=== design 1 ===
==> design_1/registers.png <==
Bar = 100 um.
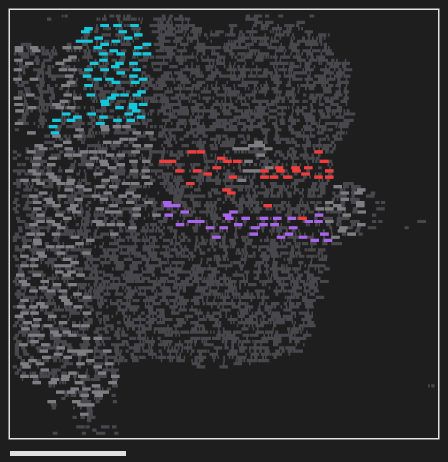

===== src/rtl/lpf_sched.sv =====
// lpf_sched -- four-channel first-order low-pass filter bank sharing one
// multiply datapath, scheduled by a programmable sample-tick counter.
//
// Each channel computes y = b0*(x + x_old) - a1*y_old in Q1.15 with
// round-half-up and saturation. Channels are processed 0..3 in order,
// two cycles each (MUL, ACC), followed by a DONE cycle that pulses y_valid.
//
// Ports:
//   clk          sole clock, rising edge
//   rst          synchronous active-high reset
//   en           sample-tick enable (counter held at 0 while low)
//   x_in         four signed Q1.15 inputs, channel n at [16n+15:16n]
//   cfg_we       config write strobe
//   cfg_addr     0-3 b0[ch], 4-7 a1[ch], 8 period, 9-15 ignored
//   cfg_wdata    config write data
//   y_out        four signed Q1.15 outputs, same packing as x_in
//   y_valid      one-cycle pulse after all four outputs are updated
//   busy         high while the datapath is sequencing
//   overrun_cnt  saturating count of ticks dropped while busy
//
// Optional feature: define LPF_SCHED_OVERRUN_EN to build the overrun
// counter; without it overrun_cnt is tied to 0.
module lpf_sched #(
  parameter int PERIOD_DEFAULT = 20
) (
  input  logic        clk,
  input  logic        rst,
  input  logic        en,
  input  logic [63:0] x_in,
  input  logic        cfg_we,
  input  logic [3:0]  cfg_addr,
  input  logic [15:0] cfg_wdata,
  output logic [63:0] y_out,
  output logic        y_valid,
  output logic        busy,
  output logic [7:0]  overrun_cnt
);

  typedef enum logic [1:0] {
    IDLE = 2'd0,
    MUL  = 2'd1,
    ACC  = 2'd2,
    DONE = 2'd3
  } state_t;

  state_t      state_reg, state_next;
  logic [1:0]  ch_reg, ch_next;

  // ---------------- tick scheduler ----------------
  logic [15:0] period_reg;
  logic [15:0] cnt_reg;
  logic [15:0] period_eff;
  logic        period_wr;
  logic        tick;

  assign period_wr  = cfg_we && (cfg_addr == 4'd8);
  // Periods of 0 and 1 both mean "tick every enabled cycle".
  assign period_eff = (period_reg < 16'd2) ? 16'd1 : period_reg;
  assign tick       = en && (cnt_reg == (period_eff - 16'd1));

  always_ff @(posedge clk) begin
    if (rst) begin
      period_reg <= 16'(PERIOD_DEFAULT);
      cnt_reg    <= '0;
    end else begin
      if (period_wr)
        period_reg <= cfg_wdata;
      // A period write restarts the count even if it lands on a tick.
      if (period_wr || !en || tick)
        cnt_reg <= '0;
      else
        cnt_reg <= cnt_reg + 16'd1;
    end
  end

  // ---------------- per-channel state ----------------
  // Flattened buses let the shared datapath select a channel by ch_reg.
  logic [63:0] b0_bus, a1_bus, xs_bus, x_old_bus, y_old_bus;
  logic signed [15:0] y_sat;

  for (genvar gi = 0; gi < 4; gi++) begin : g_ch
    logic [15:0] b0_reg, a1_reg, xs_reg, x_old_reg, y_old_reg;

    always_ff @(posedge clk) begin
      if (rst) begin
        b0_reg    <= '0;
        a1_reg    <= '0;
        xs_reg    <= '0;
        x_old_reg <= '0;
        y_old_reg <= '0;
      end else begin
        if (cfg_we && (cfg_addr == 4'(gi)))
          b0_reg <= cfg_wdata;
        if (cfg_we && (cfg_addr == 4'(gi + 4)))
          a1_reg <= cfg_wdata;
        if ((state_reg == IDLE) && tick)
          xs_reg <= x_in[16*gi +: 16];
        if ((state_reg == ACC) && (ch_reg == 2'(gi))) begin
          y_old_reg <= y_sat;
          x_old_reg <= xs_reg;
        end
      end
    end

    assign b0_bus[16*gi +: 16]    = b0_reg;
    assign a1_bus[16*gi +: 16]    = a1_reg;
    assign xs_bus[16*gi +: 16]    = xs_reg;
    assign x_old_bus[16*gi +: 16] = x_old_reg;
    assign y_old_bus[16*gi +: 16] = y_old_reg;
    // The output register and the feedback state always hold the same
    // value, so one register serves both.
    assign y_out[16*gi +: 16]     = y_old_reg;
  end

  // ---------------- shared datapath ----------------
  logic signed [15:0] b0_sel, a1_sel, xs_sel, xo_sel, yo_sel;
  logic signed [16:0] sum_sel;
  logic signed [32:0] p_b_reg;
  logic signed [31:0] p_a_reg;
  logic signed [33:0] acc_sum;
  logic signed [33:0] acc_shr;

  assign b0_sel  = b0_bus[16*ch_reg +: 16];
  assign a1_sel  = a1_bus[16*ch_reg +: 16];
  assign xs_sel  = xs_bus[16*ch_reg +: 16];
  assign xo_sel  = x_old_bus[16*ch_reg +: 16];
  assign yo_sel  = y_old_bus[16*ch_reg +: 16];
  assign sum_sel = {xs_sel[15], xs_sel} + {xo_sel[15], xo_sel};

  always_ff @(posedge clk) begin
    if (rst) begin
      p_b_reg <= '0;
      p_a_reg <= '0;
    end else if (state_reg == MUL) begin
      p_b_reg <= b0_sel * sum_sel;
      p_a_reg <= a1_sel * yo_sel;
    end
  end

  // Round half up, then back to Q1.15 with saturation.
  assign acc_sum = p_b_reg - p_a_reg + 34'sd16384;
  assign acc_shr = acc_sum >>> 15;

  always_comb begin
    y_sat = acc_shr[15:0];
    if (acc_shr > 34'sd32767)
      y_sat = 16'sh7FFF;
    else if (acc_shr < -34'sd32768)
      y_sat = 16'sh8000;
  end

  // ---------------- sequencer ----------------
  always_ff @(posedge clk) begin
    if (rst) begin
      state_reg <= IDLE;
      ch_reg    <= '0;
    end else begin
      state_reg <= state_next;
      ch_reg    <= ch_next;
    end
  end

  always_comb begin
    state_next = state_reg;
    ch_next    = ch_reg;
    case (state_reg)
      IDLE: if (tick) begin
        state_next = MUL;
        ch_next    = 2'd0;
      end
      MUL:  state_next = ACC;
      ACC:  if (ch_reg == 2'd3) begin
        state_next = DONE;
      end else begin
        state_next = MUL;
        ch_next    = ch_reg + 2'd1;
      end
      DONE: state_next = IDLE;
      default: state_next = IDLE;
    endcase
  end

  assign y_valid = (state_reg == DONE);
  assign busy    = (state_reg != IDLE);

  // ---------------- overrun counter ----------------
`ifdef LPF_SCHED_OVERRUN_EN
  logic [7:0] overrun_reg;
  logic       drop;

  assign drop = tick && (state_reg != IDLE);

  always_ff @(posedge clk) begin
    if (rst)
      overrun_reg <= '0;
    else if (drop && (overrun_reg != 8'hFF))
      overrun_reg <= overrun_reg + 8'd1;
  end

  assign overrun_cnt = overrun_reg;
`else
  assign overrun_cnt = '0;
`endif

endmodule


===== config.mk =====
export PLATFORM = sky130hd
export DESIGN_NAME = lpf_sched
export DESIGN_NICKNAME = d
export VERILOG_FILES = /design/src/rtl/lpf_sched.sv
export SDC_FILE = /design/constraint.sdc
export NUM_CORES = 2
export LEC_CHECK = 0
export CELL_PAD_IN_SITES_DETAIL_PLACEMENT = 0
export CELL_PAD_IN_SITES_GLOBAL_PLACEMENT = 1
export CORE_MARGIN = 2
export CORE_UTILIZATION = 30
export DETAILED_ROUTE_END_ITERATION = 10
export GPL_TIMING_DRIVEN = 0
export PLACE_DENSITY = 0.68
export SLEW_MARGIN = 30
export SYNTH_ARGS = -nofsm -noshare
export SYNTH_HDL_FRONTEND = slang
export SYNTH_SLANG_ARGS = --single-unit

===== constraint.sdc =====
create_clock -name clk -period 10.45 [get_ports clk]
set_clock_uncertainty 0.05 [all_clocks]
set_input_delay 2.09 -clock clk [delete_from_list [all_inputs] [get_ports clk]]
set_output_delay 2.09 -clock clk [all_outputs]
set_load 0.02 [all_outputs]

=== design 2 ===
`config.mk`:
```
export PLATFORM = sky130hd
export DESIGN_NAME = cpu_core_param
export DESIGN_NICKNAME = d
export VERILOG_FILES = /design/src/rtl/cpu_pkg.sv /design/src/rtl/cpu_muldiv.sv /design/src/rtl/cpu_core_param.sv
export SDC_FILE = /design/constraint.sdc
export NUM_CORES = 1
export LEC_CHECK = 0
export ABC_AREA = 1
export CAP_MARGIN = 20
export CORE_MARGIN = 2
export CORE_UTILIZATION = 36
export DETAILED_ROUTE_END_ITERATION = 10
export DONT_BUFFER_PORTS = 1
export GPL_ROUTABILITY_DRIVEN = 0
export HOLD_SLACK_MARGIN = 0.15
export SYNTH_ARGS = -nofsm -noshare
export SYNTH_HDL_FRONTEND = slang
export SYNTH_SLANG_ARGS = --single-unit
```
`constraint.sdc`:
```
create_clock -name clk -period 4.1 [get_ports clk]
set_clock_uncertainty 0.05 [all_clocks]
set_input_delay 0.82 -clock clk [delete_from_list [all_inputs] [get_ports clk]]
set_output_delay 0.82 -clock clk [all_outputs]
set_load 0.02 [all_outputs]
```
`src/rtl/cpu_pkg.sv`:
```
// rtl/cpu_pkg.sv - shared opcodes, FSM state type and instruction-format helpers
package cpu_pkg;

   localparam logic [2:0] OP_ADD = 3'd0;
   localparam logic [2:0] OP_SUB = 3'd1;
   localparam logic [2:0] OP_AND = 3'd2;
   localparam logic [2:0] OP_OR  = 3'd3;
   localparam logic [2:0] OP_XOR = 3'd4;
   localparam logic [2:0] OP_MUL = 3'd5;
   localparam logic [2:0] OP_DIV = 3'd6;
   localparam logic [2:0] OP_MOV = 3'd7;

   typedef enum logic {ST_IDLE = 1'b0, ST_BUSY = 1'b1} state_t;

   // Payload must hold either an immediate or {rs1, rs2, op}
   function automatic int imm_w_f(input int data_w, input int reg_aw);
      return (data_w > 2 * reg_aw + 3) ? data_w : 2 * reg_aw + 3;
   endfunction

   function automatic int instr_w_f(input int data_w, input int reg_aw);
      return 1 + reg_aw + imm_w_f(data_w, reg_aw);
   endfunction

   function automatic int mode_bit_f(input int data_w, input int reg_aw);
      return instr_w_f(data_w, reg_aw) - 1;
   endfunction

endpackage

```
`src/rtl/cpu_muldiv.sv`:
```
// rtl/cpu_muldiv.sv - iterative shift-add multiplier / restoring divider, DATA_W iterations
module cpu_muldiv
   import cpu_pkg::*;
#(
   parameter int DATA_W = 8
) (
   input  logic              clk,
   input  logic              reset,
   input  logic              i_start,
   input  logic              i_op_div,
   input  logic [DATA_W-1:0] i_a,
   input  logic [DATA_W-1:0] i_b,
   output logic              o_last,
   output logic [DATA_W-1:0] o_result,
   output logic              o_carry,
   output logic              o_err
);

   localparam int CNT_W = $clog2(DATA_W);
   localparam logic [CNT_W-1:0] LAST_CNT = CNT_W'(DATA_W - 1);

   logic              r_busy;
   logic              r_div;
   logic              r_err;
   logic [CNT_W-1:0]  r_cnt;
   logic [DATA_W-1:0] r_b;
   logic [DATA_W-1:0] r_hi;
   logic [DATA_W-1:0] r_lo;

   logic [DATA_W:0]   w_sum;
   logic [DATA_W:0]   w_rem_sh;
   logic [DATA_W-1:0] w_nxt_hi;
   logic [DATA_W-1:0] w_nxt_lo;

   // hi:lo is the product for MUL, remainder:quotient for DIV; both finish with the answer in lo
   always_comb begin
      w_sum    = {1'b0, r_hi} + (r_lo[0] ? {1'b0, r_b} : '0);
      w_rem_sh = {r_hi, r_lo[DATA_W-1]};
      w_nxt_hi = '0;
      w_nxt_lo = '0;
      if (r_div) begin
         if (w_rem_sh >= {1'b0, r_b}) begin
            w_nxt_hi = DATA_W'(w_rem_sh - {1'b0, r_b});
            w_nxt_lo = {r_lo[DATA_W-2:0], 1'b1};
         end else begin
            w_nxt_hi = w_rem_sh[DATA_W-1:0];
            w_nxt_lo = {r_lo[DATA_W-2:0], 1'b0};
         end
      end else begin
         w_nxt_hi = w_sum[DATA_W:1];
         w_nxt_lo = {w_sum[0], r_lo[DATA_W-1:1]};
      end
   end

   always_ff @(posedge clk) begin
      if (reset) begin
         r_busy <= 1'b0;
         r_div  <= 1'b0;
         r_err  <= 1'b0;
         r_cnt  <= '0;
         r_b    <= '0;
         r_hi   <= '0;
         r_lo   <= '0;
      end else if (i_start) begin
         r_busy <= 1'b1;
         r_div  <= i_op_div;
         r_err  <= i_op_div && (i_b == '0);
         r_cnt  <= '0;
         r_b    <= i_b;
         r_hi   <= '0;
         r_lo   <= i_a;
      end else if (r_busy) begin
         r_hi  <= w_nxt_hi;
         r_lo  <= w_nxt_lo;
         r_cnt <= r_cnt + CNT_W'(1);
         if (r_cnt == LAST_CNT)
            r_busy <= 1'b0;
      end
   end

   // Outputs reflect the iteration happening on this edge so the core can retire on it
   assign o_last   = r_busy && (r_cnt == LAST_CNT);
   assign o_result = w_nxt_lo;
   assign o_carry  = !r_div && (w_nxt_hi != '0);
   assign o_err    = r_err;

endmodule

```
`src/rtl/cpu_core_param.sv`:
```
// rtl/cpu_core_param.sv - parametrised register-file CPU datapath with handshake, MUL/DIV and debug port
module cpu_core_param
   import cpu_pkg::*;
#(
   parameter int DATA_W = 8,
   parameter int REG_AW = 3,
   localparam int NUM_REGS = 2 ** REG_AW,
   localparam int IMM_W    = imm_w_f(DATA_W, REG_AW),
   localparam int INSTR_W  = instr_w_f(DATA_W, REG_AW)
) (
   input  logic               clk,
   input  logic               reset,
   input  logic [INSTR_W-1:0] instr,
   input  logic               instr_valid,
   output logic               instr_ready,
   output logic [DATA_W-1:0]  result,
   output logic               result_valid,
   output logic               flag_zero,
   output logic               flag_carry,
   output logic               flag_err,
   input  logic [REG_AW-1:0]  dbg_addr,
   output logic [DATA_W-1:0]  dbg_data
);

   localparam int MODE_BIT = mode_bit_f(DATA_W, REG_AW);

   state_t            r_state;
   logic [DATA_W-1:0] r_regs [NUM_REGS];
   logic [REG_AW-1:0] r_rd;
   logic [DATA_W-1:0] r_result;
   logic              r_result_valid;
   logic              r_zero;
   logic              r_carry;
   logic              r_err;

   logic              w_mode;
   logic [REG_AW-1:0] w_rd;
   logic [IMM_W-1:0]  w_payload;
   logic [2:0]        w_op;
   logic [REG_AW-1:0] w_rs1;
   logic [REG_AW-1:0] w_rs2;
   logic [DATA_W-1:0] w_a;
   logic [DATA_W-1:0] w_b;
   logic              w_accept;
   logic              w_is_md;
   logic [DATA_W-1:0] w_alu_res;
   logic              w_alu_carry;
   logic              w_alu_err;
   logic              w_md_last;
   logic [DATA_W-1:0] w_md_result;
   logic              w_md_carry;
   logic              w_md_err;

   assign w_mode    = instr[MODE_BIT];
   assign w_rd      = instr[MODE_BIT-1 -: REG_AW];
   assign w_payload = instr[IMM_W-1:0];
   assign w_op      = w_payload[2:0];
   assign w_rs2     = w_payload[3 +: REG_AW];
   assign w_rs1     = w_payload[3 + REG_AW +: REG_AW];
   assign w_a       = r_regs[w_rs1];
   assign w_b       = r_regs[w_rs2];

   assign instr_ready = (r_state == ST_IDLE) && !reset;
   assign w_accept    = instr_valid && instr_ready;
   // Divide by zero never reaches the iterative unit; it retires like a single-cycle op
   assign w_is_md     = !w_mode && ((w_op == OP_MUL) || ((w_op == OP_DIV) && (w_b != '0)));

   always_comb begin
      w_alu_res   = '0;
      w_alu_carry = 1'b0;
      w_alu_err   = 1'b0;
      if (w_mode) begin
         w_alu_res = w_payload[DATA_W-1:0];
      end else begin
         case (w_op)
            OP_ADD: {w_alu_carry, w_alu_res} = {1'b0, w_a} + {1'b0, w_b};
            OP_SUB: begin
               w_alu_res   = w_a - w_b;
               w_alu_carry = (w_a < w_b);
            end
            OP_AND: w_alu_res = w_a & w_b;
            OP_OR:  w_alu_res = w_a | w_b;
            OP_XOR: w_alu_res = w_a ^ w_b;
            OP_DIV: begin
               w_alu_res = '1;
               w_alu_err = 1'b1;
            end
            OP_MOV: w_alu_res = w_a;
            default: w_alu_res = '0;
         endcase
      end
   end

   cpu_muldiv #(.DATA_W(DATA_W)) u_muldiv (
      .clk      (clk),
      .reset    (reset),
      .i_start  (w_accept && w_is_md),
      .i_op_div (w_op == OP_DIV),
      .i_a      (w_a),
      .i_b      (w_b),
      .o_last   (w_md_last),
      .o_result (w_md_result),
      .o_carry  (w_md_carry),
      .o_err    (w_md_err)
   );

   always_ff @(posedge clk) begin
      if (reset) begin
         r_state        <= ST_IDLE;
         r_rd           <= '0;
         r_result       <= '0;
         r_result_valid <= 1'b0;
         r_zero         <= 1'b0;
         r_carry        <= 1'b0;
         r_err          <= 1'b0;
         for (int i = 0; i < NUM_REGS; i++)
            r_regs[i] <= '0;
      end else begin
         r_result_valid <= 1'b0;
         case (r_state)
            ST_IDLE: begin
               if (w_accept) begin
                  if (w_is_md) begin
                     r_rd    <= w_rd;
                     r_state <= ST_BUSY;
                  end else begin
                     r_regs[w_rd]   <= w_alu_res;
                     r_result       <= w_alu_res;
                     r_result_valid <= 1'b1;
                     r_zero         <= (w_alu_res == '0);
                     r_carry        <= w_alu_carry;
                     r_err          <= w_alu_err;
                  end
               end
            end
            ST_BUSY: begin
               if (w_md_last) begin
                  r_regs[r_rd]   <= w_md_result;
                  r_result       <= w_md_result;
                  r_result_valid <= 1'b1;
                  r_zero         <= (w_md_result == '0);
                  r_carry        <= w_md_carry;
                  r_err          <= w_md_err;
                  r_state        <= ST_IDLE;
               end
            end
            default: r_state <= ST_IDLE;
         endcase
      end
   end

   assign result       = r_result;
   assign result_valid = r_result_valid;
   assign flag_zero    = r_zero;
   assign flag_carry   = r_carry;
   assign flag_err     = r_err;
   assign dbg_data     = r_regs[dbg_addr];

endmodule

```
=== design 3 ===
--- config.mk ---
export PLATFORM = sky130hd
export DESIGN_NAME = uart_rx_deser
export DESIGN_NICKNAME = d
export VERILOG_FILES = /design/src/rtl/uart_rx_pkg.sv /design/src/rtl/rx_sync_vote.sv /design/src/rtl/uart_rx_deser.sv
export SDC_FILE = /design/constraint.sdc
export NUM_CORES = 1
export LEC_CHECK = 0
export CAP_MARGIN = 5
export CORE_UTILIZATION = 55
export CTS_BUF_LIST = sky130_fd_sc_hd__clkbuf_4 sky130_fd_sc_hd__clkbuf_8 sky130_fd_sc_hd__clkbuf_16
export CTS_CLUSTER_DIAMETER = 60
export DETAILED_ROUTE_END_ITERATION = 6
export PLACE_DENSITY = 0.79
export SYNTH_ARGS = -nofsm -noshare
export SYNTH_HDL_FRONTEND = slang
export SYNTH_SLANG_ARGS = --single-unit
--- constraint.sdc ---
create_clock -name Clk -period 2.5 [get_ports Clk]
set_clock_uncertainty 0.1 [all_clocks]
set_input_delay 0.375 -clock Clk [delete_from_list [all_inputs] [get_ports Clk]]
set_output_delay 0.375 -clock Clk [all_outputs]
set_load 0.02 [all_outputs]
--- src/rtl/uart_rx_pkg.sv ---
// Shared types and constants for the UART receive deserialiser.
package uart_rx_pkg;

    localparam int OVS           = 16;
    localparam int S0            = 7;
    localparam int S1            = 8;
    localparam int S2            = 9;
    localparam int DATA_BITS_MIN = 5;
    localparam int DATA_BITS_MAX = 8;

    typedef enum logic [2:0] {
        IDLE,
        START,
        DATA,
        PARITY,
        STOP1,
        STOP2
    } rx_state_e;

    function automatic logic maj3(input logic a, input logic b, input logic c);
        return (a & b) | (a & c) | (b & c);
    endfunction

endpackage

--- src/rtl/rx_sync_vote.sv ---
// RxD synchroniser plus a 3-sample majority voter clocked by the 16x baud tick.
module rx_sync_vote
    import uart_rx_pkg::*;
(
    input  logic clk,
    input  logic rst_n,
    input  logic tick_en,
    input  logic rxd,
    output logic rxd_s,
    output logic vote
);

    logic       sync1_q, sync1_d;
    logic       sync2_q, sync2_d;
    logic [1:0] samp_q, samp_d;

    always_comb begin
        sync1_d = rxd;
        sync2_d = sync1_q;
        samp_d  = tick_en ? {samp_q[0], sync2_q} : samp_q;
    end

    always_ff @(posedge clk or negedge rst_n) begin
        if (!rst_n) begin
            sync1_q <= 1'b1;
            sync2_q <= 1'b1;
            samp_q  <= 2'b11;
        end else begin
            sync1_q <= sync1_d;
            sync2_q <= sync2_d;
            samp_q  <= samp_d;
        end
    end

    // The third sample is the live one, so a decision on a tick includes that tick's sample.
    assign rxd_s = sync2_q;
    assign vote  = maj3(samp_q[1], samp_q[0], sync2_q);

endmodule

--- src/rtl/uart_rx_deser.sv ---
// UART receive front-end: start validation, deserialisation, parity/stop checks
// and a one-entry holding register on a valid/ready handshake.
module uart_rx_deser
    import uart_rx_pkg::*;
#(
    parameter int DATA_BITS = 8,
    parameter int OVS       = uart_rx_pkg::OVS
) (
    input  logic                 Clk,
    input  logic                 Rst_n,
    input  logic                 Baud_16x_en,
    input  logic                 Cfg_par_en,
    input  logic                 Cfg_par_odd,
    input  logic                 Cfg_stop2,
    input  logic                 RxD,
    output logic [DATA_BITS-1:0] Rx_data,
    output logic                 Rx_vld,
    input  logic                 Rx_rdy,
    output logic                 Rx_frm_err,
    output logic                 Rx_par_err,
    output logic                 Rx_brk,
    output logic                 Rx_ovr_err,
    input  logic                 Err_clr,
    output logic                 Busy
);

    localparam int CW  = $clog2(OVS);
    localparam int BCW = $clog2(DATA_BITS_MAX);

    logic rxd_s, vote;

    rx_sync_vote u_sync_vote (
        .clk     (Clk),
        .rst_n   (Rst_n),
        .tick_en (Baud_16x_en),
        .rxd     (RxD),
        .rxd_s   (rxd_s),
        .vote    (vote)
    );

    rx_state_e            state_q, state_d;
    logic [CW-1:0]        cnt_q, cnt_d, cnt_nx;
    logic [BCW-1:0]       bit_q, bit_d;
    logic [DATA_BITS-1:0] shr_q, shr_d;
    logic [DATA_BITS-1:0] data_q, data_d;
    logic par_en_q, par_en_d, par_odd_q, par_odd_d, stop2_q, stop2_d;
    logic zero_q, zero_d, frm_q, frm_d, par_q, par_d, brk_q, brk_d;
    logic wait_q, wait_d, busy_q, busy_d, vld_q, vld_d;
    logic frm_o_q, frm_o_d, par_o_q, par_o_d, brk_o_q, brk_o_d, ovr_q, ovr_d;
    logic dec, complete, accept, load;

    always_comb begin
        state_d   = state_q;
        cnt_d     = cnt_q;
        bit_d     = bit_q;
        shr_d     = shr_q;
        par_en_d  = par_en_q;
        par_odd_d = par_odd_q;
        stop2_d   = stop2_q;
        zero_d    = zero_q;
        frm_d     = frm_q;
        par_d     = par_q;
        brk_d     = brk_q;
        wait_d    = wait_q;
        complete  = 1'b0;
        cnt_nx    = cnt_q + 1'b1;
        dec       = Baud_16x_en && (cnt_nx == CW'(S2));

        if (Baud_16x_en && (state_q != IDLE)) cnt_d = cnt_nx;

        unique case (state_q)
            IDLE: begin
                if (Baud_16x_en) begin
                    // After a break, wait for the line to return high before re-arming.
                    if (wait_q) begin
                        if (rxd_s) wait_d = 1'b0;
                    end else if (!rxd_s) begin
                        state_d   = START;
                        cnt_d     = '0;
                        bit_d     = '0;
                        shr_d     = '0;
                        zero_d    = 1'b1;
                        frm_d     = 1'b0;
                        par_d     = 1'b0;
                        brk_d     = 1'b0;
                        par_en_d  = Cfg_par_en;
                        par_odd_d = Cfg_par_odd;
                        stop2_d   = Cfg_stop2;
                    end
                end
            end
            START: begin
                if (dec) state_d = vote ? IDLE : DATA;
            end
            DATA: begin
                if (dec) begin
                    shr_d = {vote, shr_q[DATA_BITS-1:1]};
                    if (vote) zero_d = 1'b0;
                    bit_d = bit_q + 1'b1;
                    if (bit_q == BCW'(DATA_BITS - 1)) state_d = par_en_q ? PARITY : STOP1;
                end
            end
            PARITY: begin
                if (dec) begin
                    par_d = (^shr_q) ^ vote ^ par_odd_q;
                    if (vote) zero_d = 1'b0;
                    state_d = STOP1;
                end
            end
            STOP1: begin
                if (dec) begin
                    frm_d = !vote;
                    brk_d = !vote && zero_q;
                    if (stop2_q) begin
                        state_d = STOP2;
                    end else begin
                        state_d  = IDLE;
                        complete = 1'b1;
                        wait_d   = !vote && zero_q;
                    end
                end
            end
            STOP2: begin
                if (dec) begin
                    if (!vote) frm_d = 1'b1;
                    state_d  = IDLE;
                    complete = 1'b1;
                    wait_d   = brk_q;
                end
            end
            default: state_d = IDLE;
        endcase

        accept  = vld_q && Rx_rdy;
        load    = complete && (!vld_q || accept);
        data_d  = data_q;
        frm_o_d = frm_o_q;
        par_o_d = par_o_q;
        brk_o_d = brk_o_q;
        vld_d   = vld_q;
        if (load) begin
            data_d  = shr_d;
            frm_o_d = frm_d;
            par_o_d = par_d;
            brk_o_d = brk_d;
            vld_d   = 1'b1;
        end else if (accept) begin
            vld_d = 1'b0;
        end

        ovr_d = ovr_q;
        if (complete && !load) ovr_d = 1'b1;
        else if (Err_clr)      ovr_d = 1'b0;

        busy_d = (state_d != IDLE);
    end

    always_ff @(posedge Clk or negedge Rst_n) begin
        if (!Rst_n) begin
            state_q   <= IDLE;
            cnt_q     <= '0;
            bit_q     <= '0;
            shr_q     <= '0;
            par_en_q  <= 1'b0;
            par_odd_q <= 1'b0;
            stop2_q   <= 1'b0;
            zero_q    <= 1'b0;
            frm_q     <= 1'b0;
            par_q     <= 1'b0;
            brk_q     <= 1'b0;
            wait_q    <= 1'b0;
            busy_q    <= 1'b0;
            vld_q     <= 1'b0;
            data_q    <= '0;
            frm_o_q   <= 1'b0;
            par_o_q   <= 1'b0;
            brk_o_q   <= 1'b0;
            ovr_q     <= 1'b0;
        end else begin
            state_q   <= state_d;
            cnt_q     <= cnt_d;
            bit_q     <= bit_d;
            shr_q     <= shr_d;
            par_en_q  <= par_en_d;
            par_odd_q <= par_odd_d;
            stop2_q   <= stop2_d;
            zero_q    <= zero_d;
            frm_q     <= frm_d;
            par_q     <= par_d;
            brk_q     <= brk_d;
            wait_q    <= wait_d;
            busy_q    <= busy_d;
            vld_q     <= vld_d;
            data_q    <= data_d;
            frm_o_q   <= frm_o_d;
            par_o_q   <= par_o_d;
            brk_o_q   <= brk_o_d;
            ovr_q     <= ovr_d;
        end
    end

    assign Rx_data    = data_q;
    assign Rx_vld     = vld_q;
    assign Rx_frm_err = frm_o_q;
    assign Rx_par_err = par_o_q;
    assign Rx_brk     = brk_o_q;
    assign Rx_ovr_err = ovr_q;
    assign Busy       = busy_q;

endmodule
=== design 4 ===
`src/rtl/mem_access_arbiter.sv`:
```
// mem_access_arbiter: shares one MAR/memory path between the instruction
// fetch port (read-only) and the data memory port (read/write). Requests are
// arbitrated round-robin, the MAR is loaded, and the memory cycle then runs
// for WAIT_STATES+1 cycles before the winner is acked.
//
//   state  | meaning
//   IDLE   | no access in flight; requests are arbitrated here
//   LOAD   | MAR loaded with the winner's address
//   ACCESS | MAR driven and memory strobe held for WAIT_STATES+1 cycles
//   DONE   | winner's ack pulsed, read data already captured
module mem_access_arbiter #(
  parameter int ADDR_W      = 16,
  parameter int DATA_W      = 16,
  parameter int WAIT_STATES = 1
) (
  input  logic              clk,
  input  logic              reset,
  input  logic              if_req,
  input  logic [ADDR_W-1:0] if_addr,
  output logic              if_ack,
  output logic [DATA_W-1:0] if_rdata,
  input  logic              dm_req,
  input  logic              dm_we,
  input  logic [ADDR_W-1:0] dm_addr,
  input  logic [DATA_W-1:0] dm_wdata,
  output logic              dm_ack,
  output logic [DATA_W-1:0] dm_rdata,
  output logic              mar_in_en,
  output logic              mar_out_en,
  output logic [ADDR_W-1:0] mar_data,
  output logic              mem_rd,
  output logic              mem_wr,
  output logic [DATA_W-1:0] mem_wdata,
  input  logic [DATA_W-1:0] mem_rdata,
  output logic              busy
);

  typedef enum logic [1:0] {IDLE, LOAD, ACCESS, DONE} state_t;

  localparam logic [3:0] WAIT_LAST = 4'(WAIT_STATES);

  state_t            state;
  logic [3:0]        wait_cnt;
  logic              last_dm;
  logic              owner_dm;
  logic              we_q;
  logic [ADDR_W-1:0] addr_q;
  logic [DATA_W-1:0] wdata_q;
  logic              pick_dm;

  // DM wins when it asks alone, or on a tie when IF held the last grant
  assign pick_dm = dm_req && (!if_req || !last_dm);

  // Sequencer: state, latched request and all registered outputs
  always_ff @(posedge clk or negedge reset) begin
    if (!reset) begin
      state      <= IDLE;
      wait_cnt   <= '0;
      last_dm    <= 1'b1;
      owner_dm   <= 1'b0;
      we_q       <= 1'b0;
      addr_q     <= '0;
      wdata_q    <= '0;
      if_ack     <= 1'b0;
      dm_ack     <= 1'b0;
      if_rdata   <= '0;
      dm_rdata   <= '0;
      mar_in_en  <= 1'b0;
      mar_out_en <= 1'b0;
      mar_data   <= '0;
      mem_rd     <= 1'b0;
      mem_wr     <= 1'b0;
      mem_wdata  <= '0;
      busy       <= 1'b0;
    end else begin
      if_ack <= 1'b0;
      dm_ack <= 1'b0;
      case (state)
        IDLE: begin
          if (if_req || dm_req) begin
            owner_dm  <= pick_dm;
            last_dm   <= pick_dm;
            we_q      <= pick_dm && dm_we;
            addr_q    <= pick_dm ? dm_addr : if_addr;
            wdata_q   <= (pick_dm && dm_we) ? dm_wdata : '0;
            state     <= LOAD;
            mar_in_en <= 1'b1;
            mar_data  <= pick_dm ? dm_addr : if_addr;
            busy      <= 1'b1;
          end
        end
        LOAD: begin
          state      <= ACCESS;
          wait_cnt   <= '0;
          mar_in_en  <= 1'b0;
          mar_data   <= '0;
          mar_out_en <= 1'b1;
          mem_rd     <= !we_q;
          mem_wr     <= we_q;
          mem_wdata  <= wdata_q;
        end
        ACCESS: begin
          if (wait_cnt == WAIT_LAST) begin
            state      <= DONE;
            mar_out_en <= 1'b0;
            mem_rd     <= 1'b0;
            mem_wr     <= 1'b0;
            mem_wdata  <= '0;
            if_ack     <= !owner_dm;
            dm_ack     <= owner_dm;
            if (!we_q && owner_dm)  dm_rdata <= mem_rdata;
            if (!we_q && !owner_dm) if_rdata <= mem_rdata;
          end else begin
            wait_cnt <= wait_cnt + 4'd1;
          end
        end
        DONE: begin
          state <= IDLE;
          busy  <= 1'b0;
        end
        default: begin
          state <= IDLE;
          busy  <= 1'b0;
        end
      endcase
    end
  end

endmodule
```
`config.mk`:
```
export PLATFORM = sky130hd
export DESIGN_NAME = mem_access_arbiter
export DESIGN_NICKNAME = d
export VERILOG_FILES = /design/src/rtl/mem_access_arbiter.sv
export SDC_FILE = /design/constraint.sdc
export NUM_CORES = 1
export LEC_CHECK = 0
export CORE_ASPECT_RATIO = 1.25
export CORE_MARGIN = 2
export CORE_UTILIZATION = 30
export DETAILED_ROUTE_END_ITERATION = 7
export PLACE_DENSITY = 0.58
export SYNTH_ARGS = -nofsm -noshare
export SYNTH_HDL_FRONTEND = slang
export SYNTH_SLANG_ARGS = --single-unit
```
`constraint.sdc`:
```
create_clock -name clk -period 2.4 [get_ports clk]
set_clock_uncertainty 0.2 [all_clocks]
set_input_delay 0.48 -clock clk [delete_from_list [all_inputs] [get_ports clk]]
set_output_delay 0.48 -clock clk [all_outputs]
set_load 0.01 [all_outputs]
```
==> design_4/gate_families.png <==
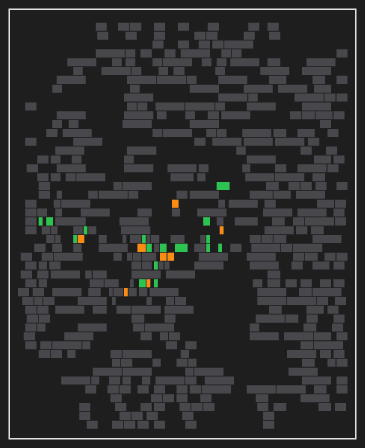
| family | color | cells |
|---|---|---|
| NOR gates | orange | 8 |
| NAND gates | green | 16 |
Cell Count, Final, Fillers Out: 591
most common cell after layout, fill and taps aside: clkdlybuf4s50_1
logic share of the area: 0.2394

==> run summary, design 4 <==
Status on the layout run. For this run the detailed placement stage logged an HPWL of 6873 um. Of all the cell area in the finished design, non-clock buffers hold 0.2585. Number of cells on the critical path landed at 5. The main area contributors are dfrtp_1, a22o_1, mux2_2. Power attributed to sequential cells is 2.74 mW. The transition time recorded at the tightest slew-check pin is 0.8235 ns. Per the cell usage report, the commonest logic cells after layout are clkdlybuf4s50_1, dfrtp_1, a22o_1. Flop count landed at 96. Once placement finished, the instance area stood at 0.005517 mm^2.

The netlist uses 43 different library cells. The completed layout was analyzed and its total power is 7.191 mW. In this run, synthesis inferred 0 flip-flops with an integrated enable.

The critical path's slowest stage uses the library cell nor2_2. Number of nets in the layout landed at 494. Number of pins with negative max-slew slack in the final report landed at 0. Register-to-register setup slack landed at 0.16 ns. After detailed routing, the met2 layer carries 4568 um of wire. The run finished with clean final reports. The synthesis log from Yosys contains 0 warnings. Yosys chip area landed at 0.003911 mm^2. For reference, the final report shows the hold violation count at 0. Post-route worst setup slack landed at 0.1607 ns. Insertion delay to the later sink of the worst-skew pair landed at 0.34 ns. Yosys reports the multiplexer fraction of the synthesized area as 0.1072. Per the GRT congestion report, total overflow comes to 0. TritonCTS built the clock tree.

Tally of clock buffers in the finished layout landed at 9. Once synthesis finished, the tally of register bits stood at 96. Post-route period utilization is reported as 0.9330. The cell-mix breakdown from Yosys lists the simple-gate area share as 0.05246.

The critical path goes through inv_1 -> ha_1 -> and4bb_1 -> nor2_2 -> a22o_1. Wire length per cell landed at 16.17 um. The number of maximum-capacitance violations recorded for the run is 0. The violation tally recorded at the end of detailed-routing iteration 0 is 84.
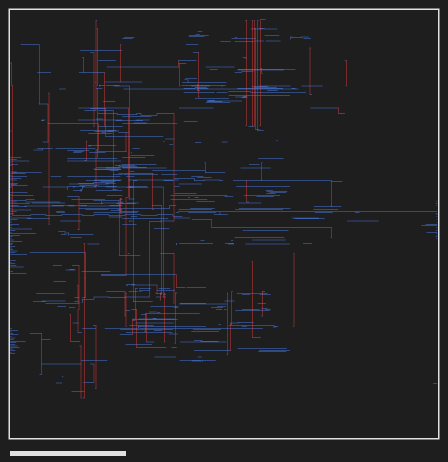
(design_1/metal_stack.png)
Bar = 100 um. Only two layers are drawn.
| layer | color | wire length |
|---|---|---|
| met3 | blue | 7,730 um |
| met4 | red | 3,390 um |

==> design_1/final_congestion.png <==
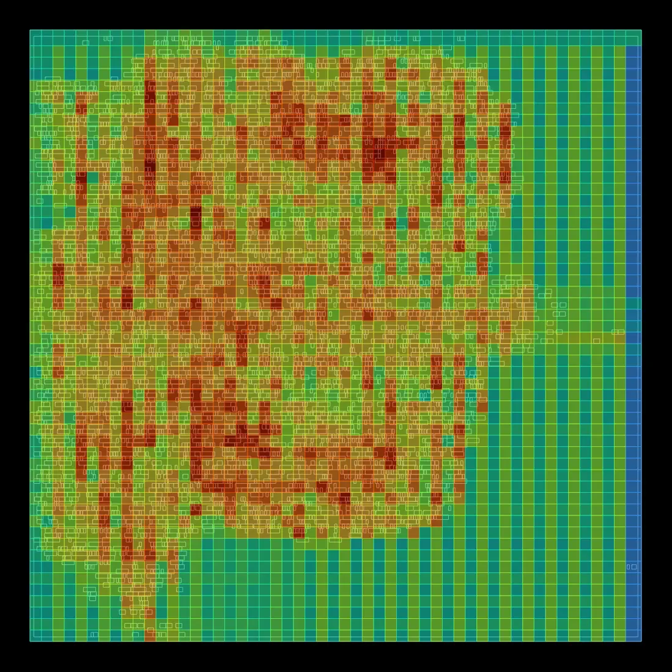
global routing met1 resource utilization: 0.2776
global routing usage on met3: 0.02450

About design_1/registers.png:
| signal | color | sequential cells |
|---|---|---|
| p_a_reg | red | 32 |
| p_b_reg | purple | 33 |
| g_ch.a1_reg | cyan | 64 |
not colored: 292
Power Sequential: 1.62 mW
fraction of the core area covered by cells at the end of the flow: 0.3458
share of cell area taken by flip-flops and latches: 0.1853
Sequential cell area: 0.008433 mm^2

==> run summary, design 1 <==
Status on the layout run. Power attributed to combinational cells landed at 0.164 mW. The congestion estimate from routability-driven global placement came to 0.9127. Count of final setup violators landed at 0. Counting flops with a built-in enable in the synthesized netlist gives 0.

Number of buffers outside the clock class in the layout landed at 376. Area fraction in compound gates after synthesis landed at 0.09039. TritonRoute output was used to compute an average wire per cell of 20.57 um. CTS buffer count landed at 48.

The routed design has 133,400 um of wire. Post-route fraction of the period consumed by the critical path landed at 0.9562. Buffer levels on the longest clock path landed at 3.

Routed metal-1 wire length landed at 60,720 um. Number of DRC markers after the initial detailed-route iteration landed at 2,500. Number of sinks handled by clock tree synthesis landed at 421.

The layout report lists the multi-input gate area as 0.02825 mm^2. Portion of total power attributed to the clock network landed at 0.505. The timing report lists the critical path depth as 37 cells. Number of multi-input combinational cells landed at 3,197. The critical path's slowest stage uses the library cell fa_1.

The first global-routing pass estimated 204,100 um of wire. The run finished with clean final reports. Via count of the first global-routing pass landed at 32,610.

Per the post-synthesis stats, the area per cell is 8.860 um^2. Of the post-synthesis cell area, the part taken by muxes is 0.07735. Tally of clock buffers in the finished layout landed at 74. The finished design was reported to have a net count of 5,569. The path class of the tightest hold or removal check is reg -> reg. In this design, the stage delay of the slowest critical-path cell is 0.54 ns.

Per STA, the library cell used most along the worst path is fa_1. Yosys chip area landed at 0.03981 mm^2. The critical path contains buffers and inverters numbering 8 combined. The design draws 3.596 mW.

Chip width landed at 368.3 um. Insertion delay to the later sink of the worst-skew pair landed at 0.64 ns. STA lists the maximum fanout along the critical path as 19. Clock tree synthesis selected as its root buffer the cell clkbuf_16. Count of max-cap constraint violations landed at 0. The setup check on the worst reg-to-reg path leaves a slack of 0.46 ns. By instance count after routing, the leading logic cell type is nand2_1. The critical path is of the reg -> reg type. Number of inverters outside the clock class in the layout landed at 647. Pin count of the biggest net entering global routing landed at 20.

Async set-or-reset flop fraction in the synthesized netlist landed at 0. Buffers inserted during post-CTS setup optimization landed at 3. Warnings raised by the tools during the run amount to 29. Number of antenna violations at the first check in global routing landed at 4. In this run, the synthesized area fraction spent on xor and xnor cells is recorded as 0.02794.
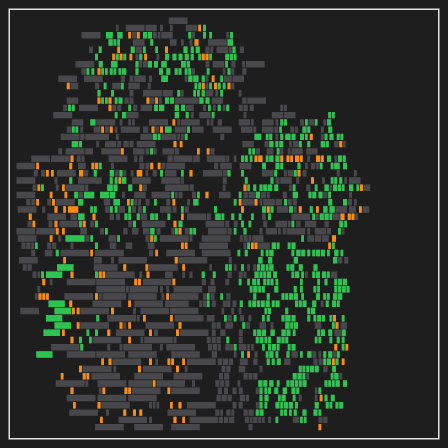
(design_2/gate_families.png)
| family | color | cells | most used |
|---|---|---|---|
| NAND gates | green | 538 | nand2_1 |
| NOR gates | orange | 176 | nor2_1 |

==> design_2/cell_classes.png <==
Bar = 50 um.
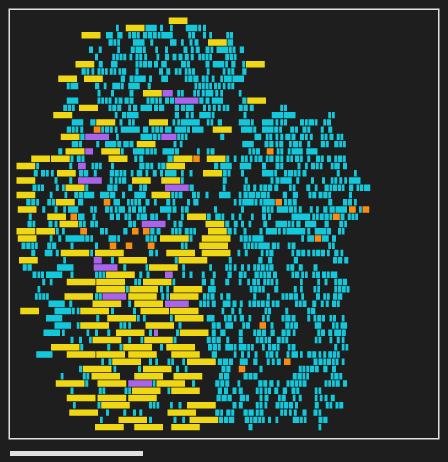
| class | color | cells |
|---|---|---|
| clock drivers and dummy loads | purple | 16 |
| other buffers and delay cells | orange | 19 |
| all other logic | cyan | 1,163 |
| flops | yellow | 110 |
Post-Layout Inst Area: 0.009350 mm^2
core footprint: 0.02418 mm^2
fraction of the core area covered by cells at the end of the flow: 0.3867
share of cell area taken by flip-flops and latches: 0.3040
row count: 57

==> run summary, design 2 <==
Status on the layout run. Per the detail_route report, routed wire per instance is 16.99 um. The startpoint identified for the worst hold timing path is u_muldiv.o_err$_SDFFE_PP0P_. Flop count landed at 110. The synthesis report names the predominant flop master as edfxtp_1.

Broken down by cell family, the worst path's largest delay share belongs to simple AND/OR/NAND/NOR gates. After synthesis, the cell types taking the most area are edfxtp_1, nand2_1, dfxtp_1. Die outline area landed at 0.02574 mm^2.

Async set-or-reset flop fraction in the synthesized netlist landed at 0. Measured along the y axis, the die boundary spans 160.4 um. Total iterations of the first detailed-routing run landed at 8. The most frequently used library cell after synthesis is nand2_1. The largest part of the power goes to registers. Tap cell count landed at 324. Number of sinks handled by clock tree synthesis landed at 110. Looking at the critical path, the single cell with the biggest stage delay is fa_1. Per-instance average area after synthesis landed at 6.620 um^2. After detailed routing, the total wire length is 27,730 um. Fraction of synthesized area in multiplexers landed at 0. Number of DRC markers after the initial detailed-route iteration landed at 1,132. Total instance count after detailed placement landed at 1,616. The register with the most flip-flops in the layout has 64 of them. The detailed router put a total of 13,200 um of wire on met1. Net count entering floorplan landed at 1,397.

For reference, the final report shows the max-slew violation count at 0. Wire length of the first global-routing pass landed at 43,880 um. Count of max-cap constraint violations landed at 0. Area growth from synthesis to final layout landed at 6.120%. The worst setup path is of the in -> reg kind. Detailed-routed wire length on met3 landed at 2647 um. After routing, the total negative slack on setup checks comes to 0 ns.

For the worst setup path, the data required time is 4.16 ns. Non-filler instance count after layout landed at 1,632. Number of cells on the critical path landed at 19. The largest single stage delay on the critical path is 0.44 ns. Count of cell types in the netlist landed at 42. The synthesized netlist occupies a cell area of 0.008811 mm^2. Via count of the first global-routing pass landed at 7,892. Average vias per placed instance landed at 5.343.

Area used by multi-input combinational logic landed at 0.004984 mm^2. The max-slew check reports its worst relative slack as 0.4737. For the worst reg-to-reg path, the startpoint reported by OpenROAD is r_regs[1][0]$_SDFFCE_PN0P_. Number of hold violations in the final report landed at 0. Count of pins on the block boundary landed at 40. The library cells used most frequently in the layout, excluding fill and tap cells, are nand2_1, inv_1, nor2_1. Across the whole layout, storage elements account for 0.002843 mm^2. Hold repair after CTS inserted 0 buffers. The power report attributes to the combinational group a share of 0.248. The power report puts the net switching power at 0.9802 mW. The critical path maximum fanout is 20. The flow ran to the end, and the final reports show no timing, DRC or antenna violations.

Pin count of the biggest net entering global routing landed at 42. Chip width landed at 160.4 um. Power per unit of standard cell area landed at 302.9 mW/mm^2. Number of vias after detailed routing landed at 8,720. Static timing analysis puts the maximum clock frequency at 0.2828 GHz. TritonCTS built the clock tree. For flop-to-flop paths, the worst setup slack is 0.81 ns. The most critical hold endpoint after final layout shows a slack of 0.3896 ns. By area, combinational gates come first. The synthesis run identifies the leading combinational cell family as simple AND/OR/NAND/NOR gates. Per Yosys stat, the portion of area used by sequential elements is 0.3226.
==> design_3/registers.png <==
Bar = 20 um.
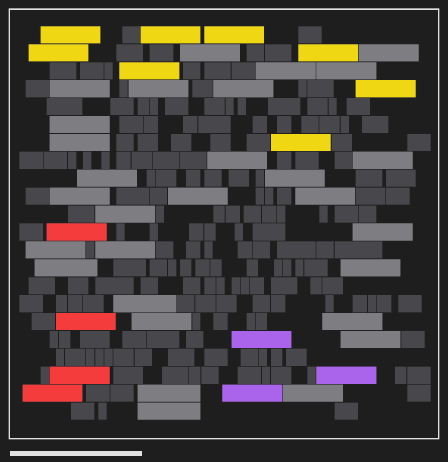
| signal | color | sequential cells |
|---|---|---|
| cnt_q | red | 4 |
| Rx_data | yellow | 8 |
| state_q | purple | 3 |

==> run summary, design 3 <==
Status on the layout run. Global routing finished with a remaining overflow of 0. Number of vias after detailed routing landed at 1,572. Post-route worst setup slack landed at 0.2303 ns. The setup check on the worst reg-to-reg path leaves a slack of 0.23 ns.

Total instance count after detailed placement landed at 264. Buffers inserted during post-CTS setup optimization landed at 0. Traced cell by cell, the critical path runs through ha_1 -> xnor2_1 -> nand3_2 -> nor2_4 -> and4_1 -> buf_12 -> mux2_2. Tally of clock buffers in the finished layout landed at 7. The run finished with clean final reports.

The flow reports power dissipated in sequential cells as 1.03 mW. In this run the critical register-to-register path is captured at Rx_data[6]$_DFFE_PN0P_. The most common logic cell in the final layout is dfrtp_1.

The H-tree was split into 2 levels. At the pin with the least slew margin, the transition time is 0.9445 ns. Combinational power share landed at 0.365. Portion of total power attributed to the clock network landed at 0.197. Of the total synthesized cell area, the portion taken by AND-OR and OR-AND cells is 0.09920. The core region is 0.003744 mm^2. The power report lists the clock group at 0.462 mW. The synthesis report names the predominant flop master as dfrtp_1. Aggregate routed wire length landed at 4437 um. The net count after synthesis is 211. In the final report, the number of pins over their slew limit comes to 0.

Register cell area after layout landed at 0.001106 mm^2. The flow reports power dissipated in combinational cells as 0.856 mW. Yosys shows that the main logic family after synthesis is simple AND/OR/NAND/NOR gates. For this run, the slowest stage of the critical path takes 0.41 ns. Number of buffers added on ports landed at 22. On met2, the global router reports a usage of 0.3776. Number of nets in the layout landed at 236.

Measured in cells, the most critical reg-to-reg path has a length of 7. In the final layout, the multi-input gates occupy 985.9 um^2. Measured along the y axis, the die boundary spans 64.99 um.

The Yosys step of the flow raised 0 warnings. Worst hold slack after final layout landed at 0.1210 ns. Flop count landed at 44. In this run, the synthesized area fraction spent on adder and majority cells is recorded as 0.02752.

Summed area of non-filler cells in the final layout landed at 0.002545 mm^2. Pin count of the biggest net entering global routing landed at 45. Multi-input logic gates represent a cell area share of 0.3874. Total power of the final layout landed at 2.346 mW. Per the GRT log, the top usage layer is met2. Number of DRC markers after the initial detailed-route iteration landed at 98. OpenROAD warning count landed at 27.

=== design 5 ===
==> design_5/final_congestion.png <==
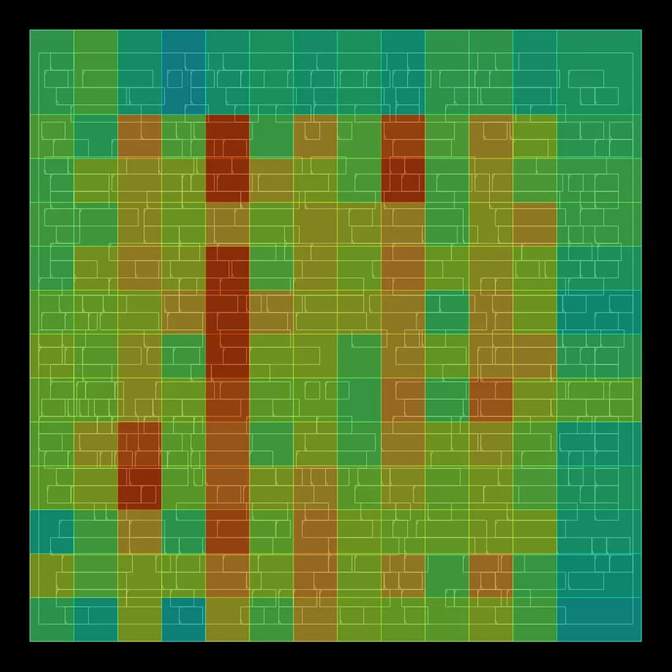

**config.mk**
```make
export PLATFORM = sky130hd
export DESIGN_NAME = instruction_fetch_queue
export DESIGN_NICKNAME = d
export VERILOG_FILES = /design/src/rtl/fetch_pkg.sv /design/src/rtl/fetch_fifo.sv /design/src/rtl/instruction_fetch_queue.sv
export SDC_FILE = /design/constraint.sdc
export NUM_CORES = 1
export LEC_CHECK = 0
export CAP_MARGIN = 10
export CORE_UTILIZATION = 50
export CTS_BUF_LIST = sky130_fd_sc_hd__clkbuf_16
export DETAILED_ROUTE_END_ITERATION = 12
export MAX_ROUTING_LAYER = met4
export PLACE_DENSITY_LB_ADDON = 0.1
export SYNTH_ARGS = -nofsm -noshare
export SYNTH_HDL_FRONTEND = slang
export SYNTH_HIERARCHICAL = 1
export SYNTH_SLANG_ARGS = --single-unit
```
**constraint.sdc**
```tcl
create_clock -name clk -period 6.3 [get_ports clk]
set_input_delay 1.26 -clock clk [delete_from_list [all_inputs] [get_ports clk]]
set_output_delay 1.26 -clock clk [all_outputs]
set_load 0.02 [all_outputs]
```
**src/rtl/fetch_pkg.sv**
```systemverilog
// Shared types and constants for the instruction fetch queue.
// The fetch_entry_t field widths follow ADDR_W and INST_W below.
package fetch_pkg;

  localparam int ADDR_W = 11;
  localparam int INST_W = 32;

  // RISC-V canonical NOP (addi x0, x0, 0), shown to decode when nothing is queued.
  localparam logic [INST_W-1:0] NOP_INSTR = 32'h0000_0013;

  typedef struct packed {
    logic [ADDR_W-1:0] pc;
    logic [INST_W-1:0] instr;
  } fetch_entry_t;

endpackage

```
**src/rtl/fetch_fifo.sv**
```systemverilog
// Circular store of fetched {pc, instr} entries with an occupancy count
// and a synchronous flush that empties the queue in one edge.
module fetch_fifo
  import fetch_pkg::*;
#(
  parameter int DEPTH = 2,
  parameter int CW    = $clog2(DEPTH) + 1
) (
  input  logic         clk,
  input  logic         rst,
  input  logic         flush,
  input  logic         wr_en,
  input  fetch_entry_t wr_data,
  input  logic         rd_en,
  output fetch_entry_t rd_data,
  output logic [CW-1:0] count,
  output logic         empty
);

  localparam int PW = $clog2(DEPTH);

  fetch_entry_t   mem [DEPTH];
  logic [PW-1:0]  wr_ptr_q, wr_ptr_d;
  logic [PW-1:0]  rd_ptr_q, rd_ptr_d;
  logic [CW-1:0]  count_q, count_d;

  // NOTE: every signal written in always_comb gets a default first, so no path can infer a latch.
  always_comb begin
    wr_ptr_d = wr_ptr_q;
    rd_ptr_d = rd_ptr_q;
    count_d  = count_q;
    if (flush) begin
      wr_ptr_d = '0;
      rd_ptr_d = '0;
      count_d  = '0;
    end else begin
      if (wr_en) wr_ptr_d = wr_ptr_q + 1'b1;
      if (rd_en) rd_ptr_d = rd_ptr_q + 1'b1;
      unique case ({wr_en, rd_en})
        2'b10:   count_d = count_q + 1'b1;
        2'b01:   count_d = count_q - 1'b1;
        default: count_d = count_q;
      endcase
    end
  end

  // NOTE: sequential state uses non-blocking assignments so every flop samples pre-edge values.
  always_ff @(posedge clk or posedge rst) begin
    if (rst) begin
      wr_ptr_q <= '0;
      rd_ptr_q <= '0;
      count_q  <= '0;
    end else begin
      wr_ptr_q <= wr_ptr_d;
      rd_ptr_q <= rd_ptr_d;
      count_q  <= count_d;
    end
  end

  // NOTE: storage is not reset; count gates every read, so stale entries are never observed.
  always_ff @(posedge clk) begin
    if (wr_en && !flush) mem[wr_ptr_q] <= wr_data;
  end

  assign rd_data = mem[rd_ptr_q];
  assign count   = count_q;
  assign empty   = (count_q == '0);

endmodule

```
**src/rtl/instruction_fetch_queue.sv**
```systemverilog
// Fetch front end: accepts PC addresses, issues single-cycle memory reads,
// and queues returned instructions in order for decode.
module instruction_fetch_queue #(
  parameter int DEPTH  = 2,
  parameter int ADDR_W = fetch_pkg::ADDR_W,
  parameter int INST_W = fetch_pkg::INST_W
) (
  input  logic              clk,
  input  logic              rst,
  input  logic              pc_valid,
  input  logic [ADDR_W-1:0] pc_addr,
  output logic              pc_ready,
  output logic              imem_rd,
  output logic [ADDR_W-1:0] imem_addr,
  input  logic [INST_W-1:0] imem_rdata,
  input  logic              flush,
  output logic              id_valid,
  input  logic              id_ready,
  output logic [INST_W-1:0] id_instr,
  output logic [ADDR_W-1:0] id_pc
);

  import fetch_pkg::*;

  localparam int CW = $clog2(DEPTH) + 1;

  logic              inflight_q, inflight_d;
  logic [ADDR_W-1:0] pend_addr_q, pend_addr_d;

  logic              accept;
  logic              pop;
  logic              wr_en;
  logic              empty;
  logic [CW-1:0]     count;
  logic [CW:0]       occupancy;
  fetch_entry_t      wr_entry;
  fetch_entry_t      head;

  assign id_valid = !empty;
  assign pop      = id_valid && id_ready;

  // Slots already promised: stored entries plus the read in flight, minus the one leaving now.
  assign occupancy = {1'b0, count} + (CW+1)'(inflight_q) - (CW+1)'(pop);
  assign pc_ready  = !rst && !flush && (occupancy < (CW+1)'(DEPTH));

  assign accept    = pc_valid && pc_ready;
  assign imem_rd   = accept;
  assign imem_addr = pc_addr;

  // Returned data is dropped if a flush lands in the same cycle it arrives.
  assign wr_en          = inflight_q && !flush;
  assign wr_entry.pc    = pend_addr_q;
  assign wr_entry.instr = imem_rdata;

  always_comb begin
    inflight_d  = accept;
    pend_addr_d = accept ? pc_addr : pend_addr_q;
  end

  always_ff @(posedge clk or posedge rst) begin
    if (rst) begin
      inflight_q  <= 1'b0;
      pend_addr_q <= '0;
    end else begin
      inflight_q  <= inflight_d;
      pend_addr_q <= pend_addr_d;
    end
  end

  fetch_fifo #(
    .DEPTH (DEPTH),
    .CW    (CW)
  ) u_fifo (
    .clk     (clk),
    .rst     (rst),
    .flush   (flush),
    .wr_en   (wr_en),
    .wr_data (wr_entry),
    .rd_en   (pop && !flush),
    .rd_data (head),
    .count   (count),
    .empty   (empty)
  );

  assign id_instr = id_valid ? head.instr : NOP_INSTR;
  assign id_pc    = id_valid ? head.pc    : '0;

endmodule

```
=== design 6 ===
## config.mk

```make
export PLATFORM = sky130hd
export DESIGN_NAME = hazard_stall_ctrl
export DESIGN_NICKNAME = d
export VERILOG_FILES = /design/src/rtl/hazard_stall_ctrl.sv
export SDC_FILE = /design/constraint.sdc
export NUM_CORES = 1
export LEC_CHECK = 0
export CORE_MARGIN = 4
export CORE_UTILIZATION = 53
export CTS_CLUSTER_DIAMETER = 150
export DETAILED_ROUTE_END_ITERATION = 8
export HOLD_SLACK_MARGIN = 0.03
export PLACE_DENSITY = 0.91
export SKIP_CTS_REPAIR_TIMING = 1
export SYNTH_ARGS = -nofsm -noshare
export SYNTH_HDL_FRONTEND = slang
export SYNTH_SLANG_ARGS = --single-unit
```

## constraint.sdc

```tcl
create_clock -name clk -period 8.6 [get_ports clk]
set_clock_uncertainty 0.2 [all_clocks]
set_input_delay 2.15 -clock clk [delete_from_list [all_inputs] [get_ports clk]]
set_output_delay 2.15 -clock clk [all_outputs]
set_load 0.05 [all_outputs]
```

## src/rtl/hazard_stall_ctrl.sv

```systemverilog
// Purpose: pipeline sequencing controller; resolves redirect, multi-cycle EX and load-use hazards in that priority.
// Latency: every stall/flush strobe is same-cycle combinational; state, flush/md counters, timeout and perf counters are registered.
// Backpressure: pc_write/if_id_write drop to hold the front end; ex_hold freezes EX while a mul/div is unfinished.
module hazard_stall_ctrl #(
  parameter int FLUSH_CYCLES = 1,
  parameter int MD_TIMEOUT   = 64,
  parameter int CNT_W        = 32
) (
  input  logic             clk,
  input  logic             reset,
  input  logic [4:0]       id_rs1,
  input  logic [4:0]       id_rs2,
  input  logic             id_use_rs1,
  input  logic             id_use_rs2,
  input  logic             ex_mem_read,
  input  logic [4:0]       ex_rd,
  input  logic             ex_redirect,
  input  logic             ex_md_busy,
  output logic             pc_write,
  output logic             if_id_write,
  output logic             if_id_flush,
  output logic             id_ex_flush,
  output logic             ex_hold,
  output logic [1:0]       state_o,
  output logic             md_timeout,
  output logic [CNT_W-1:0] stall_cnt,
  output logic [CNT_W-1:0] flush_cnt
);

  localparam int MD_W = $clog2(MD_TIMEOUT + 1);

  // Flush cycles still owed after the redirect cycle itself.
  localparam logic [2:0]       REM_RELOAD = 3'(FLUSH_CYCLES - 1);
  localparam logic [MD_W-1:0]  MD_MAX     = MD_W'(MD_TIMEOUT);
  localparam logic [MD_W-1:0]  MD_ONE     = MD_W'(1);
  localparam logic [CNT_W-1:0] CNT_ONE    = CNT_W'(1);

  typedef enum logic [1:0] {
    ST_RUN     = 2'b00,
    ST_FLUSH   = 2'b01,
    ST_MD_WAIT = 2'b10
  } state_t;

  // A single-cycle flush never needs the FLUSH state.
  localparam state_t REDIRECT_NEXT = (FLUSH_CYCLES > 1) ? ST_FLUSH : ST_RUN;

  state_t            state_q;
  state_t            state_d;
  logic [2:0]        rem_q;
  logic [2:0]        rem_d;
  logic [MD_W-1:0]   md_cnt_q;
  logic [MD_W-1:0]   md_cnt_d;
  logic              timeout_q;
  logic              timeout_d;
  logic              redirect_evt;
  logic              lu;

  // Load-use: the load in EX writes a register the ID instruction reads (x0 never hazards).
  always_comb begin
    lu = ex_mem_read && (ex_rd != 5'd0) &&
         ((id_use_rs1 && (id_rs1 == ex_rd)) || (id_use_rs2 && (id_rs2 == ex_rd)));
  end

  // Next-state and strobe generation; reset forces the strobes to a safe flush pattern.
  always_comb begin
    state_d      = state_q;
    rem_d        = rem_q;
    md_cnt_d     = md_cnt_q;
    timeout_d    = timeout_q;
    redirect_evt = 1'b0;
    pc_write     = 1'b1;
    if_id_write  = 1'b1;
    if_id_flush  = 1'b0;
    id_ex_flush  = 1'b0;
    ex_hold      = 1'b0;

    if (state_q == ST_FLUSH) begin
      // Front end keeps fetching the redirect target while wrong-path work is squashed.
      if_id_flush = 1'b1;
      id_ex_flush = 1'b1;
      if (ex_redirect) begin
        rem_d        = REM_RELOAD;
        redirect_evt = 1'b1;
      end else if (rem_q <= 3'd1) begin
        rem_d   = 3'd0;
        state_d = ST_RUN;
      end else begin
        rem_d = rem_q - 3'd1;
      end
    end else if ((state_q == ST_MD_WAIT) && ex_md_busy) begin
      // Op still running: hold everything; a redirect here is illegal and ignored.
      pc_write    = 1'b0;
      if_id_write = 1'b0;
      ex_hold     = 1'b1;
      md_cnt_d    = (md_cnt_q == MD_MAX) ? MD_MAX : (md_cnt_q + MD_ONE);
      if (md_cnt_d == MD_MAX) begin
        timeout_d = 1'b1;
      end
    end else begin
      // RUN, or the release cycle of MD_WAIT which behaves exactly like RUN.
      state_d = ST_RUN;
      if (ex_redirect) begin
        if_id_flush  = 1'b1;
        id_ex_flush  = 1'b1;
        rem_d        = REM_RELOAD;
        state_d      = REDIRECT_NEXT;
        redirect_evt = 1'b1;
      end else if (ex_md_busy) begin
        pc_write    = 1'b0;
        if_id_write = 1'b0;
        ex_hold     = 1'b1;
        md_cnt_d    = MD_ONE;
        state_d     = ST_MD_WAIT;
      end else if (lu) begin
        // One bubble: the load advances to MEM, so the hazard is gone next cycle.
        pc_write    = 1'b0;
        if_id_write = 1'b0;
        id_ex_flush = 1'b1;
      end
    end

    if (reset) begin
      pc_write    = 1'b0;
      if_id_write = 1'b0;
      if_id_flush = 1'b1;
      id_ex_flush = 1'b1;
      ex_hold     = 1'b0;
    end
  end

  // FSM, flush countdown, multi-cycle watchdog and sticky timeout registers.
  always_ff @(posedge clk or posedge reset) begin
    if (reset) begin
      state_q   <= ST_RUN;
      rem_q     <= 3'd0;
      md_cnt_q  <= '0;
      timeout_q <= 1'b0;
    end else begin
      state_q   <= state_d;
      rem_q     <= rem_d;
      md_cnt_q  <= md_cnt_d;
      timeout_q <= timeout_d;
    end
  end

  // Performance counters; both wrap naturally at 2^CNT_W.
  always_ff @(posedge clk or posedge reset) begin
    if (reset) begin
      stall_cnt <= '0;
      flush_cnt <= '0;
    end else begin
      if (!pc_write) begin
        stall_cnt <= stall_cnt + CNT_ONE;
      end
      if (redirect_evt) begin
        flush_cnt <= flush_cnt + CNT_ONE;
      end
    end
  end

  assign state_o    = state_q;
  assign md_timeout = timeout_q;

  // Structural guarantees the surrounding pipeline relies on.
  a_no_redirect_in_md_busy: assert property (@(posedge clk) disable iff (reset)
    !((state_q == ST_MD_WAIT) && ex_md_busy && ex_redirect));
  a_flush_implies_pc_write: assert property (@(posedge clk) disable iff (reset)
    if_id_flush |-> pc_write);
  a_hold_excludes_bubble: assert property (@(posedge clk) disable iff (reset)
    ex_hold |-> !id_ex_flush);

endmodule

```


## Gallery

Placement by cell class.
Bar = 20 um.
picture 1
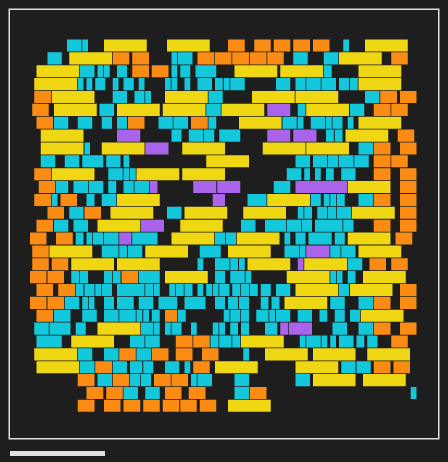
picture 2
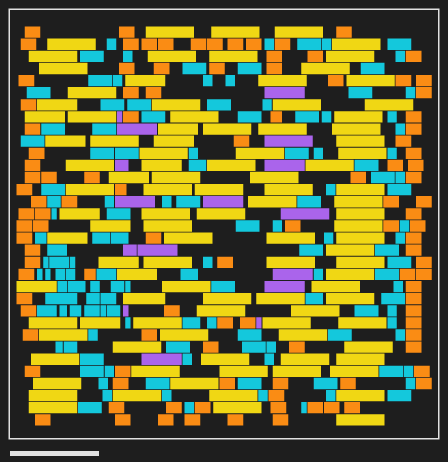
| picture | from |
|---|---|
| picture 2 | design 5 |
| picture 1 | design 6 |

Key to picture 1:
| class | color | cells |
|---|---|---|
| clock drivers and dummy loads | purple | 16 |
| flops | yellow | 73 |
| all other logic | cyan | 253 |
| other buffers and delay cells | orange | 93 |

==> design_5/gate_families.png <==
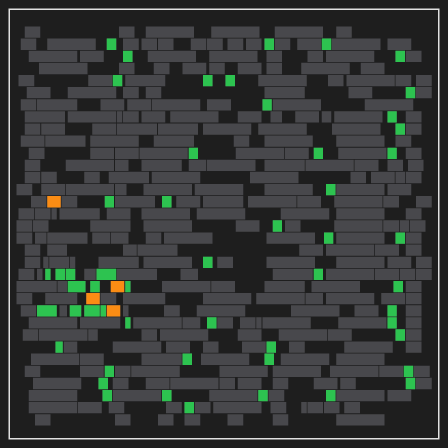
| family | color | cells | most used |
|---|---|---|---|
| XOR/XNOR gates | orange | 4 | xnor2_1 |
| NOR gates | green | 53 | nor2b_1 |
Cell Count, Final, Fillers Out: 458
most common cell after layout, fill and taps aside: clkdlybuf4s50_1

==> design_5/registers.png <==
Bar = 20 um.
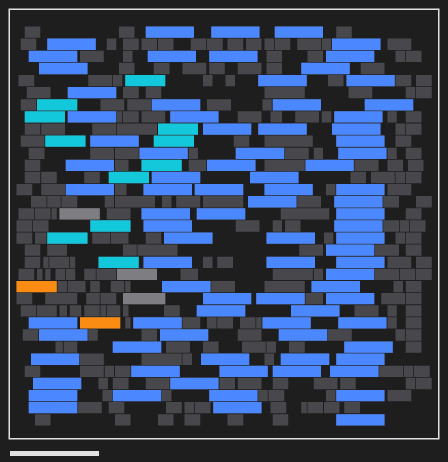
| signal | color | sequential cells |
|---|---|---|
| u_fifo/count | orange | 2 |
| pend_addr_q | cyan | 11 |
| u_fifo/mem | blue | 86 |

## Picture notes: design_5/final_congestion.png
global routing met1 resource utilization: 0.1940
fraction of the core area covered by cells at the end of the flow: 0.6903
global routing usage on met3: 0.03239

==> run summary, design 5 <==
Status on the layout run. The run finished with clean final reports. The overall die size recorded for this design is 0.009233 mm^2. Gate count of the mapped netlist landed at 251. Entering global routing, the biggest net connects 45 pins. Of the total standard cell area in the layout, the sequential portion is 0.5158. STA classifies the critical path endpoint as a primary output.

The clock passes through at most 2 buffers. Leakage power of the design landed at 2.089 nW. Hold analysis shows the worst path with a depth of 0. The region available for standard cell placement spans 0.008382 mm^2. Count of cell types in the netlist landed at 26. H-tree depth landed at 3. Buffers inserted during post-CTS setup optimization landed at 0.

Once placement completed, the tool counted placed cells totaling 442. Hold-check failures listed in the final report amount to 0. More flip-flops sit in one register than any other, and that register is u_fifo/mem.

Per the final report, max-transition violations number 0. Power drawn by the clock network landed at 0.569 mW. The critical path is of the in -> out type. Vertical die dimension landed at 96.09 um.

Setup repair after global routing left no endpoint under its margin. The top cell types in the final layout, fill and taps aside, are clkdlybuf4s50_1, edfxtp_1, mux2_4. From left edge to right edge, the die measures 96.09 um. The tree is rooted in a clkbuf_16.

Counting stages on the worst path, the most repeated cell is clkdlybuf4s50_1. Total iterations of the first detailed-routing run landed at 4. Per the synthesis report, the adder-cell share of the synthesized area is 0.007349. In this run the layout overhead on the synthesized area is reported as 30.70%.

The synthesized design contains 86 enable-type register cells. Per the final report, the share of cell area in non-clock buffers is 0.1838. Share of total power consumed by net switching landed at 0.2088. Counting every sink on the clock net gives 102. The via count of the first global-routing pass is 2,230.

In the synthesized netlist, the cells that appear most often are edfxtp_1, mux2_4, nor2b_1, dfrtp_1, buf_4. The cell family contributing the most delay on the critical path is buffers and inverters. The first global-routing pass estimated 10,830 um of wire. Number of cells on the worst reg-to-reg path landed at 8. Fraction of area in multi-input gates landed at 0.2202. TritonCTS built the clock tree.

Data required time of the worst path landed at 5.04 ns. Number of nets in the layout landed at 398. Mapped cell area landed at 0.004427 mm^2. During tapcell insertion the tool placed 105 well taps. Final weighted congestion in routability-driven placement landed at 0.7210. Area share of the largest cell type after synthesis landed at 0.5834. The register with the most flip-flops in the layout has 86 of them. Internal cell power landed at 1.232 mW.

Post-route worst setup slack landed at 0.8313 ns. Number of vias after detailed routing landed at 2,299. Number of rows in the core area landed at 33. Final critical path time including I/O delays and setup landed at 5.469 ns. The number of antenna violations at the first check in global routing came to 0.

Setup violations remaining at the end of the flow were counted as 0. In the detailed route, the total length drawn on met3 is 352 um. Total power of the final layout landed at 1.558 mW. The post-placement cell area is 0.005472 mm^2.
==> design_6/gate_families.png <==
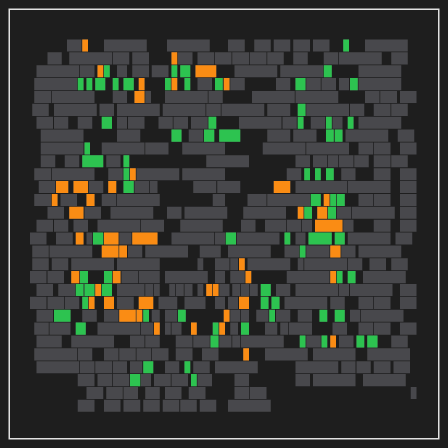
| family | color | cells | most used |
|---|---|---|---|
| NOR gates | orange | 46 | nor2_1 |
| NAND gates | green | 74 | nand2_1 |
Cell Count, Final, Fillers Out: 512
logic share of the area: 0.3563
most common cell after layout, fill and taps aside: clkdlybuf4s50_1

==> run summary, design 6 <==
Status on the layout run. Looking at the setup timing report, the critical path kind is in -> out. The post-synth register bit count is 73. Combinational power share landed at 0.329. Count of flip-flops with a built-in enable after synthesis landed at 0. Adder-cell area share of the yosys netlist landed at 0.01388. STA classifies the critical path endpoint as a primary output. The first global-routing pass estimated 13,320 um of wire. For this run, the chip area from Yosys synthesis comes to 0.003605 mm^2.

Number of DRC markers after the initial detailed-route iteration landed at 147. Buffer levels on the longest clock path landed at 2. Per the synthesis report, the XOR/XNOR share of the synthesized area is 0.1847. Number of buffers and inverters on the critical path landed at 2. Number of hold violations in the final report landed at 0. Number of inverters outside the clock class in the layout landed at 7.

Tap cell count landed at 77. Multi-input combinational cells in the finished layout were counted as 246. Per the synthesis report, the simple-gate share of the synthesized area is 0.2176. Count of max-cap constraint violations landed at 0. The layout has 496 filler cells. Summed over all layers, the routed wires come to 7810 um. The synthesis report gives the async set-or-reset register share as 1.000. Mapped cell area landed at 0.003605 mm^2. The later pin in the worst-skew pair is clocked with a latency of 0.33 ns. Traced cell by cell, the critical path runs through clkdlybuf4s50_1 -> or4_1 -> o21ai_2 -> nor2_1 -> a21oi_4 -> clkdlybuf4s50_1.

Number of cells on the critical path landed at 6. Fraction of met1 tracks used by global routing landed at 0.2594. For met2 alone, demand over resource in global routing was 0.3138. Top fanout value on the critical path landed at 18. Vertical die dimension landed at 90.47 um. Count of cell types in the netlist landed at 48. In this run the tightest slew margin relative to its limit is 0.3970.

The registers reported with the highest flop counts are flush_cnt (32), stall_cnt (32), md_cnt_q (7). Gate count of the mapped netlist landed at 334. TritonCTS built the clock tree. The number of cells on the worst reg-to-reg path is 5.

Per the synthesis report, the AND-OR/OR-AND share of the synthesized area is 0.04755. Area growth from synthesis to final layout landed at 32.49%. The slowest stage of the critical path is the clkdlybuf4s50_1 cell.

Per-instance average area after synthesis landed at 10.79 um^2. The die covers 0.008185 mm^2. The share of the Yosys chip area taken by registers is 0.5068. Proportion of layout cells with a drive suffix above 1 landed at 0.08046. Endpoints with negative setup slack in the final report add up to 0. The via count of the first global-routing pass is 2,809. For this run, the detailed router's first-pass iteration total came to 6. Among the stages of the critical path, the cell type that occurs most often is clkdlybuf4s50_1.

The run finished with clean final reports. For the finished layout, the period the worst path requires is 7.173 ns. For this run the aggregate overflow at the end of global routing stands at 0.

Entering global routing, the biggest net connects 75 pins. Standard cell core area landed at 0.006459 mm^2. The highest metal layer carrying signal wires in the routed design is met4.

Register fraction of the total cell area landed at 0.3825. TritonRoute output was used to compute an average wire per cell of 15.25 um. Setup repair after global routing left no endpoint under its margin.

In the synthesized netlist, the dominant kind of combinational cell is simple AND/OR/NAND/NOR gates. The count of buffers added on input and output ports is 92.

=== design 7 ===
==> design_7/cell_classes.png <==
Bar = 20 um.
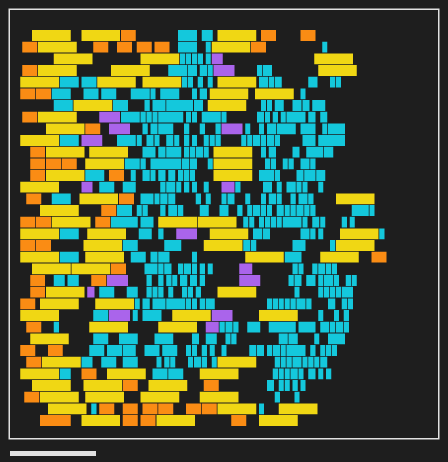

[src/rtl/vga_timing_pkg.sv]
// rtl/vga_timing_pkg.sv - shared VGA timing constants, totals and receiver lock states
package vga_timing_pkg;

  localparam int DEF_H_ACTIVE = 640;
  localparam int DEF_H_FP     = 16;
  localparam int DEF_H_SYNC   = 96;
  localparam int DEF_H_BP     = 48;
  localparam int DEF_V_ACTIVE = 480;
  localparam int DEF_V_FP     = 10;
  localparam int DEF_V_SYNC   = 2;
  localparam int DEF_V_BP     = 33;
  localparam bit DEF_HS_POL   = 1'b0;
  localparam bit DEF_VS_POL   = 1'b0;

  function automatic int hTotal(input int active, input int fp, input int sync, input int bp);
    return active + fp + sync + bp;
  endfunction

  function automatic int vTotal(input int active, input int fp, input int sync, input int bp);
    return active + fp + sync + bp;
  endfunction

  typedef enum logic [1:0] {
    SEARCH  = 2'd0,
    ACQUIRE = 2'd1,
    LOCKED  = 2'd2
  } rxState_t;

endpackage

[src/rtl/vga_sync_edge.sv]
// rtl/vga_sync_edge.sv - sync polarity normalisation, input register and leading-edge detect
module vga_sync_edge #(
  parameter bit POL = 1'b0
) (
  input  logic clk,
  input  logic rst,
  input  logic sync,
  output logic lead
);

  logic level;
  logic prev;

  // prev resets low, so a sync already asserted at reset release reads as an edge
  always_ff @(posedge clk or posedge rst) begin
    if (rst) begin
      level <= 1'b0;
      prev  <= 1'b0;
    end else begin
      level <= (sync == POL);
      prev  <= level;
    end
  end

  assign lead = level & ~prev;

endmodule

[src/rtl/vga_rx.sv]
// rtl/vga_rx.sv - VGA capture: position recovery, timing checks, lock FSM, qualified pixel output
module vga_rx
  import vga_timing_pkg::*;
#(
  parameter int H_ACTIVE = DEF_H_ACTIVE,
  parameter int H_FP     = DEF_H_FP,
  parameter int H_SYNC   = DEF_H_SYNC,
  parameter int H_BP     = DEF_H_BP,
  parameter int V_ACTIVE = DEF_V_ACTIVE,
  parameter int V_FP     = DEF_V_FP,
  parameter int V_SYNC   = DEF_V_SYNC,
  parameter int V_BP     = DEF_V_BP,
  parameter bit HS_POL   = DEF_HS_POL,
  parameter bit VS_POL   = DEF_VS_POL,
  parameter int CW       = 10
) (
  input  logic          clkIn,
  input  logic          rstIn,
  input  logic [3:0]    vgaRIn,
  input  logic [3:0]    vgaGIn,
  input  logic [3:0]    vgaBIn,
  input  logic          vgaHsIn,
  input  logic          vgaVsIn,
  output logic [3:0]    pixROut,
  output logic [3:0]    pixGOut,
  output logic [3:0]    pixBOut,
  output logic [CW-1:0] pixXOut,
  output logic [CW-1:0] pixYOut,
  output logic          pixValidOut,
  output logic          frameStartOut,
  output logic          lockedOut,
  output logic          errOut
);

  localparam int H_TOTAL = hTotal(H_ACTIVE, H_FP, H_SYNC, H_BP);
  localparam int V_TOTAL = vTotal(V_ACTIVE, V_FP, V_SYNC, V_BP);

  localparam logic [11:0] H_LAST  = 12'(H_TOTAL - 1);
  localparam logic [11:0] H_END   = 12'(H_TOTAL);
  localparam logic [11:0] H_START = 12'(H_SYNC + H_BP);
  localparam logic [11:0] H_STOP  = 12'(H_SYNC + H_BP + H_ACTIVE - 1);
  localparam logic [10:0] V_LAST  = 11'(V_TOTAL - 1);
  localparam logic [10:0] V_END   = 11'(V_TOTAL);
  localparam logic [10:0] V_START = 11'(V_SYNC + V_BP);
  localparam logic [10:0] V_STOP  = 11'(V_SYNC + V_BP + V_ACTIVE - 1);

  logic        hsEdge;
  logic        vsEdge;
  logic [11:0] rgb1;
  logic [11:0] hCnt;
  logic [11:0] hNext;
  logic [10:0] vCnt;
  logic [10:0] vNext;
  logic        active;
  logic        violRaw;
  logic        viol;
  logic        pixOk;
  rxState_t    state;

  vga_sync_edge #(.POL(HS_POL)) hsSync (.clk(clkIn), .rst(rstIn), .sync(vgaHsIn), .lead(hsEdge));
  vga_sync_edge #(.POL(VS_POL)) vsSync (.clk(clkIn), .rst(rstIn), .sync(vgaVsIn), .lead(vsEdge));

  always_ff @(posedge clkIn or posedge rstIn) begin
    if (rstIn) rgb1 <= '0;
    else       rgb1 <= {vgaRIn, vgaGIn, vgaBIn};
  end

  // hNext/vNext are the coordinates of the pixel currently held in stage 1
  always_comb begin
    hNext   = hsEdge ? 12'd0 : ((hCnt == 12'hFFF) ? hCnt : hCnt + 12'd1);
    vNext   = vsEdge ? 11'd0 :
              (hsEdge ? ((vCnt == 11'h7FF) ? vCnt : vCnt + 11'd1) : vCnt);
    violRaw = (hsEdge && (hCnt != H_LAST)) || (hNext == H_END) ||
              (vsEdge && (vCnt != V_LAST)) || (vNext == V_END);
    viol    = (state != SEARCH) && violRaw;
    active  = (hNext >= H_START) && (hNext <= H_STOP) &&
              (vNext >= V_START) && (vNext <= V_STOP);
    pixOk   = (state == LOCKED) && !viol && active;
  end

  always_ff @(posedge clkIn or posedge rstIn) begin
    if (rstIn) begin
      state         <= SEARCH;
      hCnt          <= '0;
      vCnt          <= '0;
      lockedOut     <= 1'b0;
      errOut        <= 1'b0;
      pixValidOut   <= 1'b0;
      frameStartOut <= 1'b0;
      pixROut       <= '0;
      pixGOut       <= '0;
      pixBOut       <= '0;
      pixXOut       <= '0;
      pixYOut       <= '0;
    end else begin
      hCnt   <= hNext;
      vCnt   <= vNext;
      errOut <= viol;
      case (state)
        SEARCH: begin
          lockedOut <= 1'b0;
          if (vsEdge) state <= ACQUIRE;
        end
        ACQUIRE: begin
          lockedOut <= vsEdge && !viol;
          if (viol)        state <= SEARCH;
          else if (vsEdge) state <= LOCKED;
        end
        LOCKED: begin
          lockedOut <= !viol;
          if (viol) state <= SEARCH;
        end
        default: begin
          lockedOut <= 1'b0;
          state     <= SEARCH;
        end
      endcase
      pixValidOut   <= pixOk;
      frameStartOut <= pixOk && (hNext == H_START) && (vNext == V_START);
      pixROut       <= pixOk ? rgb1[11:8] : 4'd0;
      pixGOut       <= pixOk ? rgb1[7:4]  : 4'd0;
      pixBOut       <= pixOk ? rgb1[3:0]  : 4'd0;
      pixXOut       <= pixOk ? CW'(hNext - H_START) : '0;
      pixYOut       <= pixOk ? CW'(vNext - V_START) : '0;
    end
  end

endmodule

[config.mk]
export PLATFORM = sky130hd
export DESIGN_NAME = vga_rx
export DESIGN_NICKNAME = d
export VERILOG_FILES = /design/src/rtl/vga_timing_pkg.sv /design/src/rtl/vga_sync_edge.sv /design/src/rtl/vga_rx.sv
export SDC_FILE = /design/constraint.sdc
export NUM_CORES = 1
export LEC_CHECK = 0
export ABC_AREA = 1
export CAP_MARGIN = 20
export CORE_MARGIN = 2
export CORE_UTILIZATION = 45
export DETAILED_ROUTE_END_ITERATION = 10
export GPL_ROUTABILITY_DRIVEN = 1
export PLACE_DENSITY = 0.71
export SETUP_SLACK_MARGIN = 0.2
export SLEW_MARGIN = 30
export SYNTH_ARGS = -nofsm -noshare
export SYNTH_HDL_FRONTEND = slang
export SYNTH_SLANG_ARGS = --single-unit
[constraint.sdc]
create_clock -name clkIn -period 3.6 [get_ports clkIn]
set_input_delay 0.72 -clock clkIn [delete_from_list [all_inputs] [get_ports clkIn]]
set_output_delay 0.72 -clock clkIn [all_outputs]
set_load 0.1 [all_outputs]
=== design 8 ===
File: src/rtl/hazard_ctl_pkg.sv
// ---------------------------------------------------------------------------
// hazard_ctl_pkg
// Shared encodings for the pipeline sequencing controller:
//   - EX-stage forwarding select values (FWD_*)
//   - PC-source select values (PC_SEL_*)
//   - result-source code that marks a load in E
//   - trap FSM state type
//   - reg_match helper: a live (non-x0) destination equals a source
// ---------------------------------------------------------------------------
package hazard_ctl_pkg;

  localparam logic [1:0] FWD_RF  = 2'b00;  // operand from register file
  localparam logic [1:0] FWD_WB  = 2'b01;  // operand from W-stage result
  localparam logic [1:0] FWD_MEM = 2'b10;  // operand from M-stage ALU result

  localparam logic [1:0] PC_SEL_PLUS4  = 2'b00;
  localparam logic [1:0] PC_SEL_BRANCH = 2'b01;
  localparam logic [1:0] PC_SEL_MTVEC  = 2'b10;
  localparam logic [1:0] PC_SEL_MEPC   = 2'b11;

  localparam logic [1:0] RESULT_SRC_LOAD = 2'b01;

  typedef enum logic {
    ST_RUN  = 1'b0,
    ST_TRAP = 1'b1
  } trap_state_t;

  // x0 is hard-wired to zero, so it never creates a dependency.
  function automatic logic reg_match(input logic [4:0] rd, input logic [4:0] rs);
    return (rd != 5'd0) && (rd == rs);
  endfunction

endpackage

File: src/rtl/hazard_fwd_unit.sv
// ---------------------------------------------------------------------------
// hazard_fwd_unit
// Combinational forwarding comparator for one EX-stage source operand.
// Ports:
//   rs_e       in  5  source register of the instruction in E
//   rd_m       in  5  destination register in M
//   reg_wr_m   in  1  M writes the register file
//   rd_w       in  5  destination register in W
//   reg_wr_w   in  1  W writes the register file
//   fwd_sel    out 2  FWD_MEM / FWD_WB / FWD_RF
// The younger producer (M) wins over the older one (W).
// ---------------------------------------------------------------------------
module hazard_fwd_unit
  import hazard_ctl_pkg::*;
(
  input  logic [4:0] rs_e,
  input  logic [4:0] rd_m,
  input  logic       reg_wr_m,
  input  logic [4:0] rd_w,
  input  logic       reg_wr_w,
  output logic [1:0] fwd_sel
);

  always_comb begin
    fwd_sel = FWD_RF;
    if (reg_wr_m && reg_match(rd_m, rs_e)) begin
      fwd_sel = FWD_MEM;
    end else if (reg_wr_w && reg_match(rd_w, rs_e)) begin
      fwd_sel = FWD_WB;
    end
  end

endmodule

File: src/rtl/hazard_ctl.sv
// ---------------------------------------------------------------------------
// hazard_ctl
// Pipeline sequencing controller for the 5-stage core: forwarding selects,
// stage clock enables, flushes, PC-source select and the trap FSM.
// Ports:
//   i_clk, i_rst_n                   clock, synchronous active-low reset
//   i_rs1_d, i_rs2_d                 D-stage sources
//   i_rs1_e, i_rs2_e, i_rd_e         E-stage sources / destination
//   i_reg_wr_e, i_result_src_e       E writes regfile / result source
//   i_rd_m, i_reg_wr_m               M destination / write enable
//   i_rd_w, i_reg_wr_w               W destination / write enable
//   i_pc_src_e                       taken branch/jump resolved in E
//   i_ecall_m, i_mret_m              trap entry / return present in M
//   i_dmem_busy                      data memory not ready
//   o_fwd_a_e, o_fwd_b_e             EX operand forwarding selects
//   o_pc_sel                         next-PC source
//   o_*_clk_en                       pipeline register enables
//   o_if_id_flush, o_id_ex_flush     control / bubble flushes
//   o_id_ex_flush_exception_m        trap flush of ID/EX
//   o_ex_mem_flush                   trap flush of EX/MEM
//   o_trap_active                    FSM in TRAP
//   o_mem_timeout                    sticky data-memory watchdog
// Priority: reset > trap > memory wait > control flush > load-use stall.
// ---------------------------------------------------------------------------
module hazard_ctl
  import hazard_ctl_pkg::*;
#(
  parameter int TRAP_CYCLES = 1,
  parameter int MEM_TIMEOUT = 255
) (
  input  logic       i_clk,
  input  logic       i_rst_n,
  input  logic [4:0] i_rs1_d,
  input  logic [4:0] i_rs2_d,
  input  logic [4:0] i_rs1_e,
  input  logic [4:0] i_rs2_e,
  input  logic [4:0] i_rd_e,
  input  logic       i_reg_wr_e,
  input  logic [1:0] i_result_src_e,
  input  logic [4:0] i_rd_m,
  input  logic [4:0] i_rd_w,
  input  logic       i_reg_wr_m,
  input  logic       i_reg_wr_w,
  input  logic       i_pc_src_e,
  input  logic       i_ecall_m,
  input  logic       i_mret_m,
  input  logic       i_dmem_busy,
  output logic [1:0] o_fwd_a_e,
  output logic [1:0] o_fwd_b_e,
  output logic [1:0] o_pc_sel,
  output logic       o_if_clk_en,
  output logic       o_if_id_clk_en,
  output logic       o_id_ex_clk_en,
  output logic       o_ex_mem_clk_en,
  output logic       o_mem_wb_clk_en,
  output logic       o_if_id_flush,
  output logic       o_id_ex_flush,
  output logic       o_id_ex_flush_exception_m,
  output logic       o_ex_mem_flush,
  output logic       o_trap_active,
  output logic       o_mem_timeout
);

  localparam logic [3:0] TRAP_LOAD = 4'(TRAP_CYCLES);
  localparam logic [7:0] BUSY_MAX  = 8'(MEM_TIMEOUT);

  // -------------------------------------------------------------------------
  // Forwarding: one comparator per EX operand
  // -------------------------------------------------------------------------
  logic [4:0] rs_e    [2];
  logic [1:0] fwd_sel [2];

  assign rs_e[0] = i_rs1_e;
  assign rs_e[1] = i_rs2_e;

  generate
    for (genvar gi = 0; gi < 2; gi++) begin : g_fwd
      hazard_fwd_unit u_fwd (
        .rs_e     (rs_e[gi]),
        .rd_m     (i_rd_m),
        .reg_wr_m (i_reg_wr_m),
        .rd_w     (i_rd_w),
        .reg_wr_w (i_reg_wr_w),
        .fwd_sel  (fwd_sel[gi])
      );
    end
  endgenerate

  assign o_fwd_a_e = fwd_sel[0];
  assign o_fwd_b_e = fwd_sel[1];

  // -------------------------------------------------------------------------
  // State
  // -------------------------------------------------------------------------
  trap_state_t state_reg, state_next;
  logic [3:0]  trap_cnt_reg, trap_cnt_next;
  logic [7:0]  busy_cnt_reg, busy_cnt_next;
  logic        timeout_reg, timeout_next;

  logic load_use;

  assign load_use = (i_result_src_e == RESULT_SRC_LOAD) && i_reg_wr_e &&
                    (reg_match(i_rd_e, i_rs1_d) || reg_match(i_rd_e, i_rs2_d));

  // Watchdog counts consecutive busy cycles in any FSM state.
  always_comb begin
    busy_cnt_next = 8'd0;
    if (i_dmem_busy) begin
      busy_cnt_next = (busy_cnt_reg >= BUSY_MAX) ? BUSY_MAX : busy_cnt_reg + 8'd1;
    end
    timeout_next = timeout_reg || (busy_cnt_next == BUSY_MAX);
  end

  always_ff @(posedge i_clk) begin
    if (!i_rst_n) begin
      state_reg    <= ST_RUN;
      trap_cnt_reg <= 4'd0;
      busy_cnt_reg <= 8'd0;
      timeout_reg  <= 1'b0;
    end else begin
      state_reg    <= state_next;
      trap_cnt_reg <= trap_cnt_next;
      busy_cnt_reg <= busy_cnt_next;
      timeout_reg  <= timeout_next;
    end
  end

  assign o_mem_timeout = timeout_reg;

  // -------------------------------------------------------------------------
  // Next state and sequencing outputs
  // -------------------------------------------------------------------------
  always_comb begin
    state_next                = state_reg;
    trap_cnt_next             = trap_cnt_reg;
    o_pc_sel                  = PC_SEL_PLUS4;
    o_if_clk_en               = 1'b1;
    o_if_id_clk_en            = 1'b1;
    o_id_ex_clk_en            = 1'b1;
    o_ex_mem_clk_en           = 1'b1;
    o_mem_wb_clk_en           = 1'b1;
    o_if_id_flush             = 1'b0;
    o_id_ex_flush             = 1'b0;
    o_id_ex_flush_exception_m = 1'b0;
    o_ex_mem_flush            = 1'b0;
    o_trap_active             = 1'b0;

    // While reset is asserted the outputs hold their idle values.
    if (i_rst_n) begin
      case (state_reg)
        ST_TRAP: begin
          // Drain: keep flushing, ignore new ecall/mret.
          o_trap_active             = 1'b1;
          o_if_id_flush             = 1'b1;
          o_id_ex_flush_exception_m = 1'b1;
          o_ex_mem_flush            = 1'b1;
          if (trap_cnt_reg <= 4'd1) begin
            state_next    = ST_RUN;
            trap_cnt_next = 4'd0;
          end else begin
            trap_cnt_next = trap_cnt_reg - 4'd1;
          end
        end
        default: begin
          if (i_ecall_m || i_mret_m) begin
            o_pc_sel                  = i_ecall_m ? PC_SEL_MTVEC : PC_SEL_MEPC;
            o_if_id_flush             = 1'b1;
            o_id_ex_flush_exception_m = 1'b1;
            o_ex_mem_flush            = 1'b1;
            state_next                = ST_TRAP;
            trap_cnt_next             = TRAP_LOAD;
          end else if (i_dmem_busy) begin
            // Freeze the whole pipe; pending branch/stall re-resolve later.
            o_if_clk_en     = 1'b0;
            o_if_id_clk_en  = 1'b0;
            o_id_ex_clk_en  = 1'b0;
            o_ex_mem_clk_en = 1'b0;
            o_mem_wb_clk_en = 1'b0;
          end else if (i_pc_src_e) begin
            o_pc_sel      = PC_SEL_BRANCH;
            o_if_id_flush = 1'b1;
            o_id_ex_flush = 1'b1;
          end else if (load_use) begin
            // Hold IF and D, inject a bubble into E.
            o_if_clk_en    = 1'b0;
            o_if_id_clk_en = 1'b0;
            o_id_ex_flush  = 1'b1;
          end
        end
      endcase
    end
  end

endmodule
File: config.mk
export PLATFORM = sky130hd
export DESIGN_NAME = hazard_ctl
export DESIGN_NICKNAME = d
export VERILOG_FILES = /design/src/rtl/hazard_ctl_pkg.sv /design/src/rtl/hazard_fwd_unit.sv /design/src/rtl/hazard_ctl.sv
export SDC_FILE = /design/constraint.sdc
export NUM_CORES = 1
export LEC_CHECK = 0
export CELL_PAD_IN_SITES_DETAIL_PLACEMENT = 0
export CELL_PAD_IN_SITES_GLOBAL_PLACEMENT = 2
export CORE_MARGIN = 4
export CORE_UTILIZATION = 18
export CTS_CLUSTER_SIZE = 20
export DETAILED_ROUTE_END_ITERATION = 16
export GPL_ROUTABILITY_DRIVEN = 0
export GPL_TIMING_DRIVEN = 0
export PLACE_DENSITY_LB_ADDON = 0.05
export SLEW_MARGIN = 15
export SYNTH_ARGS = -nofsm -noshare
export SYNTH_HDL_FRONTEND = slang
export SYNTH_SLANG_ARGS = --single-unit
File: constraint.sdc
create_clock -name i_clk -period 2.47 [get_ports i_clk]
set_input_delay 0.741 -clock i_clk [delete_from_list [all_inputs] [get_ports i_clk]]
set_output_delay 0.741 -clock i_clk [all_outputs]
set_load 0.005 [all_outputs]
=== design 9 ===
==> config.mk <==
export PLATFORM = sky130hd
export DESIGN_NAME = seq_match_monitor
export DESIGN_NICKNAME = d
export VERILOG_FILES = /design/src/rtl/seq_det_pkg.sv /design/src/rtl/seq_win_timer.sv /design/src/rtl/seq_match_monitor.sv
export SDC_FILE = /design/constraint.sdc
export NUM_CORES = 1
export LEC_CHECK = 0
export CAP_MARGIN = 20
export CORE_MARGIN = 4
export CORE_UTILIZATION = 53
export CTS_CLUSTER_SIZE = 14
export DETAILED_ROUTE_END_ITERATION = 8
export PLACE_DENSITY = 0.77
export SKIP_CTS_REPAIR_TIMING = 1
export SYNTH_ARGS = -nofsm -noshare
export SYNTH_HDL_FRONTEND = slang
export SYNTH_SLANG_ARGS = --single-unit
export TNS_END_PERCENT = 10
==> constraint.sdc <==
create_clock -name clk -period 5.8 [get_ports clk]
set_clock_uncertainty 0.2 [all_clocks]
set_input_delay 1.16 -clock clk [delete_from_list [all_inputs] [get_ports clk]]
set_output_delay 1.16 -clock clk [all_outputs]
set_load 0.03 [all_outputs]
==> src/rtl/seq_det_pkg.sv <==
// Shared definitions for the sequence-match monitor.
// Holds the monitor FSM state type and the default values of the monitor parameters.
package seq_det_pkg;

  typedef enum logic [1:0] {
    StIdle   = 2'd0,
    StRun    = 2'd1,
    StReport = 2'd2
  } mon_state_e;

  localparam int unsigned WinLenDefault = 256;
  localparam int unsigned CntWDefault   = 16;
  localparam int unsigned ThreshDefault = 4;

endpackage

==> src/rtl/seq_win_timer.sv <==
// Window timer for the sequence-match monitor.
// Counts RUN cycles from 0 up to WIN_LEN-1, then wraps back to 0 for the next window.
// Ports:
//   clk  - clock, rising edge
//   rst  - asynchronous active-high reset
//   run  - count this cycle (monitor is in RUN and enabled); low zeroes the timer
//   clr  - synchronous clear, zeroes the timer
//   last - high while the timer equals WIN_LEN-1 (final cycle of the window)
module seq_win_timer
  import seq_det_pkg::*;
#(
  parameter int unsigned WIN_LEN = WinLenDefault
) (
  input  logic clk,
  input  logic rst,
  input  logic run,
  input  logic clr,
  output logic last
);

  localparam int unsigned TimerW = $clog2(WIN_LEN);

  logic [TimerW-1:0] cnt_q;

  assign last = (cnt_q == TimerW'(WIN_LEN - 1));

  always_ff @(posedge clk or posedge rst) begin
    if (rst) begin
      cnt_q <= '0;
    end else if (clr || !run || last) begin
      // Leaving RUN, aborting, or completing a window all restart the count at 0.
      cnt_q <= '0;
    end else begin
      cnt_q <= cnt_q + TimerW'(1);
    end
  end

endmodule

==> src/rtl/seq_match_monitor.sv <==
// Sequence-match monitor: counts detector matches over fixed windows of WIN_LEN RUN cycles,
// reports each completed window's count, keeps a saturating total and a sticky threshold alarm.
// Optional feature: define SEQ_MON_ALARM_EN to build the alarm comparator/register; otherwise
// alarm is tied to 0.
// Ports:
//   clk       - clock, rising edge
//   rst       - asynchronous active-high reset
//   en        - monitoring enable; dropping it mid-window aborts that window
//   clear     - synchronous clear of counters, alarm and FSM; wins over everything else
//   det_in    - detector match, one match per high cycle (counted only in enabled RUN cycles)
//   total_cnt - saturating count of all matches since reset/clear
//   win_cnt   - match count of the last completed window
//   win_valid - one-cycle pulse when win_cnt is loaded
//   alarm     - sticky flag, set when a completed window holds at least THRESH matches
// A RUN cycle with en low is treated as the abort cycle: its det_in is not counted, and this
// applies to the last window cycle as well.
module seq_match_monitor
  import seq_det_pkg::*;
#(
  parameter int unsigned WIN_LEN = WinLenDefault,
  parameter int unsigned CNT_W   = CntWDefault,
  parameter int unsigned THRESH  = ThreshDefault
) (
  input  logic             clk,
  input  logic             rst,
  input  logic             en,
  input  logic             clear,
  input  logic             det_in,
  output logic [CNT_W-1:0] total_cnt,
  output logic [CNT_W-1:0] win_cnt,
  output logic             win_valid,
  output logic             alarm
);

  mon_state_e       state;
  logic [CNT_W-1:0] run_cnt;
  logic             active;
  logic             last;

  function automatic logic [CNT_W-1:0] sat_inc(input logic [CNT_W-1:0] v);
    return (&v) ? v : v + CNT_W'(1);
  endfunction

  assign active = (state == StRun) && en;

  seq_win_timer #(
    .WIN_LEN(WIN_LEN)
  ) u_timer (
    .clk (clk),
    .rst (rst),
    .run (active),
    .clr (clear),
    .last(last)
  );

  always_ff @(posedge clk or posedge rst) begin
    if (rst) begin
      state     <= StIdle;
      run_cnt   <= '0;
      total_cnt <= '0;
      win_cnt   <= '0;
      win_valid <= 1'b0;
    end else begin
      win_valid <= 1'b0;
      if (clear) begin
        state     <= StIdle;
        run_cnt   <= '0;
        total_cnt <= '0;
        win_cnt   <= '0;
      end else begin
        unique case (state)
          StIdle: begin
            if (en) state <= StRun;
          end
          StRun: begin
            if (!en) begin
              state   <= StIdle;
              run_cnt <= '0;
            end else begin
              if (det_in) total_cnt <= sat_inc(total_cnt);
              if (last) begin
                // Final window cycle: its own match is folded into the reported count.
                state     <= StReport;
                win_cnt   <= det_in ? sat_inc(run_cnt) : run_cnt;
                win_valid <= 1'b1;
                run_cnt   <= '0;
              end else if (det_in) begin
                run_cnt <= sat_inc(run_cnt);
              end
            end
          end
          StReport: begin
            state <= en ? StRun : StIdle;
          end
          default: state <= StIdle;
        endcase
      end
    end
  end

`ifdef SEQ_MON_ALARM_EN
  logic alarm_q;

  // Evaluated during the REPORT cycle, so win_cnt already holds the just-completed window.
  always_ff @(posedge clk or posedge rst) begin
    if (rst) begin
      alarm_q <= 1'b0;
    end else if (clear) begin
      alarm_q <= 1'b0;
    end else if ((state == StReport) && (32'(win_cnt) >= THRESH)) begin
      alarm_q <= 1'b1;
    end
  end

  assign alarm = alarm_q;
`else
  logic unused_thresh;
  assign unused_thresh = ^THRESH;
  assign alarm         = 1'b0;
`endif

endmodule
=== design 10 ===
## config.mk

```make
export PLATFORM = sky130hd
export DESIGN_NAME = cdpga_rst_seq_flat
export DESIGN_NICKNAME = d
export VERILOG_FILES = /design/src/rtl/cdpga_rst_seq_pkg.sv /design/src/rtl/cdpga_rst_seq_if.sv /design/src/rtl/cdpga_rst_seq_sync.sv /design/src/rtl/cdpga_rst_seq.sv /design/src/flat_wrapper.sv
export SDC_FILE = /design/constraint.sdc
export NUM_CORES = 1
export LEC_CHECK = 0
export CORE_ASPECT_RATIO = 1.4
export CORE_UTILIZATION = 25
export DETAILED_ROUTE_END_ITERATION = 10
export GPL_TIMING_DRIVEN = 0
export PLACE_DENSITY_LB_ADDON = 0.1
export SLEW_MARGIN = 20
export SYNTH_ARGS = -nofsm -noshare
export SYNTH_HDL_FRONTEND = slang
export SYNTH_SLANG_ARGS = --single-unit
```

## constraint.sdc

```tcl
create_clock -name clk -period 1.4 [get_ports clk]
set_input_delay 0.28 -clock clk [delete_from_list [all_inputs] [get_ports clk]]
set_output_delay 0.28 -clock clk [all_outputs]
set_load 0.01 [all_outputs]
```

## src/rtl/cdpga_rst_seq_pkg.sv

```systemverilog
// cdpga_rst_seq_pkg: shared state encoding, counter width and saturating increment for the PLL reset sequencer
// Contents:
//   state_t  sequencer states; 2'd3 is unused and recovers to ST_PLL_RST
//   CNT_W    width of the saturating event counters
//   sat_inc  increment that holds at all-ones instead of wrapping
package cdpga_rst_seq_pkg;
    localparam int CNT_W = 8;
    typedef enum logic [1:0] {
        ST_PLL_RST   = 2'd0,
        ST_WAIT_LOCK = 2'd1,
        ST_RUN       = 2'd2
    } state_t;
    function automatic logic [CNT_W-1:0] sat_inc(input logic [CNT_W-1:0] v);
        return (v == '1) ? v : v + 1'b1;
    endfunction
endpackage

```

## src/rtl/cdpga_rst_seq_if.sv

```systemverilog
// cdpga_rst_seq_if: PLL-facing and system-facing signals of the reset sequencer
// Signals:
//   pll_lock       PLL LOCK output, asynchronous to clk
//   pll_resetb     PLL RESET input, active low
//   sys_rst        active-high system reset request
//   ready          high while the sequencer is in RUN
//   lock_loss_cnt  saturating count of lock losses seen in RUN
//   retry_cnt      saturating count of lock-timeout retries
// Modports: master = sequencer side, slave = PLL/system side
interface cdpga_rst_seq_if;
    import cdpga_rst_seq_pkg::*;
    logic             pll_lock;
    logic             pll_resetb;
    logic             sys_rst;
    logic             ready;
    logic [CNT_W-1:0] lock_loss_cnt;
    logic [CNT_W-1:0] retry_cnt;
    modport master (input pll_lock, output pll_resetb, sys_rst, ready, lock_loss_cnt, retry_cnt);
    modport slave (output pll_lock, input pll_resetb, sys_rst, ready, lock_loss_cnt, retry_cnt);
endinterface

```

## src/rtl/cdpga_rst_seq_sync.sv

```systemverilog
// cdpga_sync: STAGES-deep flop synchronizer with synchronous reset to 0
// Ports:
//   clk  destination clock
//   rst  synchronous active-high reset, clears every stage
//   d    asynchronous input
//   q    synchronized output
module cdpga_sync #(
    parameter int STAGES = 2
) (
    input  logic clk,
    input  logic rst,
    input  logic d,
    output logic q
);
    logic [STAGES-1:0] ff;
    always_ff @(posedge clk)
        ff <= rst ? '0 : {ff[STAGES-2:0], d};
    assign q = ff[STAGES-1];
endmodule

```

## src/rtl/cdpga_rst_seq.sv

```systemverilog
// cdpga_rst_seq: PLL reset sequencer; holds the PLL in reset, waits for stable lock, then releases system reset
// Ports:
//   clk  16 MHz reference clock (same net as the PLL reference)
//   rst  synchronous active-high reset
//   bus  cdpga_rst_seq_if.master: pll_lock in; pll_resetb, sys_rst, ready, lock_loss_cnt, retry_cnt out
// Build option CDPGA_RST_SEQ_RETRY_EN: adds a WAIT_LOCK timeout that re-pulses the PLL reset and counts retries;
// without it WAIT_LOCK waits indefinitely and retry_cnt is 0.
module cdpga_rst_seq
    import cdpga_rst_seq_pkg::*;
#(
    parameter int PLL_RST_CYCLES     = 16,
    parameter int LOCK_STABLE_CYCLES = 1024,
    parameter int LOCK_TIMEOUT       = 16000,
    parameter int SYNC_STAGES        = 2
) (
    input logic            clk,
    input logic            rst,
    cdpga_rst_seq_if.master bus
);
    localparam int RW = (PLL_RST_CYCLES > 1) ? $clog2(PLL_RST_CYCLES) : 1;
    localparam int SW = (LOCK_STABLE_CYCLES > 1) ? $clog2(LOCK_STABLE_CYCLES) : 1;
    if (PLL_RST_CYCLES < 2 || LOCK_STABLE_CYCLES < 1 || LOCK_TIMEOUT < 1 || SYNC_STAGES < 2) begin : g_bad_param
        $error("cdpga_rst_seq: parameter below its minimum");
    end
    state_t           state;
    logic [RW-1:0]    rst_tmr;
    logic [SW-1:0]    stable;
    logic             lock_s;
    logic             pll_resetb;
    logic             sys_rst;
    logic             ready;
    logic [CNT_W-1:0] lock_loss_cnt;
    logic             rst_done;
    logic             stable_hit;
    cdpga_sync #(.STAGES(SYNC_STAGES)) u_sync (
        .clk(clk),
        .rst(rst),
        .d  (bus.pll_lock),
        .q  (lock_s)
    );
    assign rst_done   = rst_tmr == RW'(PLL_RST_CYCLES - 1);
    assign stable_hit = lock_s && stable == SW'(LOCK_STABLE_CYCLES - 1);
`ifdef CDPGA_RST_SEQ_RETRY_EN
    localparam int TW = (LOCK_TIMEOUT > 1) ? $clog2(LOCK_TIMEOUT) : 1;
    logic [TW-1:0]    tout;
    logic [CNT_W-1:0] retry_cnt;
    logic             tout_hit;
    assign tout_hit      = tout == TW'(LOCK_TIMEOUT - 1);
    assign bus.retry_cnt = retry_cnt;
`else
    assign bus.retry_cnt = '0;
`endif
    // Outputs are updated on the same edge as the state change so they always match the state.
    always_ff @(posedge clk) begin
        if (rst) begin
            state         <= ST_PLL_RST;
            rst_tmr       <= '0;
            stable        <= '0;
            pll_resetb    <= 1'b0;
            sys_rst       <= 1'b1;
            ready         <= 1'b0;
            lock_loss_cnt <= '0;
`ifdef CDPGA_RST_SEQ_RETRY_EN
            tout          <= '0;
            retry_cnt     <= '0;
`endif
        end else begin
            case (state)
                ST_PLL_RST: begin
                    rst_tmr <= rst_done ? '0 : rst_tmr + 1'b1;
                    if (rst_done) begin
                        state      <= ST_WAIT_LOCK;
                        pll_resetb <= 1'b1;
                        stable     <= '0;
`ifdef CDPGA_RST_SEQ_RETRY_EN
                        tout       <= '0;
`endif
                    end
                end
                ST_WAIT_LOCK: begin
                    // Any low sample of lock_s restarts the stability window.
                    stable <= (lock_s && !stable_hit) ? stable + 1'b1 : '0;
`ifdef CDPGA_RST_SEQ_RETRY_EN
                    tout   <= tout + 1'b1;
`endif
                    if (stable_hit) begin
                        state   <= ST_RUN;
                        sys_rst <= 1'b0;
                        ready   <= 1'b1;
                    end
`ifdef CDPGA_RST_SEQ_RETRY_EN
                    // Stability is tested first, so a simultaneous timeout still releases.
                    else if (tout_hit) begin
                        state      <= ST_PLL_RST;
                        pll_resetb <= 1'b0;
                        rst_tmr    <= '0;
                        retry_cnt  <= sat_inc(retry_cnt);
                    end
`endif
                end
                ST_RUN: begin
                    if (!lock_s) begin
                        state         <= ST_PLL_RST;
                        pll_resetb    <= 1'b0;
                        sys_rst       <= 1'b1;
                        ready         <= 1'b0;
                        rst_tmr       <= '0;
                        lock_loss_cnt <= sat_inc(lock_loss_cnt);
                    end
                end
                default: begin
                    state      <= ST_PLL_RST;
                    pll_resetb <= 1'b0;
                    sys_rst    <= 1'b1;
                    ready      <= 1'b0;
                    rst_tmr    <= '0;
                end
            endcase
        end
    end
    assign bus.pll_resetb    = pll_resetb;
    assign bus.sys_rst       = sys_rst;
    assign bus.ready         = ready;
    assign bus.lock_loss_cnt = lock_loss_cnt;
endmodule

```

## src/flat_wrapper.sv

```systemverilog
// flat-port wrapper written by rule: the top's interface ports become plain ports
module cdpga_rst_seq_flat import cdpga_rst_seq_pkg::*;
#(
    parameter int PLL_RST_CYCLES     = 16,
    parameter int LOCK_STABLE_CYCLES = 1024,
    parameter int LOCK_TIMEOUT       = 16000,
    parameter int SYNC_STAGES        = 2
)
  (clk, rst, bus_pll_lock, bus_pll_resetb, bus_sys_rst, bus_ready, bus_lock_loss_cnt, bus_retry_cnt);
  cdpga_rst_seq_if bus_i ();
  input logic clk;
  input logic rst;
  input wire logic [$bits(bus_i.pll_lock)-1:0] bus_pll_lock;
  output wire logic [$bits(bus_i.pll_resetb)-1:0] bus_pll_resetb;
  output wire logic [$bits(bus_i.sys_rst)-1:0] bus_sys_rst;
  output wire logic [$bits(bus_i.ready)-1:0] bus_ready;
  output wire logic [$bits(bus_i.lock_loss_cnt)-1:0] bus_lock_loss_cnt;
  output wire logic [$bits(bus_i.retry_cnt)-1:0] bus_retry_cnt;
  assign bus_i.pll_lock = bus_pll_lock;
  assign bus_pll_resetb = bus_i.pll_resetb;
  assign bus_sys_rst = bus_i.sys_rst;
  assign bus_ready = bus_i.ready;
  assign bus_lock_loss_cnt = bus_i.lock_loss_cnt;
  assign bus_retry_cnt = bus_i.retry_cnt;
  cdpga_rst_seq #(.PLL_RST_CYCLES(PLL_RST_CYCLES), .LOCK_STABLE_CYCLES(LOCK_STABLE_CYCLES), .LOCK_TIMEOUT(LOCK_TIMEOUT), .SYNC_STAGES(SYNC_STAGES)) u_core (.clk(clk), .rst(rst), .bus(bus_i));
endmodule
```

==> design_7/gate_families.png <==
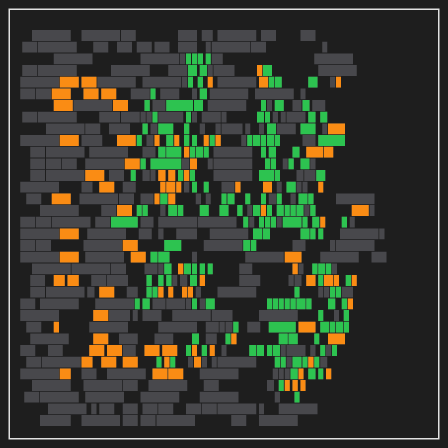
| family | color | cells | most used |
|---|---|---|---|
| NOR gates | orange | 87 | nor2_1 |
| NAND gates | green | 171 | nand2_1 |

==> design_7/final_congestion.png <==
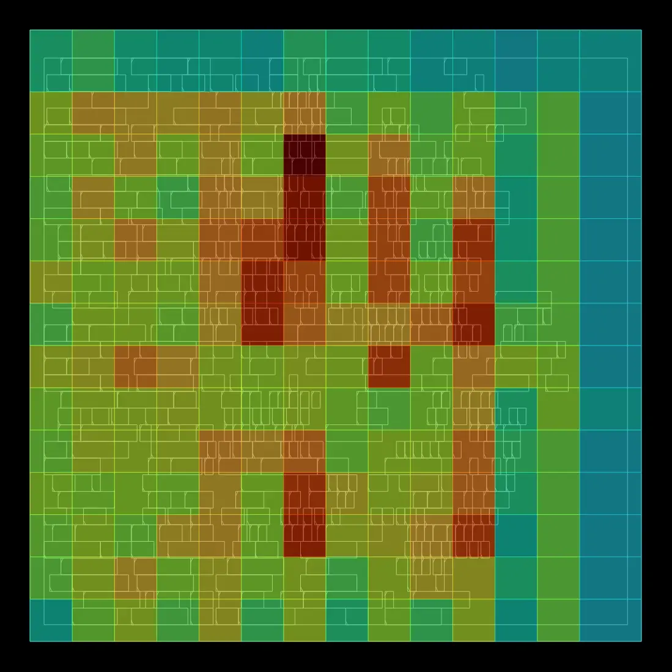
peak-usage layer in the global routing report: met2
global routing met1 resource utilization: 0.2564

About design_7/cell_classes.png:
| class | color | cells |
|---|---|---|
| flops | yellow | 77 |
| other buffers and delay cells | orange | 52 |
| clock drivers and dummy loads | purple | 16 |
| all other logic | cyan | 373 |
core footprint: 0.008806 mm^2
share of cell area taken by flip-flops and latches: 0.3924

==> run summary, design 7 <==
Status on the layout run. Count of pins on the block boundary landed at 52. Yosys synthesis warning count landed at 0. Vertical die dimension landed at 99.79 um. For the worst-skew pair, the clock arrives at the later sink with an insertion delay of 0.35 ns.

Total power of the final layout landed at 2.085 mW. Wire length of the first global-routing pass landed at 14,540 um. The highest supply drop recorded on VDD is 0.3559 mV.

For flop-to-flop paths, the worst setup slack is 0.57 ns. Per the detail_route log, the uppermost layer with routed signals is met4. Total instance count after detailed placement landed at 609. Routed metal-1 wire length landed at 4148 um.

Across all layers, the routed design uses 3,173 vias. The first routing iteration left 177 violations. Yosys stat cell total landed at 458. The flow reports power dissipated in sequential cells as 0.959 mW. The report lists the number of cells resized after CTS as 0. The flow ran to the end, and the final reports show no timing, DRC or antenna violations.

From left edge to right edge, the die measures 99.79 um. Per STA, the endpoint of the critical path is pixBOut[3]$_DFF_PP0_. Yosys chip area landed at 0.004129 mm^2. The gate-level netlist out of Yosys references 36 unique cell types.

Per the final timing report, the hold violations number 0. Number of rows in the core area landed at 34. Total routing usage reported by global routing landed at 0.1837. Sum of met2 wire segment lengths after detailed routing landed at 3961 um.

For the pin with the worst max-slew slack, the measured transition is 0.9977 ns. The via count of the first global-routing pass came to 3,110. Total power normalized to cell area comes to 424.5 mW/mm^2.

Die outline area landed at 0.009958 mm^2. Looking at the hold checks, the worst path lands on vsSync.prev$_DFF_PP0_. The cell type that accounts for the most area after synthesis is dfrtp_1. In the final layout, the registers with the most flip-flops are hCnt (12), rgb1 (12), vCnt (11). Mapped cell area landed at 0.004129 mm^2. Number of nets still failing antenna checks after routing landed at 0.

For this run, the post-layout net count is 543. Looking at the area split, the leading class of cells is registers. The tool flagged a number of max-cap violations equal to 0. Hold-fix buffer count after cts landed at 0.

Adder-cell area share of the yosys netlist landed at 0.04242. Summed over all nets, wire length on met3 after detailed routing comes to 488 um. Per the synthesis report, the simple-gate share of the synthesized area is 0.3527. The type recorded for the worst min-delay path is reg -> reg. Power attributed to combinational cells landed at 0.529 mW. Number of pins with negative max-slew slack in the final report landed at 0.

Setup repair after global routing left no endpoint under its margin. Data on the critical path is required at its endpoint by 3.85 ns. After layout, the worst setup slack is 0.5680 ns. Proportion of layout cells with a drive suffix above 1 landed at 0.1680. Pin count of the biggest net entering global routing landed at 41.
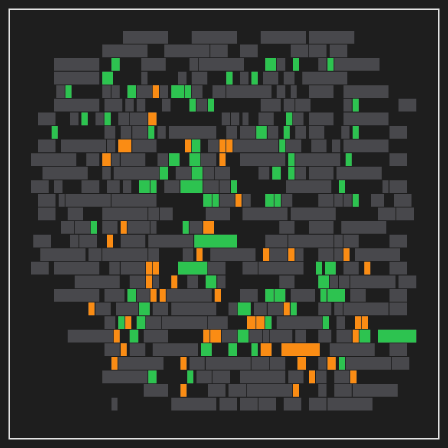
(design_9/gate_families.png)
| family | color | cells | most used |
|---|---|---|---|
| NOR gates | orange | 46 | nor2_1 |
| NAND gates | green | 72 | nand2_1 |
logic share of the area: 0.4202
most common cell after layout, fill and taps aside: dfrtp_1

==> run summary, design 9 <==
Status on the layout run. Data arrival time of the worst path landed at 3.62 ns. Setup repair after global routing left no endpoint under its margin. Of the total synthesized cell area, the portion taken by full adders, half adders and majority gates is 0.01173. Number of multi-input combinational cells landed at 250. Mapped cell area landed at 0.003201 mm^2. TritonCTS built the clock tree.

Once synthesis finished, the tally of register bits stood at 59. In the global route stage, met3 resource usage came out at 0.03842. Of all flip-flops after synthesis, the portion carrying an async set or reset was 1.000. The pin closest to its max-slew limit shows a slew of 0.7886 ns.

After detailed placement, the total cell area comes to 0.003563 mm^2. The flow ran to the end, and the final reports show no timing, DRC or antenna violations. In this run the horizontal extent of the chip is 85.71 um. In the routed design, unresolved DRC markers number 0. Post-detailed-placement half-perimeter wirelength landed at 4838 um.

Per the post-run analysis, buffers plus inverters along the critical path come to 2. Final weighted congestion in routability-driven placement landed at 0.8395. The global routing report lists combined usage of all routing layers as 0.2101. Pin count of the biggest net entering global routing landed at 60. Count of max-cap constraint violations landed at 0. Per the synthesis report, the XOR/XNOR share of the synthesized area is 0.06841. The first global-routing pass estimated 12,300 um of wire.

Based on the critical path, the design can be clocked at up to 0.2804 GHz. Per the OpenROAD floorplan log, the height of the die is 85.71 um. In this run the worst path has a maximum fanout of 22. Register-to-register setup slack landed at 3.31 ns. Non-filler instance count after layout landed at 446.

Area used by multi-input combinational logic landed at 0.001578 mm^2. Tracing the worst setup path back leads to its startpoint at clear. Area share of the largest cell type after synthesis landed at 0.4613. There are 59 flip-flops and latches. Recorded from the global router log, the overflow total was 0. Across all layers, the routed design uses 2,677 vias.

Setup slack on the critical path of the routed design comes to 2.233 ns. STA classifies the critical path endpoint as a flop. The die covers 0.007346 mm^2. The worst setup path is launched from an input port. OpenROAD warning count landed at 26.

The global router reports that the layer with the highest usage is met2.
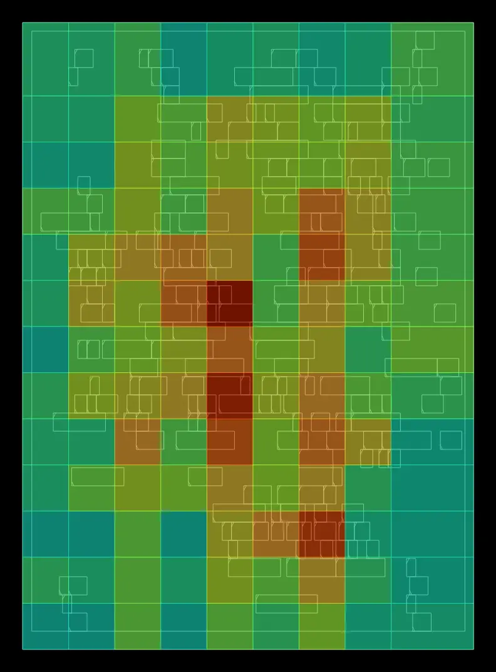
(design_10/final_congestion.png)
Global Route Usage Sum: 0.1309
global routing usage on met3: 0.03641
routed wirelength normalized by instance count: 13.71 um
peak-usage layer in the global routing report: met2

==> run summary, design 10 <==
Status on the layout run. The share of synthesized area in the top cell type comes to 0.3860. The layout report lists the combined flip-flop and latch area as 615.6 um^2. Yosys chip area landed at 0.001504 mm^2. Number of multi-input combinational cells landed at 135. Final weighted congestion in routability-driven placement landed at 0.7215. The min-delay analysis places its worst path in the category reg -> reg. dfxtp_1 takes more of the synthesized area than any other cell. Averaged over all synthesized cells, the footprint is 8.497 um^2. Gate count of the mapped netlist landed at 177. The root buffer cell chosen for the clock tree is clkbuf_8. Yosys synthesis warning count landed at 0. The share of the core area taken by cells at floorplan is 0.2583. The transition time recorded at the tightest slew-check pin is 0.5334 ns.

The critical path endpoint has a required time of 1.55 ns. Flop count landed at 29. Number of rows in the core area landed at 33. The run finished with clean final reports.

STA classifies the critical path endpoint as a flop. Number of pins with negative max-slew slack in the final report landed at 0. Pin count of the biggest net entering global routing landed at 11.

The worst setup path is launched from a flop. The setup check on the worst reg-to-reg path leaves a slack of 0.04 ns. On the critical path the data arrives at 1.51 ns. Counting buffers and inverters, the worst setup path is 5 cells deep. In the finished design, the share of the clock period the worst path needs comes to 0.9728.

Number of buffers added on ports landed at 12. Wire segments on met3 add up to 97 um in the final route. Leaving out the clock tree, the finished layout contains a buffer count of 35. Clock slew at the register clock pins of the worst setup and hold paths landed at 0.06 ns. Of the total power, registers draw 0.516. Of the total synthesized cell area, the portion taken by XOR and XNOR cells is 0.01747. Mapped cell area landed at 0.001504 mm^2.

The class occupying the most area after layout is reported as combinational gates. For the worst reg-to-reg path, the startpoint reported by OpenROAD is u_core.stable[6]$_SDFFE_PP0P_.
==> design_8/registers.png <==
Bar = 20 um.
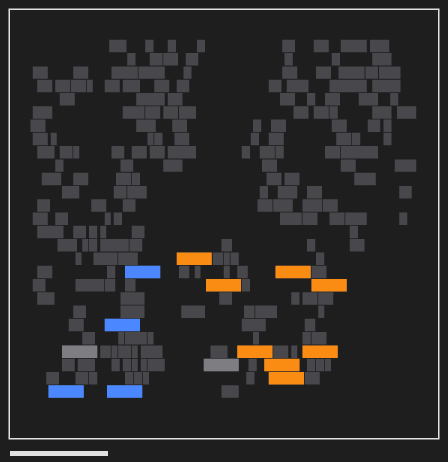
| signal | color | sequential cells |
|---|---|---|
| busy_cnt_reg | orange | 8 |
| trap_cnt_reg | blue | 4 |
not colored: 2
fraction of the core area covered by cells at the end of the flow: 0.3393
Sequential cell area: 280.3 um^2
Power Sequential: 0.243 mW

==> design_8/final_congestion.png <==
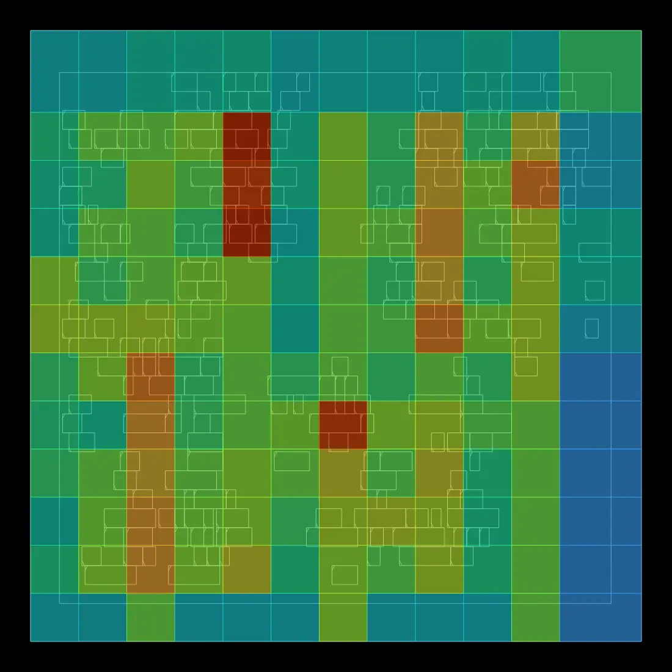
global routing usage on met3: 0.03198
global routing met1 resource utilization: 0.1174
routed wirelength normalized by instance count: 13.25 um
peak-usage layer in the global routing report: met2

==> run summary, design 8 <==
Status on the layout run. Buffers inserted during clock tree synthesis total 3. Of all power groups, the one with the highest power is registers. STA shows the worst reg2reg path with a cell count of 5.

For the pin with the worst max-slew slack, the measured transition is 0.3385 ns. Average vias per placed instance landed at 4.348. The via count of the first global-routing pass came to 1,286. The finished design was reported to have a net count of 268. Of all nets on the critical path, the largest fanout is 2. The end-of-flow timing check tallies setup violations at 7. The cell-mix breakdown from Yosys lists the simple-gate area share as 0.2445. STA classifies the critical path endpoint as a primary output.

The worst setup path is launched from an input port. Buffers inserted during post-CTS setup optimization landed at 9. Fraction of area in multi-input gates landed at 0.4565. Count of pins on the block boundary landed at 63. Data arrival time of the worst path landed at 1.98 ns. Warnings raised by the tools during the run amount to 29.

The highest metal layer carrying signal wires in the routed design is met4. Core utilization at floorplan landed at 0.1894. In this run the critical path is formed by buf_8 -> or4_4 -> o21ai_4 -> buf_6 -> nor4_4 -> nor4_2 -> buf_2.

Detailed-routed wire length on met3 landed at 249 um. Tracing the worst setup path back leads to its startpoint at i_rd_m[3]. The first global-routing pass estimated 6134 um of wire. Each instance of the synthesized netlist takes up on average 8.151 um^2. CTS built an H-tree with a depth of 1. The startpoint identified for the worst hold timing path is o_mem_timeout$_SDFF_PN0_. Sorting the Yosys area breakdown by cell type puts at the top dfxtp_1. Total congestion overflow after global routing landed at 0. For the worst reg-to-reg path, the startpoint reported by OpenROAD is busy_cnt_reg[0]$_SDFF_PN0_. Insertion delay to the later sink of the worst-skew pair landed at 0.24 ns.

Per Yosys stat, the portion of area used by sequential elements is 0.2456. Entering global routing, the biggest net connects 10 pins. Remaining max-slew budget at the tightest pin landed at 0.7714. The checks that failed: setup timing. Proportion of layout cells with a drive suffix above 1 landed at 0.3578. Non-filler instance count after layout landed at 293. For reference, the top cells by area after synthesis are dfxtp_1, xor2_1, xnor2_1.

The synthesized design contains 0 enable-type register cells. Net count entering floorplan landed at 189. VDD sags by at most 0.2491 mV. CTS placed an instance of clkbuf_8 at the clock tree root. Ranking logic cells in the layout by count gives the top entries xor2_1, buf_4, dlygate4sd2_1. The run finished, with violations left.

Number of remaining DRC errors landed at 0. Number of sinks handled by clock tree synthesis landed at 14. Setup repair after global routing could not meet its margin everywhere.

Grouping stages by cell kind, the critical path spends the most delay in simple AND/OR/NAND/NOR gates. Summed area of non-filler cells in the final layout landed at 0.002044 mm^2. met2 track demand over resource after global routing is 0.1822. The final timing report gives a worst setup slack of -0.2477 ns.


## Gallery

Gate families picked out.
(a)
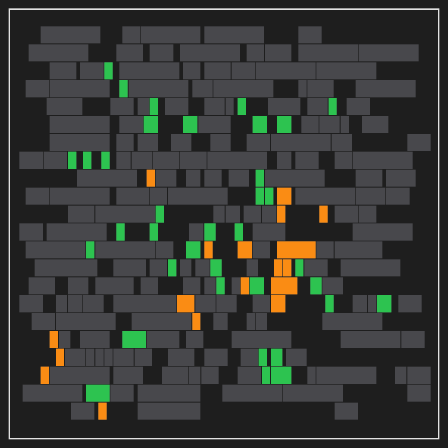
(b)
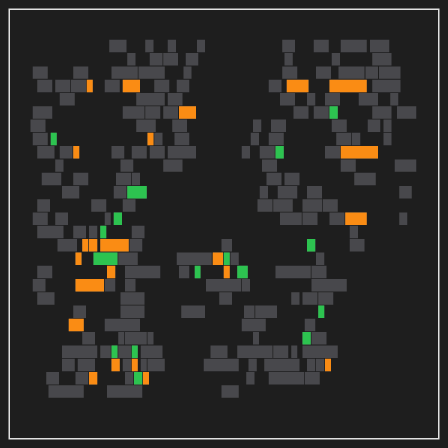
(c)
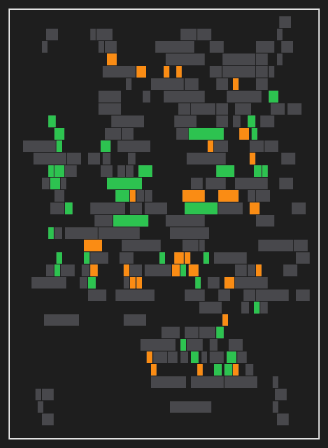
- (a) = design 3
- (c) = design 10
- (b) = design 8


==> notes/layouts.md <==
Pictures saved along the way, in no particular order.

Wiring by layer.
image #1
Bar = 50 um. Only two layers are drawn.
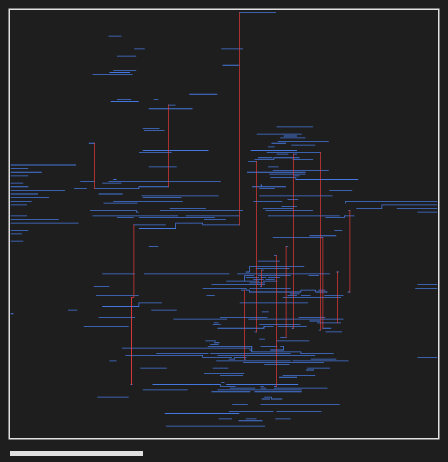
image #2
Bar = 20 um. Only two layers are drawn.
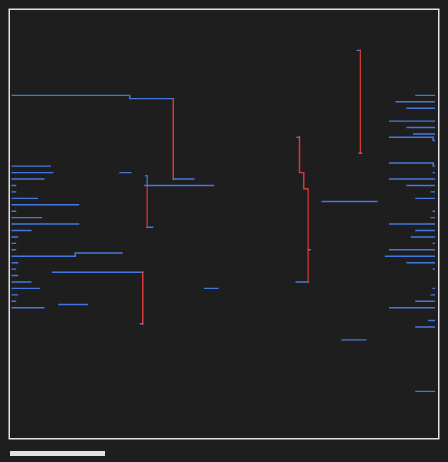
image #3
Bar = 20 um. Only two layers are drawn.
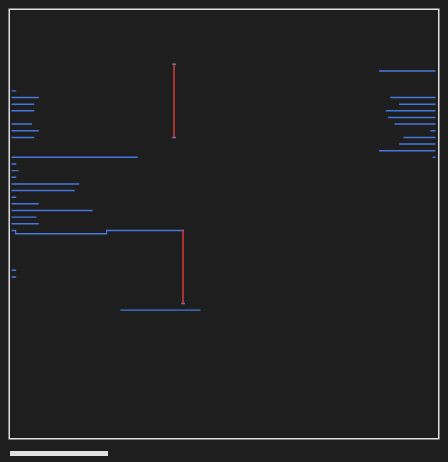
image #4
Bar = 20 um. Only two layers are drawn.
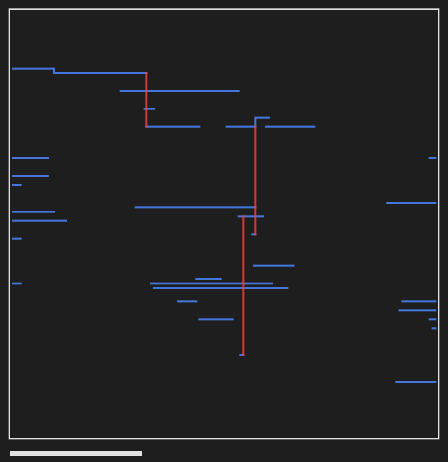
image #5
Bar = 20 um. Only two layers are drawn.
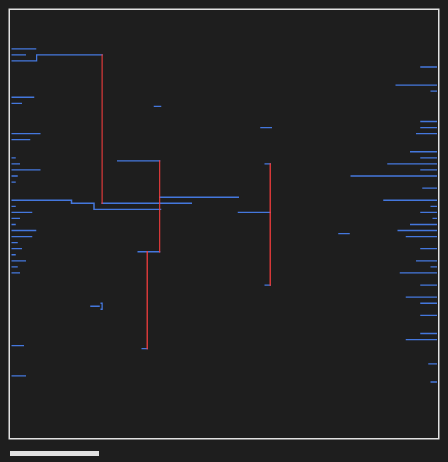
image #6
Bar = 20 um. Only two layers are drawn.
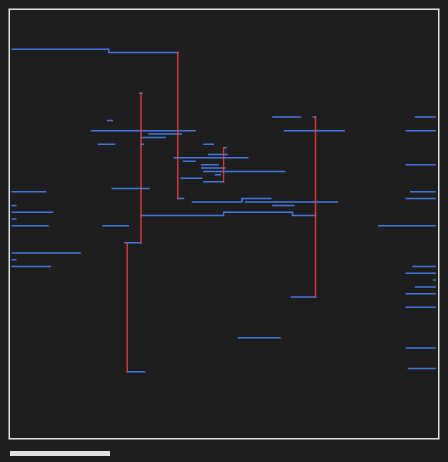
Design 9 is image #6.
Design 6 is image #2.
Design 8 is image #3.
Design 2 is image #1.
Design 5 is image #5.
Design 3 is image #4.

Power figures rest on the tool's default switching activity, not on a simulated workload.
